=== trojan_resp_analyzer ===
==> trojan_resp_analyzer/congestion_map.png <==
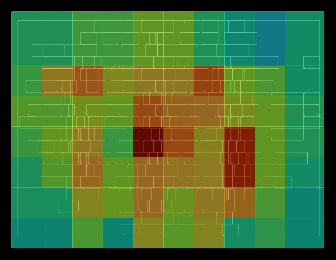
===== src/rtl/trojan_resp_analyzer.sv =====
`default_nettype none
// ============================================================================
// Module   : trojan_resp_analyzer
// Brief    : Captures one response bit per exhaustive input pattern, in order,
//            and compares the captured vector against a golden vector.
// Revision : 1.0 - initial release
// ============================================================================
module trojan_resp_analyzer #(
    parameter int N_IN = 3,
    localparam int N_PAT = 2**N_IN,
    localparam int FC_W = $clog2(N_PAT + 1),
    parameter logic [N_PAT-1:0] GOLDEN = 8'hB4
) (
    input  logic              CK,
    input  logic              reset,
    input  logic              start,
    input  logic              pat_valid,
    input  logic [N_IN-1:0]   pat_idx,
    input  logic              resp_bit,
    output logic              busy,
    output logic              done,
    output logic              mismatch,
    output logic [FC_W-1:0]   fail_count,
    output logic [N_IN-1:0]   first_fail_idx,
    output logic              seq_err,
    output logic [N_PAT-1:0]  resp_vec
);

    localparam logic [N_IN-1:0] c_last_idx = N_IN'(N_PAT - 1);

    typedef enum logic [1:0] {
        S_IDLE    = 2'd0,
        S_COLLECT = 2'd1,
        S_COMPARE = 2'd2,
        S_DONE    = 2'd3
    } state_t;

    state_t            r_state;
    logic [N_IN-1:0]   r_exp_idx;
    logic              r_busy;
    logic              r_done;
    logic              r_mismatch;
    logic [FC_W-1:0]   r_fail_count;
    logic [N_IN-1:0]   r_first_fail;
    logic              r_seq_err;
    logic [N_PAT-1:0]  r_resp_vec;

    logic [N_PAT-1:0]  w_diff;
    logic [FC_W-1:0]   w_fail_cnt;
    logic [N_IN-1:0]   w_first_fail;

    // Scan high-to-low so the final assignment leaves the lowest differing index.
    always_comb begin
        w_diff       = r_resp_vec ^ GOLDEN;
        w_fail_cnt   = '0;
        w_first_fail = '0;
        for (int k = N_PAT - 1; k >= 0; k--) begin
            w_fail_cnt = w_fail_cnt + FC_W'(w_diff[k]);
            if (w_diff[k]) begin
                w_first_fail = N_IN'(k);
            end
        end
    end

    always_ff @(posedge CK) begin
        if (reset) begin
            r_state      <= S_IDLE;
            r_exp_idx    <= '0;
            r_busy       <= 1'b0;
            r_done       <= 1'b0;
            r_mismatch   <= 1'b0;
            r_fail_count <= '0;
            r_first_fail <= '0;
            r_seq_err    <= 1'b0;
            r_resp_vec   <= '0;
        end else begin
            case (r_state)
                S_IDLE, S_DONE: begin
                    if (start) begin
                        r_state      <= S_COLLECT;
                        r_exp_idx    <= '0;
                        r_busy       <= 1'b1;
                        r_done       <= 1'b0;
                        r_mismatch   <= 1'b0;
                        r_fail_count <= '0;
                        r_first_fail <= '0;
                        r_seq_err    <= 1'b0;
                        r_resp_vec   <= '0;
                    end
                end
                S_COLLECT: begin
                    if (pat_valid) begin
                        if (pat_idx == r_exp_idx) begin
                            r_resp_vec[pat_idx] <= resp_bit;
                            r_exp_idx           <= r_exp_idx + 1'b1;
                            if (pat_idx == c_last_idx) begin
                                r_state <= S_COMPARE;
                            end
                        end else begin
                            r_seq_err <= 1'b1;
                        end
                    end
                end
                S_COMPARE: begin
                    r_state      <= S_DONE;
                    r_busy       <= 1'b0;
                    r_done       <= 1'b1;
                    r_mismatch   <= |w_diff;
                    r_fail_count <= w_fail_cnt;
                    r_first_fail <= w_first_fail;
                end
                default: begin
                    r_state <= S_IDLE;
                    r_busy  <= 1'b0;
                    r_done  <= 1'b0;
                end
            endcase
        end
    end

    assign busy           = r_busy;
    assign done           = r_done;
    assign mismatch       = r_mismatch;
    assign fail_count     = r_fail_count;
    assign first_fail_idx = r_first_fail;
    assign seq_err        = r_seq_err;
    assign resp_vec       = r_resp_vec;

endmodule
`default_nettype wire


===== config.mk =====
export PLATFORM = sky130hd
export DESIGN_NAME = trojan_resp_analyzer
export DESIGN_NICKNAME = d
export VERILOG_FILES = /design/src/rtl/trojan_resp_analyzer.sv
export SDC_FILE = /design/constraint.sdc
export NUM_CORES = 1
export LEC_CHECK = 0
export CAP_MARGIN = 5
export CELL_PAD_IN_SITES_DETAIL_PLACEMENT = 0
export CELL_PAD_IN_SITES_GLOBAL_PLACEMENT = 1
export CORE_ASPECT_RATIO = 0.75
export CORE_UTILIZATION = 41
export CTS_CLUSTER_SIZE = 20
export DETAILED_ROUTE_END_ITERATION = 10
export PLACE_DENSITY = 0.95
export SYNTH_ARGS = -nofsm -noshare
export SYNTH_HDL_FRONTEND = slang
export SYNTH_SLANG_ARGS = --single-unit
export TNS_END_PERCENT = 20

===== constraint.sdc =====
create_clock -name CK -period 8.95 [get_ports CK]
set_input_delay 2.2375 -clock CK [delete_from_list [all_inputs] [get_ports CK]]
set_output_delay 2.2375 -clock CK [all_outputs]
set_load 0.02 [all_outputs]

==> results_dict.tcl <==
# implementation run metrics
set metrics [dict create \
    min_period_ns 4.015 \
    postPlaceCellArea_sq_mm 0.001720 \
    areaGrowthSynthToFinish_pct 22.60 \
    synthCells 169 \
    hp-start "first_fail_idx[2]" \
    pg_comb_uw 132 \
    drive_above_1_share_pct 4.211 \
    worstSkewPairLatency_ns 0.28 \
    dr.pass1.iters 8 \
    tapCellCount 40 \
    status "finished with violations" \
    maxCapViolations 0 \
    common_cells "dfxtp_1, inv_1, o211ai_1" \
    gp_congestion 0.8152 \
    top_cell "dfxtp_1" \
    post_cts_buffers 0 \
    grt_use_met2_pct 32.69 \
    seq_share_pct 26.82 \
    power.group.top "combinational cells" \
    ff_type "dfxtp_1" \
    async_reset_ff_share_pct 0 \
    hp-class "reg2reg" \
    p_total_uw 358.2 \
    yosys.stat.seqShare_pct 32.88 \
    combPwrFrac_pct 36.9 \
    worstMarginPinSlew_ns 0.8980 \
    ys_types 43 \
    fin_nets 211 \
    n_all_buffers 26 \
    vdd_drop_max_uv 142.3 \
    cts_buffer_depth 2 \
    seq_cells 24 \
    finalClockPeriodUsage_pct 44.86 \
    startpoint "reset" \
    cts_buffers 3 \
    cts_resized 0 \
    hold-path-endpoint "first_fail_idx[2]" \
    grt_pass1_wl_mm 5.934 \
    finClkSkew_ns 0.005651 \
    setup_violations 0 \
    die_h_um 53.71 \
    cp-start-kind "primary input" \
    cp.required_ns 9.17 \
    yosys_warnings 0 \
    edf_count 0 \
    report.final.slew_viol_count 0 \
    synth.net_count 189 \
    grt_busiest_layer "met2" \
    final_cell_count_no_fill 230 \
    regToRegSetupSlack_ns 5.78 \
    drtAntennaViolNets 0 \
    cp-endpoint "resp_vec[0]" \
    crit_fanout 25 \
    drc 4 \
    slew_headroom_pct 39.95 \
    comb_share_pct 48.32 \
    pwr-share-seq_pct 35.4 \
    violations "design-rule violations" \
    place_inst 226 \
    wl_met3_um 190 \
    power_density_mw_per_mm2 199.9 \
    use_met1_pct 27.87 \
    root_buffer "clkbuf_8" \
    portBuffers 26 \
    grt_usage_pct 20.17 \
    criticalPathCategory "in2reg" \
    leakage_uw 0.0006506 \
    routed.top_layer "met4" \
    grt_overflow 0 \
    n_all_inverters 17 \
]
About trojan_resp_analyzer/congestion_map.png:
routed length per instance: 15.31 um
Final Util: 53.39%

-- kinds of logic after synthesis --
family | count (synthesis) | synth area share (%)
and+or+nand+nor | 57 | 20.89
adders and majority gates | 12 | 12.33
AOI/OAI and AO/OA | 45 | 22.43
DFF | 24 | 32.88
xor gates and xnor gates | 4 | 2.912
buffers and inverters | 26 | 7.876
muxes | 1 | 0.6850
-- worst max-delay path, cell delays in order --
cell	delay, ns
clkdlybuf4s50_1	0.87
nor2b_1	0.71
o311a_1	0.27
a31oi_1	0.04
o21ai_1	0.09

=== secuenciador_compuertas ===
==> secuenciador_compuertas/congestion_map.png <==
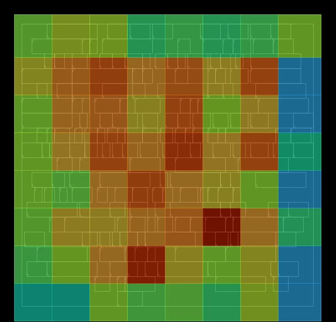
==> secuenciador_compuertas/class_map.png <==
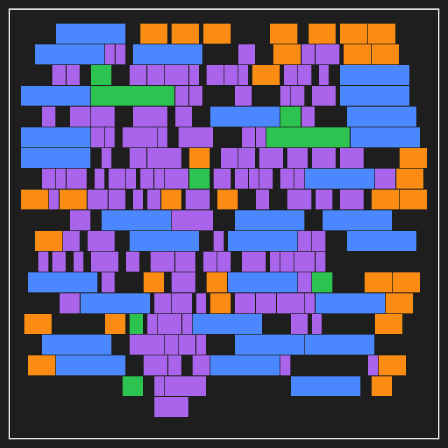
[src/rtl/secuenciador_compuertas.sv]
// secuenciador_compuertas
// Self-test sequencer for the basic gate unit (AND, OR, NOT of A).
// Drives all four {A,B} combinations, waits a settle window for each,
// samples the gate outputs into three truth tables and compares them
// against the golden tables, reporting through a start/busy/done handshake.
//
// state  | meaning
// -------+---------------------------------------------------------------
// IDLE   | waiting for start, gate inputs parked at 00
// APPLY  | driving combination idx, settle window running
// SAMPLE | last cycle of combination idx, outputs latched on exit
// CHECK  | compare sampled tables against golden, build verdict
// DONE   | one-cycle done pulse, results stay valid afterwards

module secuenciador_compuertas #(
    parameter int unsigned SETTLE_CYCLES = 2
) (
    input  logic       clk,
    input  logic       rst,
    input  logic       start,
    output logic       a_out,
    output logic       b_out,
    input  logic       y_and,
    input  logic       y_or,
    input  logic       y_not,
    output logic       busy,
    output logic       done,
    output logic       pass,
    output logic       err_valid,
    output logic [1:0] err_idx,
    output logic [3:0] tabla_and,
    output logic [3:0] tabla_or,
    output logic [3:0] tabla_not
);

    typedef enum logic [2:0] {
        IDLE,
        APPLY,
        SAMPLE,
        CHECK,
        DONE
    } state_t;

    // Bit i of each table corresponds to combination i = {A,B}.
    localparam logic [3:0] GOLD_AND = 4'b1000;
    localparam logic [3:0] GOLD_OR  = 4'b1110;
    localparam logic [3:0] GOLD_NOT = 4'b0011;

    // The settle counter counts up from 0; the last APPLY cycle is SETTLE_CYCLES-1.
    localparam logic [3:0] SETTLE_LAST = 4'(SETTLE_CYCLES - 1);

    state_t     state;
    logic [1:0] idx;
    logic [3:0] settle_cnt;

    logic [3:0] mism;
    logic       all_match;
    logic [1:0] first_bad;

    // Per-combination mismatch vector and the lowest failing combination.
    always_comb begin
        mism      = (tabla_and ^ GOLD_AND) | (tabla_or ^ GOLD_OR) | (tabla_not ^ GOLD_NOT);
        all_match = (mism == 4'b0000);
        first_bad = 2'd0;
        for (int i = 3; i >= 0; i--) begin
            if (mism[i]) begin
                first_bad = 2'(i);
            end
        end
    end

    // Sequencer FSM with registered gate drives, handshake and result outputs.
    always_ff @(posedge clk or posedge rst) begin
        if (rst) begin
            state      <= IDLE;
            idx        <= 2'd0;
            settle_cnt <= 4'd0;
            a_out      <= 1'b0;
            b_out      <= 1'b0;
            busy       <= 1'b0;
            done       <= 1'b0;
            pass       <= 1'b0;
            err_valid  <= 1'b0;
            err_idx    <= 2'd0;
            tabla_and  <= 4'd0;
            tabla_or   <= 4'd0;
            tabla_not  <= 4'd0;
        end else begin
            done <= 1'b0;
            case (state)
                IDLE: begin
                    a_out <= 1'b0;
                    b_out <= 1'b0;
                    busy  <= 1'b0;
                    if (start) begin
                        state      <= APPLY;
                        idx        <= 2'd0;
                        settle_cnt <= 4'd0;
                        busy       <= 1'b1;
                        // Results of the previous run are discarded on acceptance.
                        pass       <= 1'b0;
                        err_valid  <= 1'b0;
                        err_idx    <= 2'd0;
                        tabla_and  <= 4'd0;
                        tabla_or   <= 4'd0;
                        tabla_not  <= 4'd0;
                    end
                end

                APPLY: begin
                    // Combination idx is already on a_out/b_out since state entry.
                    if (settle_cnt == SETTLE_LAST) begin
                        state <= SAMPLE;
                    end else begin
                        settle_cnt <= settle_cnt + 4'd1;
                    end
                end

                SAMPLE: begin
                    tabla_and[idx] <= y_and;
                    tabla_or[idx]  <= y_or;
                    tabla_not[idx] <= y_not;
                    if (idx == 2'd3) begin
                        state <= CHECK;
                        a_out <= 1'b0;
                        b_out <= 1'b0;
                    end else begin
                        state           <= APPLY;
                        idx             <= idx + 2'd1;
                        settle_cnt      <= 4'd0;
                        {a_out, b_out}  <= idx + 2'd1;
                    end
                end

                CHECK: begin
                    pass      <= all_match;
                    err_valid <= ~all_match;
                    err_idx   <= all_match ? 2'd0 : first_bad;
                    state     <= DONE;
                    busy      <= 1'b0;
                    done      <= 1'b1;
                end

                DONE: begin
                    // start is ignored here; a held start is taken in the next IDLE cycle.
                    state <= IDLE;
                end

                default: begin
                    state <= IDLE;
                    a_out <= 1'b0;
                    b_out <= 1'b0;
                    busy  <= 1'b0;
                end
            endcase
        end
    end

endmodule

[config.mk]
export PLATFORM = sky130hd
export DESIGN_NAME = secuenciador_compuertas
export DESIGN_NICKNAME = d
export VERILOG_FILES = /design/src/rtl/secuenciador_compuertas.sv
export SDC_FILE = /design/constraint.sdc
export NUM_CORES = 1
export LEC_CHECK = 0
export CORE_MARGIN = 1
export CORE_UTILIZATION = 52
export DETAILED_ROUTE_END_ITERATION = 10
export HOLD_SLACK_MARGIN = 0.03
export PLACE_DENSITY = 0.81
export SLEW_MARGIN = 20
export SYNTH_ARGS = -nofsm -noshare
export SYNTH_HDL_FRONTEND = slang
export SYNTH_SLANG_ARGS = --single-unit
[constraint.sdc]
create_clock -name clk -period 2 [get_ports clk]
set_input_delay 0.4 -clock clk [delete_from_list [all_inputs] [get_ports clk]]
set_output_delay 0.4 -clock clk [all_outputs]
set_load 0.02 [all_outputs]
==> results_dict.tcl <==
# implementation run metrics
set metrics [dict create \
    status "complete, no violations" \
    cts_buffer_depth 2 \
    synthCells 158 \
    fin_setup_tns_ns 0 \
    powerSeq_uw 926 \
    dr_wl_met2_mm 1.712 \
    whs_ns 0.4145 \
    clkTransAtPathRegs_ns 0.10 \
    path_cells "ha_1 > or3b_1 > a21oi_2 > nand2_2 > mux2_4" \
    p_sw_uw 1052 \
    yosys_warnings 0 \
    synth_stat.cells 158 \
    async_reset_ff_share_pct 100.0 \
    p_int_uw 1709 \
    criticalPathCategory "reg2reg" \
    crit_fanout 7 \
    post_cts_buffers 0 \
    viasPerCell 5.910 \
    p_total_uw 2761 \
    ys_chip_area_sq_mm 0.001524 \
    cp.required_ns 2.24 \
]
Notes on secuenciador_compuertas/congestion_map.png above:
routed length per instance: 15.66 um
Final Util: 70.01%
GRT met1 Usage: 30.88%
gr busiest metal: met2

Notes on secuenciador_compuertas/class_map.png above:
legend:
  purple:
    class: remaining logic cells
    cells: 120
    share_of_their_area: 40%
  orange:
    class: remaining buffers and delay cells
    cells: 33
    share_of_their_area: 16%
  green:
    class: clock drivers and dummy loads
    cells: 8
    share_of_their_area: 5.4%
  blue:
    class: registers
    cells: 29
    share_of_their_area: 38%

[logic make-up (layout without fill, tap and decap cells)]
family          after synthesis  count (layout)  share of synthesized area (%)
compound gates               46              46                          19.46
fa+ha+maj                     6               6                          4.926
simple gates                 54              54                          19.38
mux                           3               3                          2.627
flops                        29              29                          47.62
buf+inv                      19              51                          5.419
xor+xnor                      1               1                         0.5748
[cell type report]
type	count	area, sq um	share of cell area (%)
well taps	31	38.79	2.009
multi-input cells	110	715.7	37.07
inverters	10	37.54	1.944
flip-flops and latches	29	725.7	37.59
repair buffers	33	310.3	16.07
clock buffers	5	37.54	1.944
clock inverters	3	65.06	3.370

=== deserializer ===
==> deserializer/class_map.png <==
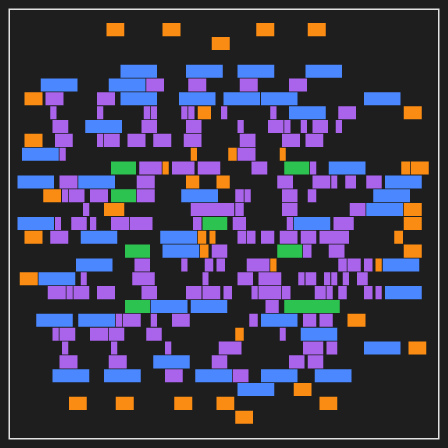
==> deserializer/sizing.png <==
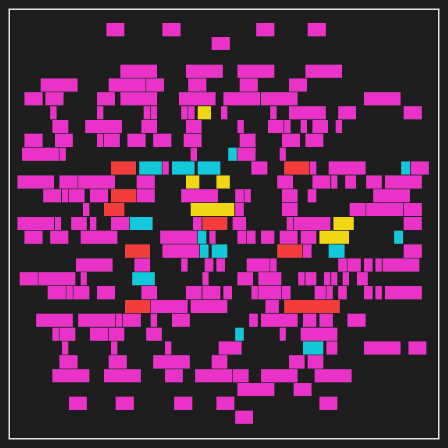
--- src/rtl/deserializer.sv ---
// Serial-to-parallel receiver: collects MSB-first bursts qualified by a valid
// strobe and emits one parallel word plus its valid-bit count per burst.
module deserializer #(
    parameter int DATA_BUS_WIDTH = 16,
    parameter int DATA_MOD_WIDTH = $clog2(DATA_BUS_WIDTH)
) (
    input  logic                      clk_i,
    input  logic                      srst_i,
    input  logic                      ser_data_i,
    input  logic                      ser_data_val_i,
    output logic [DATA_BUS_WIDTH-1:0] data_o,
    output logic [DATA_MOD_WIDTH-1:0] data_mod_o,
    output logic                      data_val_o,
    output logic                      runt_o,
    output logic                      busy_o
);

    localparam int CNT_W = $clog2(DATA_BUS_WIDTH + 1);

    typedef enum logic {IDLE, RECV} state_t;

    state_t                      state, state_nxt;
    logic [CNT_W-1:0]            cnt, cnt_nxt;
    logic [DATA_BUS_WIDTH-1:0]   shift_buf, shift_buf_nxt;
    logic [DATA_BUS_WIDTH-1:0]   word_nxt;
    logic [DATA_MOD_WIDTH-1:0]   mod_nxt;
    logic                        emit_nxt;
    logic                        runt_nxt;

    // The k-th bit of a word lands at position W-1-k.
    function automatic logic [DATA_BUS_WIDTH-1:0] insert_bit(
        input logic [DATA_BUS_WIDTH-1:0] word_in,
        input logic [CNT_W-1:0]          pos,
        input logic                      bit_in
    );
        logic [DATA_BUS_WIDTH-1:0] r;
        r = word_in;
        for (int i = 0; i < DATA_BUS_WIDTH; i++) begin
            if (CNT_W'(DATA_BUS_WIDTH - 1 - i) == pos)
                r[i] = bit_in;
        end
        return r;
    endfunction

    always_ff @(posedge clk_i) begin
        if (srst_i) begin
            state     <= IDLE;
            cnt       <= '0;
            shift_buf <= '0;
        end else begin
            state     <= state_nxt;
            cnt       <= cnt_nxt;
            shift_buf <= shift_buf_nxt;
        end
    end

    always_comb begin
        state_nxt     = state;
        cnt_nxt       = cnt;
        shift_buf_nxt = shift_buf;
        word_nxt      = shift_buf;
        mod_nxt       = '0;
        emit_nxt      = 1'b0;
        runt_nxt      = 1'b0;
        case (state)
            IDLE: begin
                if (ser_data_val_i) begin
                    shift_buf_nxt = {ser_data_i, {(DATA_BUS_WIDTH-1){1'b0}}};
                    cnt_nxt       = CNT_W'(1);
                    state_nxt     = RECV;
                end
            end
            RECV: begin
                if (ser_data_val_i) begin
                    shift_buf_nxt = insert_bit(shift_buf, cnt, ser_data_i);
                    if (cnt == CNT_W'(DATA_BUS_WIDTH - 1)) begin
                        emit_nxt  = 1'b1;
                        word_nxt  = shift_buf_nxt;
                        cnt_nxt   = '0;
                        state_nxt = IDLE;
                    end else begin
                        cnt_nxt = cnt + 1'b1;
                    end
                end else begin
                    // Burst ended early: short words are emitted, 1-2 bit bursts are dropped.
                    if (cnt >= CNT_W'(3)) begin
                        emit_nxt = 1'b1;
                        mod_nxt  = cnt[DATA_MOD_WIDTH-1:0];
                    end else begin
                        runt_nxt = 1'b1;
                    end
                    cnt_nxt   = '0;
                    state_nxt = IDLE;
                end
            end
            default: state_nxt = IDLE;
        endcase
    end

    always_ff @(posedge clk_i) begin
        if (srst_i) begin
            data_o     <= '0;
            data_mod_o <= '0;
            data_val_o <= 1'b0;
            runt_o     <= 1'b0;
        end else begin
            data_val_o <= emit_nxt;
            runt_o     <= runt_nxt;
            if (emit_nxt) begin
                data_o     <= word_nxt;
                data_mod_o <= mod_nxt;
            end
        end
    end

    always_comb begin
        busy_o = (state == RECV);
    end

endmodule

--- config.mk ---
export PLATFORM = sky130hd
export DESIGN_NAME = deserializer
export DESIGN_NICKNAME = d
export VERILOG_FILES = /design/src/rtl/deserializer.sv
export SDC_FILE = /design/constraint.sdc
export NUM_CORES = 1
export LEC_CHECK = 0
export CAP_MARGIN = 20
export CORE_UTILIZATION = 30
export DETAILED_ROUTE_END_ITERATION = 10
export GPL_TIMING_DRIVEN = 0
export PLACE_DENSITY_LB_ADDON = 0.15
export SLEW_MARGIN = 20
export SYNTH_ARGS = -nofsm -noshare
export SYNTH_HDL_FRONTEND = slang
export SYNTH_SLANG_ARGS = --single-unit
--- constraint.sdc ---
create_clock -name clk_i -period 2.47 [get_ports clk_i]
set_input_delay 0.6175 -clock clk_i [delete_from_list [all_inputs] [get_ports clk_i]]
set_output_delay 0.6175 -clock clk_i [all_outputs]
set_load 0.03 [all_outputs]
==> results_dict.tcl <==
# implementation run metrics
set metrics [dict create \
    seq_cells 44 \
    gp_congestion 0.8333 \
    clkTransAtPathRegs_ns 0.09 \
    p_total_uw 1409 \
    grt_use_met3_pct 4.352 \
    syn_area_per_cell_sq_um 10.06 \
    grt_pass1_wl_mm 8.224 \
    p_sw_uw 313.2 \
    synth.logic.top_family "AND-OR/OR-AND gates" \
    finalClockPeriodUsage_pct 84.02 \
    setup_violations 0 \
    hpwl_mm 3.377 \
    top_area_cell "dfxtp_1" \
    hp-class "reg2reg" \
    cp.required_ns 2.71 \
    critPathCaptureType "flip-flop" \
    synthCells 201 \
    vdd_drop_max_uv 233.6 \
    final_cell_count_no_fill 310 \
    p_clk_uw 615 \
    hold_violations 0 \
    regToRegSetupSlack_ns 0.39 \
    portBuffers 24 \
    synth.net_count 209 \
    drtAntennaViolNets 0 \
    fillers 678 \
    violations "design-rule violations" \
    whs_ns 0.4830 \
    wl_per_cell_um 15.84 \
    pwr-share-seq_pct 50.9 \
    core_area_sq_mm 0.006422 \
    place_inst 302 \
    power.group.top "sequential cells" \
    yosys_warnings 0 \
    synth_stat.cells 201 \
    finClkSkew_ns 0.008541 \
    buffer_area_share_pct 13.14 \
    slew_headroom_pct 59.26 \
    status "finished with violations" \
    yosys.stat.seqShare_pct 43.56 \
    postCtsHoldBufs 0 \
    fin_setup_tns_ns 0 \
    dr_wl_met2_mm 2.186 \
    top_cell_area_share_pct 43.56 \
    routed.top_layer "met4" \
    ff_type "dfxtp_1" \
    finish.utilization_pct 38.69 \
    r2r_end "data_o[14]" \
    cts_tree "done" \
    pg_comb_uw 76.0 \
    drc 4 \
    vias 1648 \
    combPwrFrac_pct 5.4 \
    p_int_uw 1096 \
    r2r_cells 7 \
    wl_met1_mm 2.497 \
    edf_count 0 \
    viasPerCell 5.316 \
    cts_buffer_depth 2 \
    grt_pass1_vias 1581 \
    die_h_um 84.10 \
    pwr-share-clk_pct 43.7 \
    areaGrowthSynthToFinish_pct 22.90 \
    layout_top_cells "dfxtp_1, nor2_1, clkdlybuf4s50_1" \
    holdPathStages 1 \
    cts_buffers 5 \
]
## Picture notes: deserializer/class_map.png
legend:
  orange:
    class: remaining buffers and delay cells
    cells: 40
    share_of_their_area: 14%
  green:
    class: clock drivers and dummy loads
    cells: 8
    share_of_their_area: 5.3%
  purple:
    class: remaining logic cells
    cells: 141
    share_of_their_area: 44%
  blue:
    class: registers
    cells: 44
    share_of_their_area: 37%

## Picture notes: deserializer/sizing.png
legend:
  yellow:
    size: x3 and x4
    cells: 6
  cyan:
    size: x2
    cells: 14
  red:
    size: x6 and larger
    cells: 9
  magenta:
    size: x1 and smaller
    cells: 204

-- how the worst max path moves through the flow --
stage,cells past startpoint,end,slack (ns),startpoint
2_1_floorplan,7,data_o[10],0.70,cnt[1]
5_1_grt,7,data_o[12],0.20,cnt[0]
6_report,7,data_o[14],0.39,cnt[0]
3_5_place_dp,5,data_o[0],0.26,ser_data_i
4_1_cts,7,data_o[14],0.38,cnt[0]
3_3_place_gp,5,data_o[0],0.25,ser_data_i
-- registers in the layout (all words and copies together) (netlist names) --
register,cells
data_mod_o,4
runt_o,1
busy_o,1
shift_buf,16
data_o,16
cnt,5
data_val_o,1

=== cache_fill_arbiter_flat ===
`src/rtl/cache_fill_arbiter_if.sv`:
```
// Handshake bundle between CPU / miss logic / RAM and the data-array write sequencer.
interface cache_fill_arbiter_if #(
    parameter int AddrWidth    = 8,
    parameter int BeatsPerLine = 4
);
    localparam int BeatBits = $clog2(BeatsPerLine);

    logic                          cpu_wr_valid;
    logic [AddrWidth-1:0]          cpu_wr_addr;
    logic                          cpu_wr_ready;
    logic                          refill_start;
    logic [AddrWidth-BeatBits-1:0] refill_line;
    logic                          ram_beat_valid;
    logic                          ram_beat_ready;
    logic                          refill_busy;
    logic                          refill_done;
    logic                          seleccion;
    logic                          arr_wr_en;
    logic [AddrWidth-1:0]          arr_wr_addr;

    modport master (
        output cpu_wr_valid, cpu_wr_addr, refill_start, refill_line, ram_beat_valid,
        input  cpu_wr_ready, ram_beat_ready, refill_busy, refill_done,
               seleccion, arr_wr_en, arr_wr_addr
    );

    modport slave (
        input  cpu_wr_valid, cpu_wr_addr, refill_start, refill_line, ram_beat_valid,
        output cpu_wr_ready, ram_beat_ready, refill_busy, refill_done,
               seleccion, arr_wr_en, arr_wr_addr
    );
endinterface

```
`src/rtl/cache_fill_arbiter.sv`:
```
// Write-port sequencer for the cache data array: single-beat CPU writes vs multi-beat line refills.
module cache_fill_arbiter #(
    parameter int SizeDataMux  = 64,
    parameter int AddrWidth    = 8,
    parameter int BeatsPerLine = 4
) (
    input logic                 clk,
    input logic                 rst_n,
    cache_fill_arbiter_if.slave bus
);
    localparam int BeatBits = $clog2(BeatsPerLine);
    localparam logic [BeatBits-1:0] LastBeat = BeatBits'(BeatsPerLine - 1);

    typedef enum logic [1:0] {IDLE, REFILL, DONE} state_t;

    state_t                        state;
    logic [AddrWidth-BeatBits-1:0] line_q;
    logic [BeatBits-1:0]           beat_cnt;
    logic                          ready_en;
    logic                          in_refill;
    logic                          beat_hs;
    logic                          cpu_hs;

    assign in_refill = (state == REFILL);
    assign beat_hs   = bus.ram_beat_valid & in_refill;
    // ready_en keeps the CPU port closed for the first cycle after reset release.
    assign cpu_hs    = bus.cpu_wr_valid & ready_en & ~in_refill;

    assign bus.cpu_wr_ready   = ready_en & ~in_refill;
    assign bus.ram_beat_ready = in_refill;
    assign bus.seleccion      = ~in_refill;
    assign bus.refill_busy    = in_refill;
    assign bus.refill_done    = (state == DONE);
    assign bus.arr_wr_en      = cpu_hs | beat_hs;
    assign bus.arr_wr_addr    = in_refill ? {line_q, beat_cnt} : bus.cpu_wr_addr;

    always_ff @(posedge clk or negedge rst_n) begin
        if (!rst_n) begin
            state    <= IDLE;
            line_q   <= '0;
            beat_cnt <= '0;
            ready_en <= 1'b0;
        end else begin
            ready_en <= 1'b1;
            case (state)
                IDLE, DONE: begin
                    if (bus.refill_start) begin
                        line_q   <= bus.refill_line;
                        beat_cnt <= '0;
                        state    <= REFILL;
                    end else begin
                        state    <= IDLE;
                    end
                end
                REFILL: begin
                    // refill_start is deliberately ignored here; the miss logic waits for refill_done.
                    if (beat_hs) begin
                        if (beat_cnt == LastBeat) begin
                            beat_cnt <= '0;
                            state    <= DONE;
                        end else begin
                            beat_cnt <= beat_cnt + 1'b1;
                        end
                    end
                end
                default: state <= IDLE;
            endcase
        end
    end
endmodule

```
`src/flat_wrapper.sv`:
```
// flat-port wrapper written by rule: the top's interface ports become plain ports
module cache_fill_arbiter_flat 
#(
    parameter int SizeDataMux  = 64,
    parameter int AddrWidth    = 8,
    parameter int BeatsPerLine = 4
)
  (clk, rst_n, bus_cpu_wr_valid, bus_cpu_wr_addr, bus_refill_start, bus_refill_line, bus_ram_beat_valid, bus_cpu_wr_ready, bus_ram_beat_ready, bus_refill_busy, bus_refill_done, bus_seleccion, bus_arr_wr_en, bus_arr_wr_addr);
  cache_fill_arbiter_if #(.AddrWidth(AddrWidth), .BeatsPerLine(BeatsPerLine)) bus_i ();
  input logic clk;
  input logic rst_n;
  input wire logic [$bits(bus_i.cpu_wr_valid)-1:0] bus_cpu_wr_valid;
  input wire logic [$bits(bus_i.cpu_wr_addr)-1:0] bus_cpu_wr_addr;
  input wire logic [$bits(bus_i.refill_start)-1:0] bus_refill_start;
  input wire logic [$bits(bus_i.refill_line)-1:0] bus_refill_line;
  input wire logic [$bits(bus_i.ram_beat_valid)-1:0] bus_ram_beat_valid;
  output wire logic [$bits(bus_i.cpu_wr_ready)-1:0] bus_cpu_wr_ready;
  output wire logic [$bits(bus_i.ram_beat_ready)-1:0] bus_ram_beat_ready;
  output wire logic [$bits(bus_i.refill_busy)-1:0] bus_refill_busy;
  output wire logic [$bits(bus_i.refill_done)-1:0] bus_refill_done;
  output wire logic [$bits(bus_i.seleccion)-1:0] bus_seleccion;
  output wire logic [$bits(bus_i.arr_wr_en)-1:0] bus_arr_wr_en;
  output wire logic [$bits(bus_i.arr_wr_addr)-1:0] bus_arr_wr_addr;
  assign bus_i.cpu_wr_valid = bus_cpu_wr_valid;
  assign bus_i.cpu_wr_addr = bus_cpu_wr_addr;
  assign bus_i.refill_start = bus_refill_start;
  assign bus_i.refill_line = bus_refill_line;
  assign bus_i.ram_beat_valid = bus_ram_beat_valid;
  assign bus_cpu_wr_ready = bus_i.cpu_wr_ready;
  assign bus_ram_beat_ready = bus_i.ram_beat_ready;
  assign bus_refill_busy = bus_i.refill_busy;
  assign bus_refill_done = bus_i.refill_done;
  assign bus_seleccion = bus_i.seleccion;
  assign bus_arr_wr_en = bus_i.arr_wr_en;
  assign bus_arr_wr_addr = bus_i.arr_wr_addr;
  cache_fill_arbiter #(.SizeDataMux(SizeDataMux), .AddrWidth(AddrWidth), .BeatsPerLine(BeatsPerLine)) u_core (.clk(clk), .rst_n(rst_n), .bus(bus_i));
endmodule
```
`config.mk`:
```
export PLATFORM = sky130hd
export DESIGN_NAME = cache_fill_arbiter_flat
export DESIGN_NICKNAME = d
export VERILOG_FILES = /design/src/rtl/cache_fill_arbiter_if.sv /design/src/rtl/cache_fill_arbiter.sv /design/src/flat_wrapper.sv
export SDC_FILE = /design/constraint.sdc
export NUM_CORES = 1
export LEC_CHECK = 0
export ABC_CLOCK_PERIOD_IN_PS = 1300
export CORE_ASPECT_RATIO = 0.9
export CORE_MARGIN = 2
export CORE_UTILIZATION = 33
export CTS_CLUSTER_SIZE = 24
export DETAILED_ROUTE_END_ITERATION = 12
export GPL_ROUTABILITY_DRIVEN = 0
export PLACE_DENSITY_LB_ADDON = 0.15
export SYNTH_ARGS = -nofsm -noshare
export SYNTH_HDL_FRONTEND = slang
export SYNTH_SLANG_ARGS = --single-unit
export TNS_END_PERCENT = 30
```
`constraint.sdc`:
```
create_clock -name clk -period 1.3 [get_ports clk]
set_clock_uncertainty 0.15 [all_clocks]
set_input_delay 0.13 -clock clk [delete_from_list [all_inputs] [get_ports clk]]
set_output_delay 0.13 -clock clk [all_outputs]
set_load 0.01 [all_outputs]
```
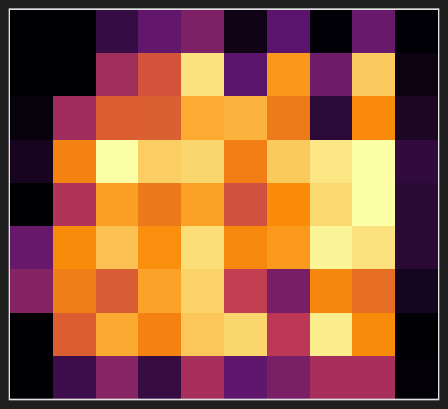
(cache_fill_arbiter_flat/util_map.png)
10 x 9 tiles, from black (low) to pale yellow (high), 0 to 100% covered.
emptiest ninth of the die: north-west
fullest tile: 100%
mean over tiles: 51%
tiles over 75% full: 31%
nearly empty tiles: 13%
densest ninth of the die: center

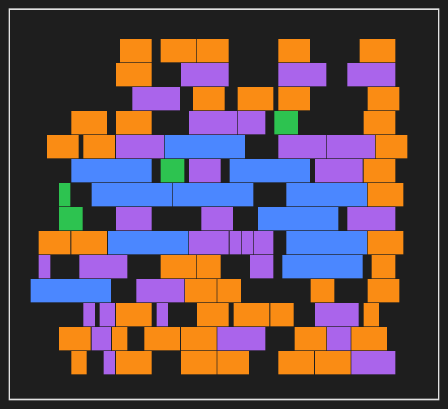
(cache_fill_arbiter_flat/class_map.png)
legend:
  blue:
    class: registers
    cells: 11
    share_of_their_area: 26%
  purple:
    class: remaining logic cells
    cells: 31
    share_of_their_area: 31%
  green:
    class: clock drivers and dummy loads
    cells: 4
    share_of_their_area: 2.4%
  orange:
    class: remaining buffers and delay cells
    cells: 45
    share_of_their_area: 41%

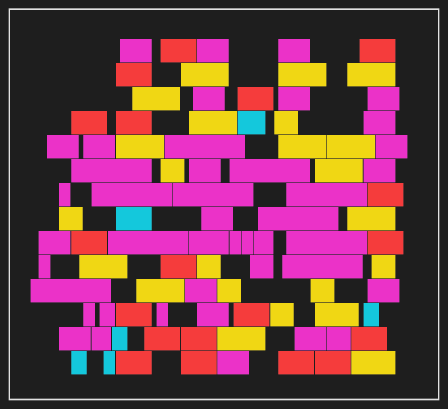
(cache_fill_arbiter_flat/sizing.png)
legend:
  yellow:
    size: x3 and x4
    cells: 23
  magenta:
    size: x1 and smaller
    cells: 43
  red:
    size: x6 and larger
    cells: 19
  cyan:
    size: x2
    cells: 6

==> results_dict.tcl <==
# implementation run metrics
set metrics [dict create \
    whs_ns 0.006228 \
    criticalPathCategory "reg2out" \
    grt_max_degree 12 \
    comb_share_pct 29.46 \
    top_area_cell "dfrtp_1" \
    common_cells "mux2_2, dfrtp_1, nand2_1" \
    rows 14 \
    die_h_um 44.05 \
    synth_stat.cells 46 \
    synthCells 46 \
    vias 507 \
    cpMaxStageDelayCell "dfrtp_1" \
    worstSkewPairLatency_ns 0.26 \
    ys_types 20 \
    hold_violations 0 \
    seq_share_pct 24.83 \
    grt_use_met3_pct 7.770 \
    wl_per_cell_um 12.30 \
    leakage_uw 0.0005503 \
    violations "negative setup slack" \
    n_all_inverters 1 \
    drt-total-wl_mm 1.414 \
    warnings 29 \
    hpwl_um 985.6 \
    final_cell_count_no_fill 115 \
    ioPinCount 33 \
    status "finished with violations" \
    buffer_area_share_pct 40.29 \
    worst_slack_ns -0.3793 \
    root_buffer "clkbuf_4" \
    setup_violations 23 \
    layout.cells.most_common "buf_6" \
]
power breakdown:
group / internal, uW / leakage [uW] / switching, uW
registers: 487 / 0.000132 / 86.9
logic: 1160 / 0.000403 / 599
clock network: 119 / 0.0000150 / 108
state kept, by name (all words and copies together) (netlist names):
signal           flops
u_core.beat_cnt      2
u_core.state         2
u_core.line_q        6
u_core.ready_en      1
what timing repair did:
action	4_1_cts	5_1_grt
resized	89	4
cloned	1	0
setup endpoints to repair	22	24
pin swaps	0	0
hold buffers	0	0
buffers inserted	2	1

=== servo_frame_generator ===
==> servo_frame_generator/class_map.png <==
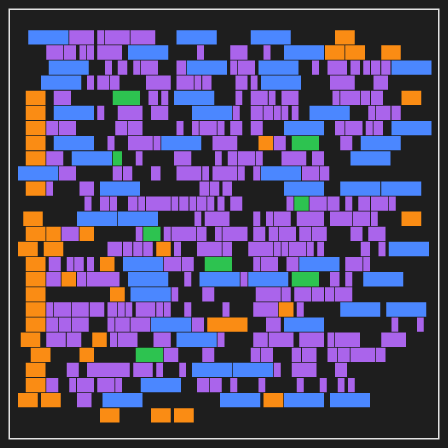
==> servo_frame_generator/util_map.png <==
8 x 8 tiles, from black (low) to pale yellow (high), 0 to 100% covered.
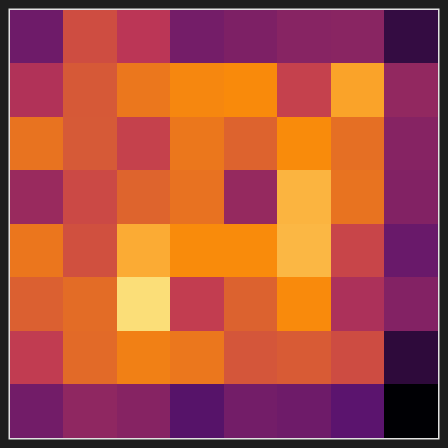
## src/rtl/servo_frame_generator.sv

```systemverilog
// Servo frame generator: owns the servo frame timing, advances the modulation
// State mid-frame, and turns the sampled pulse width into the PWM_Out waveform.
module servo_frame_generator #(
    parameter int unsigned FRAME_TICKS    = 2000000,
    parameter int unsigned NUM_STATES     = 24,
    parameter int unsigned STATE_ADV_TICK = 1000000,
    parameter int unsigned PULSE_MIN      = 100000,
    parameter int unsigned PULSE_MAX      = 200000,
    parameter int unsigned PULSE_NEUTRAL  = 150000,
    localparam int unsigned CNT_W         = 21,
    localparam int unsigned ST_W          = 5
) (
    input  logic             CLK,
    input  logic             RST,
    input  logic             Enable,
    input  logic [CNT_W-1:0] Pulse,
    output logic [ST_W-1:0]  State,
    output logic             PWM_Out,
    output logic             FrameStart,
    output logic             Clamped
);

    logic [CNT_W-1:0] cnt_q, cnt_d;
    logic [CNT_W-1:0] width_q, width_d;
    logic [ST_W-1:0]  state_q, state_d;
    logic             pwm_q, pwm_d;
    logic             fs_q, fs_d;
    logic             clamped_q, clamped_d;
    logic             frame_end_c;
    logic             state_adv_c;

    assign frame_end_c = (cnt_q == CNT_W'(FRAME_TICKS - 1));
    assign state_adv_c = (cnt_q == CNT_W'(STATE_ADV_TICK));

    // Next-state logic; the width is only reloaded on the last tick of a frame
    always_comb begin
        cnt_d     = cnt_q + CNT_W'(1);
        width_d   = width_q;
        state_d   = state_q;
        clamped_d = 1'b0;
        pwm_d     = (cnt_q < width_q);
        fs_d      = (cnt_q == '0);

        if (frame_end_c) begin
            cnt_d = '0;
            if (!Enable) begin
                width_d = '0;
            end else if (Pulse < CNT_W'(PULSE_MIN)) begin
                width_d   = CNT_W'(PULSE_MIN);
                clamped_d = 1'b1;
            end else if (Pulse > CNT_W'(PULSE_MAX)) begin
                width_d   = CNT_W'(PULSE_MAX);
                clamped_d = 1'b1;
            end else begin
                width_d = Pulse;
            end
        end

        if (state_adv_c) begin
            state_d = (state_q == ST_W'(NUM_STATES - 1)) ? '0 : state_q + ST_W'(1);
        end
    end

    always_ff @(posedge CLK) begin
        if (RST) begin
            cnt_q     <= '0;
            width_q   <= CNT_W'(PULSE_NEUTRAL);
            state_q   <= '0;
            pwm_q     <= 1'b0;
            fs_q      <= 1'b0;
            clamped_q <= 1'b0;
        end else begin
            cnt_q     <= cnt_d;
            width_q   <= width_d;
            state_q   <= state_d;
            pwm_q     <= pwm_d;
            fs_q      <= fs_d;
            clamped_q <= clamped_d;
        end
    end

    assign State      = state_q;
    assign PWM_Out    = pwm_q;
    assign FrameStart = fs_q;
    assign Clamped    = clamped_q;

endmodule

```

## config.mk

```make
export PLATFORM = sky130hd
export DESIGN_NAME = servo_frame_generator
export DESIGN_NICKNAME = d
export VERILOG_FILES = /design/src/rtl/servo_frame_generator.sv
export SDC_FILE = /design/constraint.sdc
export NUM_CORES = 1
export LEC_CHECK = 0
export CAP_MARGIN = 20
export CORE_MARGIN = 1
export CORE_UTILIZATION = 48
export DETAILED_ROUTE_END_ITERATION = 12
export PLACE_DENSITY_LB_ADDON = 0.1
export SYNTH_ARGS = -nofsm -noshare
export SYNTH_HDL_FRONTEND = slang
export SYNTH_SLANG_ARGS = --single-unit
```

## constraint.sdc

```tcl
create_clock -name CLK -period 2.7 [get_ports CLK]
set_input_delay 0.81 -clock CLK [delete_from_list [all_inputs] [get_ports CLK]]
set_output_delay 0.81 -clock CLK [all_outputs]
set_load 0.005 [all_outputs]
```

==> results_dict.tcl <==
# implementation run metrics
set metrics [dict create \
    synthSimpleGateAreaFrac_pct 24.79 \
    r2r_cells 6 \
    hpwl_mm 4.375 \
    syn_area_per_cell_sq_um 8.654 \
    grt_pass1_wl_mm 9.908 \
    core_area_sq_mm 0.005270 \
    r2r_start "cnt_q[0]" \
    grt_overflow 0 \
    slew_headroom_pct 58.71 \
    die_h_um 77 \
    synth.logic.top_family "simple AND/OR/NAND/NOR gates" \
    finish.utilization_pct 61.44 \
    postCtsHoldBufs 0 \
    cts_buffers 5 \
    netSwitchingFraction_pct 24.75 \
    clkTransAtPathRegs_ns 0.09 \
    status "complete, no violations" \
    fillers 494 \
    top_cells_by_area "dfxtp_1, ha_1, nor2_1" \
    ys_types 50 \
    combPwrFrac_pct 8.8 \
    yosys_warnings 0 \
    cp-start-kind "primary input" \
    die_w_um 77 \
    diodes 0 \
    drt-total-wl_mm 5.577 \
    top_cell_area_share_pct 37.07 \
    top_area_cell "dfxtp_1" \
    critPathCaptureType "flip-flop" \
    final_cell_area_sq_mm 0.003238 \
    grt_antenna_before_repair 0 \
    vias 2245 \
    crit_fanout 6 \
    mux_share_pct 0.7414 \
    hp-start "width_q[18]" \
    final_cell_count_no_fill 426 \
    buffer_area_share_pct 12.52 \
    powerSeq_uw 750 \
    ff_type "dfxtp_1" \
    path_cells "clkdlybuf4s50_1 > or4_1 > a31oi_1 > o21ai_2 > nor3_4 > a22o_1" \
    worst-path-buf-inv 1 \
    worstPathArrival_ns 2.58 \
    finalClockPeriodUsage_pct 85.76 \
    yosys.stat.seqShare_pct 37.07 \
    layout.cells.most_common "dfxtp_1" \
    fin_nets 402 \
    initial_core_util_pct 51.23 \
    drtAntennaViolNets 0 \
]
## Picture notes: servo_frame_generator/class_map.png
legend:
  blue:
    class: registers
    cells: 50
    share_of_their_area: 32%
  purple:
    class: remaining logic cells
    cells: 256
    share_of_their_area: 53%
  orange:
    class: remaining buffers and delay cells
    cells: 42
    share_of_their_area: 13%
  green:
    class: clock drivers and dummy loads
    cells: 8
    share_of_their_area: 2.9%

## Picture notes: servo_frame_generator/util_map.png
densest ninth of the die: center
fullest tile: 93%
emptiest ninth of the die: south-east
mean over tiles: 53%
nearly empty tiles: 1.6%
tiles over 75% full: 7.8%

==> cells in the mapped netlist (all sizes together), types with 2 or more instances <==
cell,n
or2,3
inv,29
buf,4
nand2,16
ha,23
or4,5
a31o,2
and3,5
nor4,7
a22o,6
nand3,11
a21oi,17
a21o,3
xor2,11
nand4,8
o22ai,4
nor3,5
mux2i,2
dfxtp,50
a311o,3
clkbuf,2
nor2,48
o211ai,2
nor2b,4
o21ai,12
a31oi,3
nand4b,2
nor4b,2
and2,3
o31ai,2
xnor2,9
o21a,2

=== puf_eval_ctrl ===
<file path="src/rtl/puf_pkg.sv">
// rtl/puf_pkg.sv - shared states, default widths and timing for the PUF evaluation controller
package puf_pkg;

   typedef enum logic [2:0] {
      IDLE,
      CLEAR,
      ARM,
      FIRE,
      CAPTURE,
      DONE
   } state_t;

   localparam int DEF_CHALLENGE_WIDTH  = 64;
   localparam int DEF_PDL_CONFIG_WIDTH = 128;
   localparam int DEF_RESPONSE_WIDTH   = 6;
   localparam int DEF_CLEAR_CYCLES     = 4;
   localparam int DEF_SETUP_CYCLES     = 8;
   localparam int DEF_SETTLE_CYCLES    = 16;
   localparam int DEF_NUM_REPS         = 5;

   // Ones counters hold up to 15 repetitions.
   localparam int VOTE_CNT_W = 4;

   function automatic int max3(input int a, input int b, input int c);
      int m;
      m = (a > b) ? a : b;
      return (m > c) ? m : c;
   endfunction

endpackage

</file>
<file path="src/rtl/puf_vote_accum.sv">
// rtl/puf_vote_accum.sv - per-bit ones counters and majority decision over repeated PUF evaluations
module puf_vote_accum
   import puf_pkg::*;
#(
   parameter int RESPONSE_WIDTH = DEF_RESPONSE_WIDTH,
   parameter int NUM_REPS       = DEF_NUM_REPS
) (
   input  logic                      clk,
   input  logic                      reset,
   input  logic                      clear,
   input  logic                      sample,
   input  logic [RESPONSE_WIDTH-1:0] raw,
   input  logic                      xor_bit,
   output logic [RESPONSE_WIDTH-1:0] maj_raw,
   output logic                      maj_xor
);

   localparam logic [VOTE_CNT_W-1:0] HALF = VOTE_CNT_W'(NUM_REPS / 2);

   logic [VOTE_CNT_W-1:0] raw_cnt [RESPONSE_WIDTH];
   logic [VOTE_CNT_W-1:0] xor_cnt;

   always_ff @(posedge clk or negedge reset) begin
      if (!reset) begin
         for (int i = 0; i < RESPONSE_WIDTH; i++) raw_cnt[i] <= '0;
         xor_cnt <= '0;
      end else if (clear) begin
         for (int i = 0; i < RESPONSE_WIDTH; i++) raw_cnt[i] <= '0;
         xor_cnt <= '0;
      end else if (sample) begin
         for (int i = 0; i < RESPONSE_WIDTH; i++) raw_cnt[i] <= raw_cnt[i] + VOTE_CNT_W'(raw[i]);
         xor_cnt <= xor_cnt + VOTE_CNT_W'(xor_bit);
      end
   end

   always_comb begin
      maj_raw = '0;
      for (int i = 0; i < RESPONSE_WIDTH; i++) maj_raw[i] = (raw_cnt[i] > HALF);
      maj_xor = (xor_cnt > HALF);
   end

endmodule

</file>
<file path="src/rtl/puf_eval_ctrl.sv">
// rtl/puf_eval_ctrl.sv - PUF evaluation initiator: sequences clear/arm/fire/capture and returns the response
// Optional majority vote over NUM_REPS evaluations: define PUF_MAJORITY_VOTE_EN.
module puf_eval_ctrl
   import puf_pkg::*;
#(
   parameter int CHALLENGE_WIDTH  = DEF_CHALLENGE_WIDTH,
   parameter int PDL_CONFIG_WIDTH = DEF_PDL_CONFIG_WIDTH,
   parameter int RESPONSE_WIDTH   = DEF_RESPONSE_WIDTH,
   parameter int CLEAR_CYCLES     = DEF_CLEAR_CYCLES,
   parameter int SETUP_CYCLES     = DEF_SETUP_CYCLES,
   parameter int SETTLE_CYCLES    = DEF_SETTLE_CYCLES,
   parameter int NUM_REPS         = DEF_NUM_REPS
) (
   input  logic                        clk,
   input  logic                        reset,
   input  logic                        req_valid,
   output logic                        req_ready,
   input  logic [CHALLENGE_WIDTH-1:0]  req_challenge,
   input  logic [PDL_CONFIG_WIDTH-1:0] req_pdl_config,
   output logic [CHALLENGE_WIDTH-1:0]  puf_challenge,
   output logic [PDL_CONFIG_WIDTH-1:0] puf_pdl_config,
   output logic                        puf_reset,
   output logic                        puf_trigger,
   input  logic [RESPONSE_WIDTH-1:0]   puf_raw_response,
   input  logic                        puf_xor_response,
   output logic                        rsp_valid,
   input  logic                        rsp_ready,
   output logic [RESPONSE_WIDTH-1:0]   rsp_raw,
   output logic                        rsp_xor,
   output logic                        busy
);

   localparam int CW    = $clog2(max3(CLEAR_CYCLES, SETUP_CYCLES, SETTLE_CYCLES) + 1);
   localparam int REP_W = $clog2(NUM_REPS + 1);
`ifdef PUF_MAJORITY_VOTE_EN
   localparam int EVALS = NUM_REPS;
`else
   localparam int EVALS = 1;
`endif

   localparam logic [CW-1:0] CLEAR_LOAD  = CW'(CLEAR_CYCLES - 1);
   localparam logic [CW-1:0] SETUP_LOAD  = CW'(SETUP_CYCLES - 1);
   localparam logic [CW-1:0] SETTLE_LOAD = CW'(SETTLE_CYCLES - 1);

   state_t            state;
   logic [CW-1:0]     cnt;
   logic [REP_W-1:0]  rep_cnt;
   logic              accept;
   logic              rep_last;

   assign accept   = (state == IDLE) && req_valid && req_ready;
   assign rep_last = (rep_cnt == REP_W'(EVALS - 1));

`ifdef PUF_MAJORITY_VOTE_EN
   logic [RESPONSE_WIDTH-1:0] maj_raw;
   logic                      maj_xor;

   puf_vote_accum #(
      .RESPONSE_WIDTH (RESPONSE_WIDTH),
      .NUM_REPS       (NUM_REPS)
   ) u_vote (
      .clk     (clk),
      .reset   (reset),
      .clear   (accept),
      .sample  (state == CAPTURE),
      .raw     (puf_raw_response),
      .xor_bit (puf_xor_response),
      .maj_raw (maj_raw),
      .maj_xor (maj_xor)
   );
`endif

   always_ff @(posedge clk or negedge reset) begin
      if (!reset) begin
         state          <= IDLE;
         cnt            <= '0;
         rep_cnt        <= '0;
         req_ready      <= 1'b1;
         rsp_valid      <= 1'b0;
         rsp_raw        <= '0;
         rsp_xor        <= 1'b0;
         puf_reset      <= 1'b1;
         puf_trigger    <= 1'b0;
         puf_challenge  <= '0;
         puf_pdl_config <= '0;
         busy           <= 1'b0;
      end else begin
         case (state)
            IDLE: begin
               if (accept) begin
                  puf_challenge  <= req_challenge;
                  puf_pdl_config <= req_pdl_config;
                  req_ready      <= 1'b0;
                  busy           <= 1'b1;
                  rep_cnt        <= '0;
                  cnt            <= CLEAR_LOAD;
                  state          <= CLEAR;
               end
            end
            CLEAR: begin
               if (cnt == '0) begin
                  puf_reset <= 1'b0;
                  cnt       <= SETUP_LOAD;
                  state     <= ARM;
               end else begin
                  cnt <= cnt - 1'b1;
               end
            end
            ARM: begin
               if (cnt == '0) begin
                  puf_trigger <= 1'b1;
                  cnt         <= SETTLE_LOAD;
                  state       <= FIRE;
               end else begin
                  cnt <= cnt - 1'b1;
               end
            end
            FIRE: begin
               // Trigger drops a cycle before sampling; arbiters stay latched until puf_reset.
               if (cnt == '0) begin
                  puf_trigger <= 1'b0;
                  cnt         <= '0;
                  state       <= CAPTURE;
               end else begin
                  cnt <= cnt - 1'b1;
               end
            end
            CAPTURE: begin
               puf_reset <= 1'b1;
`ifndef PUF_MAJORITY_VOTE_EN
               rsp_raw   <= puf_raw_response;
               rsp_xor   <= puf_xor_response;
`endif
               if (rep_last) begin
                  cnt   <= '0;
                  state <= DONE;
               end else begin
                  rep_cnt <= rep_cnt + 1'b1;
                  cnt     <= CLEAR_LOAD;
                  state   <= CLEAR;
               end
            end
            DONE: begin
               // First DONE cycle publishes the result; handshake can only follow it.
               if (!rsp_valid) begin
                  rsp_valid <= 1'b1;
`ifdef PUF_MAJORITY_VOTE_EN
                  rsp_raw   <= maj_raw;
                  rsp_xor   <= maj_xor;
`endif
               end else if (rsp_ready) begin
                  rsp_valid <= 1'b0;
                  req_ready <= 1'b1;
                  busy      <= 1'b0;
                  state     <= IDLE;
               end
            end
            default: begin
               state <= IDLE;
            end
         endcase
      end
   end

endmodule

</file>
<file path="config.mk">
export PLATFORM = sky130hd
export DESIGN_NAME = puf_eval_ctrl
export DESIGN_NICKNAME = d
export VERILOG_FILES = /design/src/rtl/puf_pkg.sv /design/src/rtl/puf_vote_accum.sv /design/src/rtl/puf_eval_ctrl.sv
export SDC_FILE = /design/constraint.sdc
export NUM_CORES = 1
export LEC_CHECK = 0
export CAP_MARGIN = 20
export CORE_AREA = 3 3 159 161
export CTS_CLUSTER_SIZE = 14
export DETAILED_ROUTE_END_ITERATION = 8
export DIE_AREA = 0 0 162 164
export PLACE_DENSITY = 0.7
export SETUP_SLACK_MARGIN = 0.4
export SYNTH_ARGS = -nofsm -noshare
export SYNTH_HDL_FRONTEND = slang
export SYNTH_SLANG_ARGS = --single-unit
</file>
<file path="constraint.sdc">
create_clock -name clk -period 4.4 [get_ports clk]
set_input_delay 0.88 -clock clk [delete_from_list [all_inputs] [get_ports clk]]
set_output_delay 0.88 -clock clk [all_outputs]
set_load 0.02 [all_outputs]
</file>
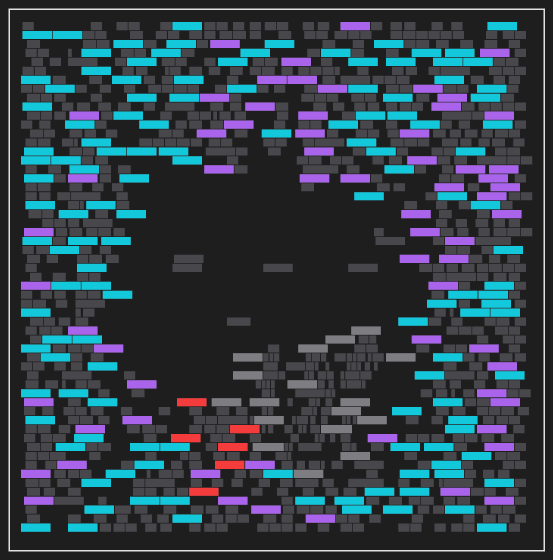
(puf_eval_ctrl/ff_map.png)
legend:
  purple:
    signal: puf_challenge
    placed_flops: 64
    where: widely spread
  cyan:
    signal: puf_pdl_config
    placed_flops: 128
    where: widely spread
  red:
    signal: rsp_raw
    placed_flops: 6
    where: south

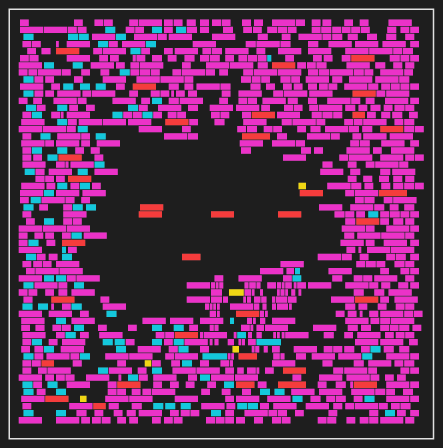
(puf_eval_ctrl/sizing.png)
legend:
  yellow:
    size: x3 and x4
    cells: 5
  cyan:
    size: x2
    cells: 104
  red:
    size: x6 and larger
    cells: 34
  magenta:
    size: x1 and smaller
    cells: 809

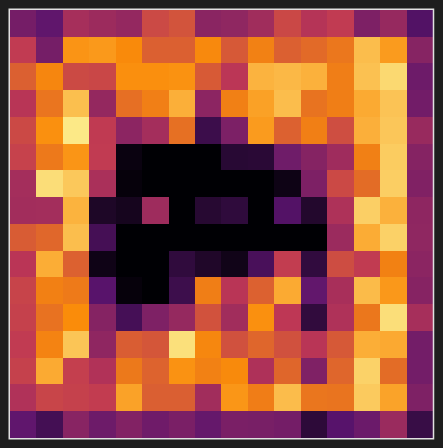
(puf_eval_ctrl/util_map.png)
16 x 16 tiles, from black (low) to pale yellow (high), 0 to 100% covered.
tiles over 75% full: 21%
densest ninth of the die: north-east
mean over tiles: 49%
fullest tile: 95%
nearly empty tiles: 9.0%

==> results_dict.tcl <==
# implementation run metrics
set metrics [dict create \
    status "complete, no violations" \
    combPwrFrac_pct 44.9 \
    async_reset_ff_share_pct 100.0 \
    cts_buffers 24 \
    cpMaxStageDelayCell "clkdlybuf4s50_1" \
    use_met1_pct 18.48 \
    r2r_cells 4 \
    die_area_sq_mm 0.02657 \
    die_w_um 162 \
    cp-start-kind "flip-flop" \
    die_h_um 164 \
    postCtsHoldBufs 0 \
    dr.pass1.iters 4 \
    compound_area_share_pct 2.302 \
    finClkSkew_ns 0.009496 \
    finalClockPeriodUsage_pct 57.95 \
    report.final.slew_viol_count 0 \
    synthCells 522 \
    powerSeq_uw 3440 \
    grt_pass1_wl_mm 34.43 \
    cp-endpoint "puf_reset" \
    drtAntennaViolNets 0 \
    fillers 2016 \
    vdd_drop_max_uv 435.2 \
    synthSimpleGateAreaFrac_pct 2.242 \
    pwr-share-seq_pct 34.6 \
    mux_share_pct 27.31 \
    drc 0 \
    netSwitchingFraction_pct 34.17 \
    yosys.stat.seqShare_pct 64.73 \
    cts_sinks 215 \
    grt_max_degree 96 \
    worst_path_largest_cell_delay_ns 0.62 \
    common_cells "dfrtp_1, mux2_1, mux2_2" \
    setup_violations 0 \
    grt_busiest_layer "met2" \
    postPlaceCellArea_sq_mm 0.01268 \
    ys_chip_area_sq_mm 0.008315 \
    top_cells_by_area "dfrtp_1, mux2_1, mux2_2" \
    ff_type "dfrtp_1" \
    r2r_start "state[1]" \
]
## cell type report
type                    count  area (sq um)  area share [%]
clock inverters             7         113.9          0.8446
repair buffers            412          4150           30.79
multi-input cells         273          2708           20.09
inverters                   8         30.03          0.2228
flip-flops and latches    215          5383           39.93
clock buffers              37         690.7           5.123
well taps                 324         405.4           3.007
## flip-flops by register name, indices dropped and copies added, names as in the netlist
name / cells
puf_pdl_config: 128
puf_challenge: 64
rsp_raw: 6
cnt: 5
rep_cnt: 3
state: 3
busy: 1
puf_reset: 1
puf_trigger: 1
req_ready: 1
rsp_valid: 1
rsp_xor: 1

=== dmem_arbiter ===
==> dmem_arbiter/util_map.png <==
11 x 11 tiles, from black (low) to pale yellow (high), 0 to 100% covered.
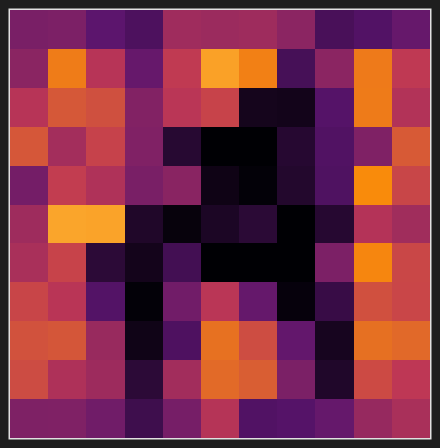
<file path="src/rtl/dmem_arbiter.sv">
`default_nettype none
// ============================================================================
// Module   : dmem_arbiter
// Purpose  : Shares one single-port data memory between the core LSU (port 0)
//            and a debug/DMA master (port 1). At most one access is granted
//            per cycle. Read data, which arrives one cycle late, is routed
//            back to the requesting port. A per-port lock holds ownership
//            across multi-word sequences.
// Options  : DMEM_ARB_RR_EN - when defined, contention is resolved
//            round-robin; otherwise port 0 always wins.
// Revision : 1.0 - initial release
// ============================================================================
module dmem_arbiter #(
  parameter int ADDR_W = 20,
  parameter int DATA_W = 32
) (
  input  logic              clk,
  input  logic              reset,
  input  logic              m0_req,
  input  logic              m0_we,
  input  logic [ADDR_W-1:0] m0_addr,
  input  logic [DATA_W-1:0] m0_wdata,
  input  logic              m0_lock,
  output logic              m0_gnt,
  output logic              m0_rvalid,
  output logic [DATA_W-1:0] m0_rdata,
  input  logic              m1_req,
  input  logic              m1_we,
  input  logic [ADDR_W-1:0] m1_addr,
  input  logic [DATA_W-1:0] m1_wdata,
  input  logic              m1_lock,
  output logic              m1_gnt,
  output logic              m1_rvalid,
  output logic [DATA_W-1:0] m1_rdata,
  output logic              mem_we,
  output logic              mem_wr_select,
  output logic [ADDR_W-1:0] mem_a,
  output logic [DATA_W-1:0] mem_wd,
  input  logic [DATA_W-1:0] mem_rd
);

  typedef enum logic [1:0] {
    OWN_NONE = 2'd0,
    OWN_P0   = 2'd1,
    OWN_P1   = 2'd2
  } own_e;

  own_e lock_own_q;
  own_e lock_own_d;
  own_e own_eff;
  logic rvalid0_q;
  logic rvalid0_d;
  logic rvalid1_q;
  logic rvalid1_d;
  logic gnt0;
  logic gnt1;
`ifdef DMEM_ARB_RR_EN
  logic rr_ptr_q;
  logic rr_ptr_d;
`endif

  // Ownership as seen this cycle (an owner dropping lock releases at once),
  // then grant selection; nothing is granted while reset is asserted.
  always_comb begin
    own_eff = lock_own_q;
    if ((lock_own_q == OWN_P0) && !m0_lock) own_eff = OWN_NONE;
    if ((lock_own_q == OWN_P1) && !m1_lock) own_eff = OWN_NONE;
    gnt0 = 1'b0;
    gnt1 = 1'b0;
    if (reset) begin
      case (own_eff)
        OWN_P0: gnt0 = m0_req;
        OWN_P1: gnt1 = m1_req;
        default: begin
          if (m0_req && m1_req) begin
`ifdef DMEM_ARB_RR_EN
            gnt0 = ~rr_ptr_q;
            gnt1 = rr_ptr_q;
`else
            gnt0 = 1'b1;
`endif
          end else begin
            gnt0 = m0_req;
            gnt1 = m1_req;
          end
        end
      endcase
    end
  end

  // Next-state: lock capture, pending read returns and priority pointer.
  always_comb begin
    lock_own_d = own_eff;
    if (own_eff == OWN_NONE) begin
      if (gnt0 && m0_lock)      lock_own_d = OWN_P0;
      else if (gnt1 && m1_lock) lock_own_d = OWN_P1;
    end
    rvalid0_d = gnt0 & ~m0_we;
    rvalid1_d = gnt1 & ~m1_we;
`ifdef DMEM_ARB_RR_EN
    rr_ptr_d = rr_ptr_q;
    if (gnt0)      rr_ptr_d = 1'b1;
    else if (gnt1) rr_ptr_d = 1'b0;
`endif
  end

  // State registers; reset drops any in-flight read response and the lock.
  always_ff @(posedge clk or negedge reset) begin
    if (!reset) begin
      lock_own_q <= OWN_NONE;
      rvalid0_q  <= 1'b0;
      rvalid1_q  <= 1'b0;
`ifdef DMEM_ARB_RR_EN
      rr_ptr_q   <= 1'b0;
`endif
    end else begin
      lock_own_q <= lock_own_d;
      rvalid0_q  <= rvalid0_d;
      rvalid1_q  <= rvalid1_d;
`ifdef DMEM_ARB_RR_EN
      rr_ptr_q   <= rr_ptr_d;
`endif
    end
  end

  // Memory drive from the granted port; idle bus is all zeros.
  always_comb begin
    mem_we        = 1'b0;
    mem_wr_select = 1'b0;
    mem_a         = '0;
    mem_wd        = '0;
    if (gnt0) begin
      mem_we        = m0_we;
      mem_wr_select = m0_we;
      mem_a         = m0_addr;
      mem_wd        = m0_wdata;
    end else if (gnt1) begin
      mem_we        = m1_we;
      mem_wr_select = m1_we;
      mem_a         = m1_addr;
      mem_wd        = m1_wdata;
    end
  end

  assign m0_gnt    = gnt0;
  assign m1_gnt    = gnt1;
  assign m0_rvalid = rvalid0_q;
  assign m1_rvalid = rvalid1_q;
  assign m0_rdata  = rvalid0_q ? mem_rd : '0;
  assign m1_rdata  = rvalid1_q ? mem_rd : '0;

endmodule
`default_nettype wire

</file>
<file path="config.mk">
export PLATFORM = sky130hd
export DESIGN_NAME = dmem_arbiter
export DESIGN_NICKNAME = d
export VERILOG_FILES = /design/src/rtl/dmem_arbiter.sv
export SDC_FILE = /design/constraint.sdc
export NUM_CORES = 1
export LEC_CHECK = 0
export CAP_MARGIN = 20
export CORE_AREA = 2 2 104 106
export DETAILED_ROUTE_END_ITERATION = 6
export DIE_AREA = 0 0 106 108
export PLACE_DENSITY = 0.57
export REMOVE_ABC_BUFFERS = 1
export SLEW_MARGIN = 20
export SYNTH_ARGS = -nofsm -noshare
export SYNTH_HDL_FRONTEND = slang
export SYNTH_SLANG_ARGS = --single-unit
export TNS_END_PERCENT = 1
</file>
<file path="constraint.sdc">
create_clock -name clk -period 3.85 [get_ports clk]
set_clock_uncertainty 0.15 [all_clocks]
set_input_delay 0.9625 -clock clk [delete_from_list [all_inputs] [get_ports clk]]
set_output_delay 0.9625 -clock clk [all_outputs]
set_load 0.02 [all_outputs]
</file>
==> results_dict.tcl <==
# implementation run metrics
set metrics [dict create \
    synthSimpleGateAreaFrac_pct 38.11 \
    postPlaceCellArea_sq_mm 0.004119 \
    ys_chip_area_sq_mm 0.001257 \
    drt-total-wl_mm 9.751 \
    ioPinCount 266 \
    hold_violations 0 \
    regToRegSetupSlack_ns 1.86 \
    leakage_uw 0.001811 \
    grt_pass1_wl_mm 13.63 \
    largest_reg_flops 2 \
    xor_area_share_pct 0 \
    layout.cells.most_common "clkdlybuf4s50_1" \
    cts_buffers 3 \
    initial_core_util_pct 12.29 \
    warnings 28 \
    p_clk_uw 87.0 \
    status "complete, no violations" \
    areaGrowthSynthToFinish_pct 240.9 \
    grt_pass1_vias 2490 \
    cp-start-kind "primary input" \
    dr.pass1.iters 4 \
    final_cell_area_sq_mm 0.004287 \
    min_period_ns 3.818 \
    clkTransAtPathRegs_ns 0.03 \
    ff_type "dfrtp_1" \
    hold-path-endpoint "lock_own_q[0]" \
    p_sw_uw 284.1 \
    combPwrFrac_pct 80.9 \
    holdPathStages 3 \
    cts_tree "done" \
    drtIter0Drc 44 \
    wl_per_cell_um 17.05 \
    drive_above_1_share_pct 22.02 \
    fin_setup_tns_ns 0 \
    mux_share_pct 0.8955 \
    power_density_mw_per_mm2 174.3 \
    synth.logic.top_family "AND-OR/OR-AND gates" \
    cts_sinks 4 \
    pwr-share-clk_pct 11.6 \
    pg_comb_uw 604 \
    r2r_start "lock_own_q[1]" \
    grt_overflow 0 \
    criticalPathCategory "in2out" \
    ys_sh_adder_pct 2.985 \
    crit_fanout 11 \
    ys_types 25 \
    vias 2337 \
    yosys_warnings 0 \
    finalClockPeriodUsage_pct 99.18 \
    core_area_sq_mm 0.01023 \
    hpwl_mm 8.266 \
    worstPathArrival_ns 2.71 \
    cts_buffer_depth 2 \
    top_cell_area_share_pct 34.83 \
    top_register "lock_own_q" \
    rows 37 \
    diodes 0 \
    grt_antenna_before_repair 0 \
    drtAntennaViolNets 0 \
    postCtsHoldBufs 0 \
    finish.utilization_pct 41.90 \
]
About dmem_arbiter/util_map.png:
tiles over 75% full: 2.5%
fullest tile: 80%
nearly empty tiles: 8.3%
mean over tiles: 36%

## cell type report
cell class              instances  area [sq um]  share of cell area [%]
multi-input cells             137          1082                   25.25
flip-flops and latches          4         100.1                   2.335
well taps                     136         170.2                   3.970
repair buffers                288          2878                   67.13
inverters                       4         15.01                  0.3503
clock buffers                   3         41.29                  0.9632
## per-layer routing
layer | global-route usage (%) | up-vias | wire, um
li1 | - | 1136 | -
met1 | 14.38 | 1019 | 3118
met2 | 31.20 | 172 | 5192
met3 | 5.546 | 10 | 1215
met4 | 4.229 | 0 | 225
met5 | 0 | - | 0


==> gallery <==
Placed cells, one color a class.
(a)
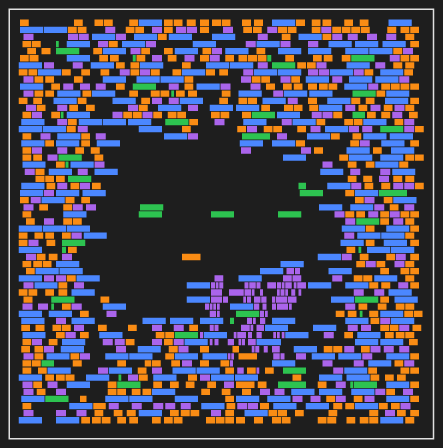
(b)
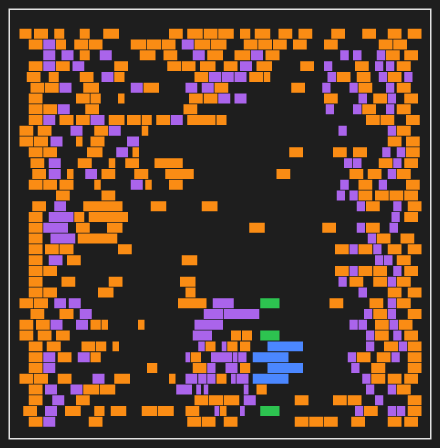
(c)
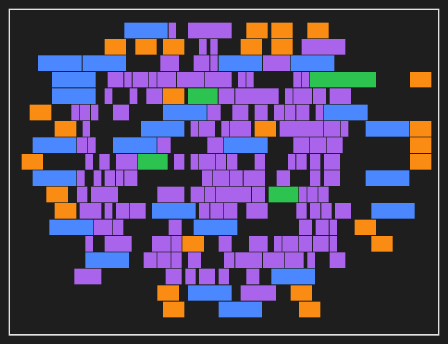
| picture | from |
|---|---|
| (a) | puf_eval_ctrl |
| (b) | dmem_arbiter |
| (c) | trojan_resp_analyzer |


==> gallery <==
Drive-strength map.
image #1
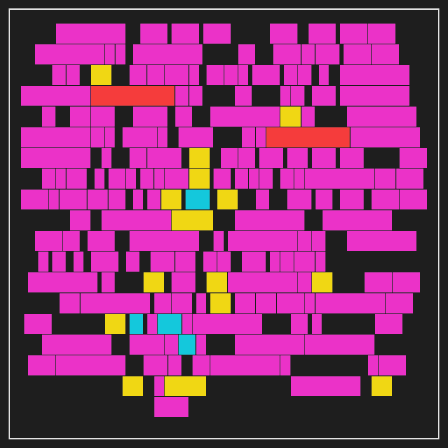
image #2
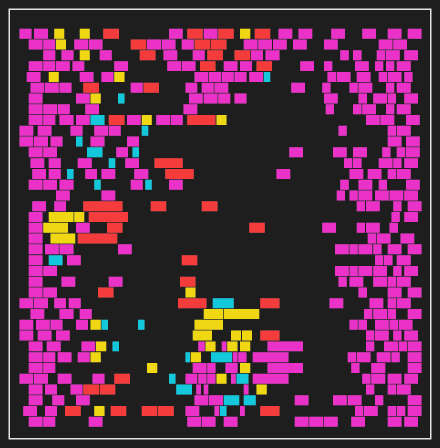
image #3
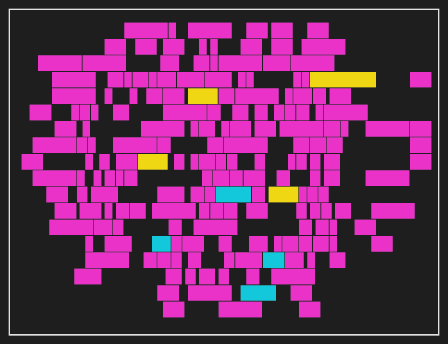
image #4
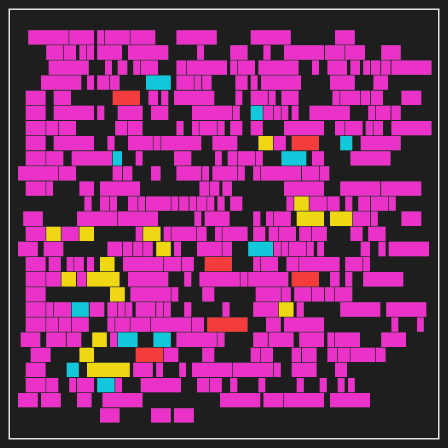
image #1 -> secuenciador_compuertas
image #2 -> dmem_arbiter
image #4 -> servo_frame_generator
image #3 -> trojan_resp_analyzer

Key to image #4:
legend:
  cyan:
    size: x2
    cells: 11
  yellow:
    size: x3 and x4
    cells: 16
  red:
    size: x6 and larger
    cells: 6
  magenta:
    size: x1 and smaller
    cells: 323

Power figures rest on the tool's default switching activity, not on a simulated workload.
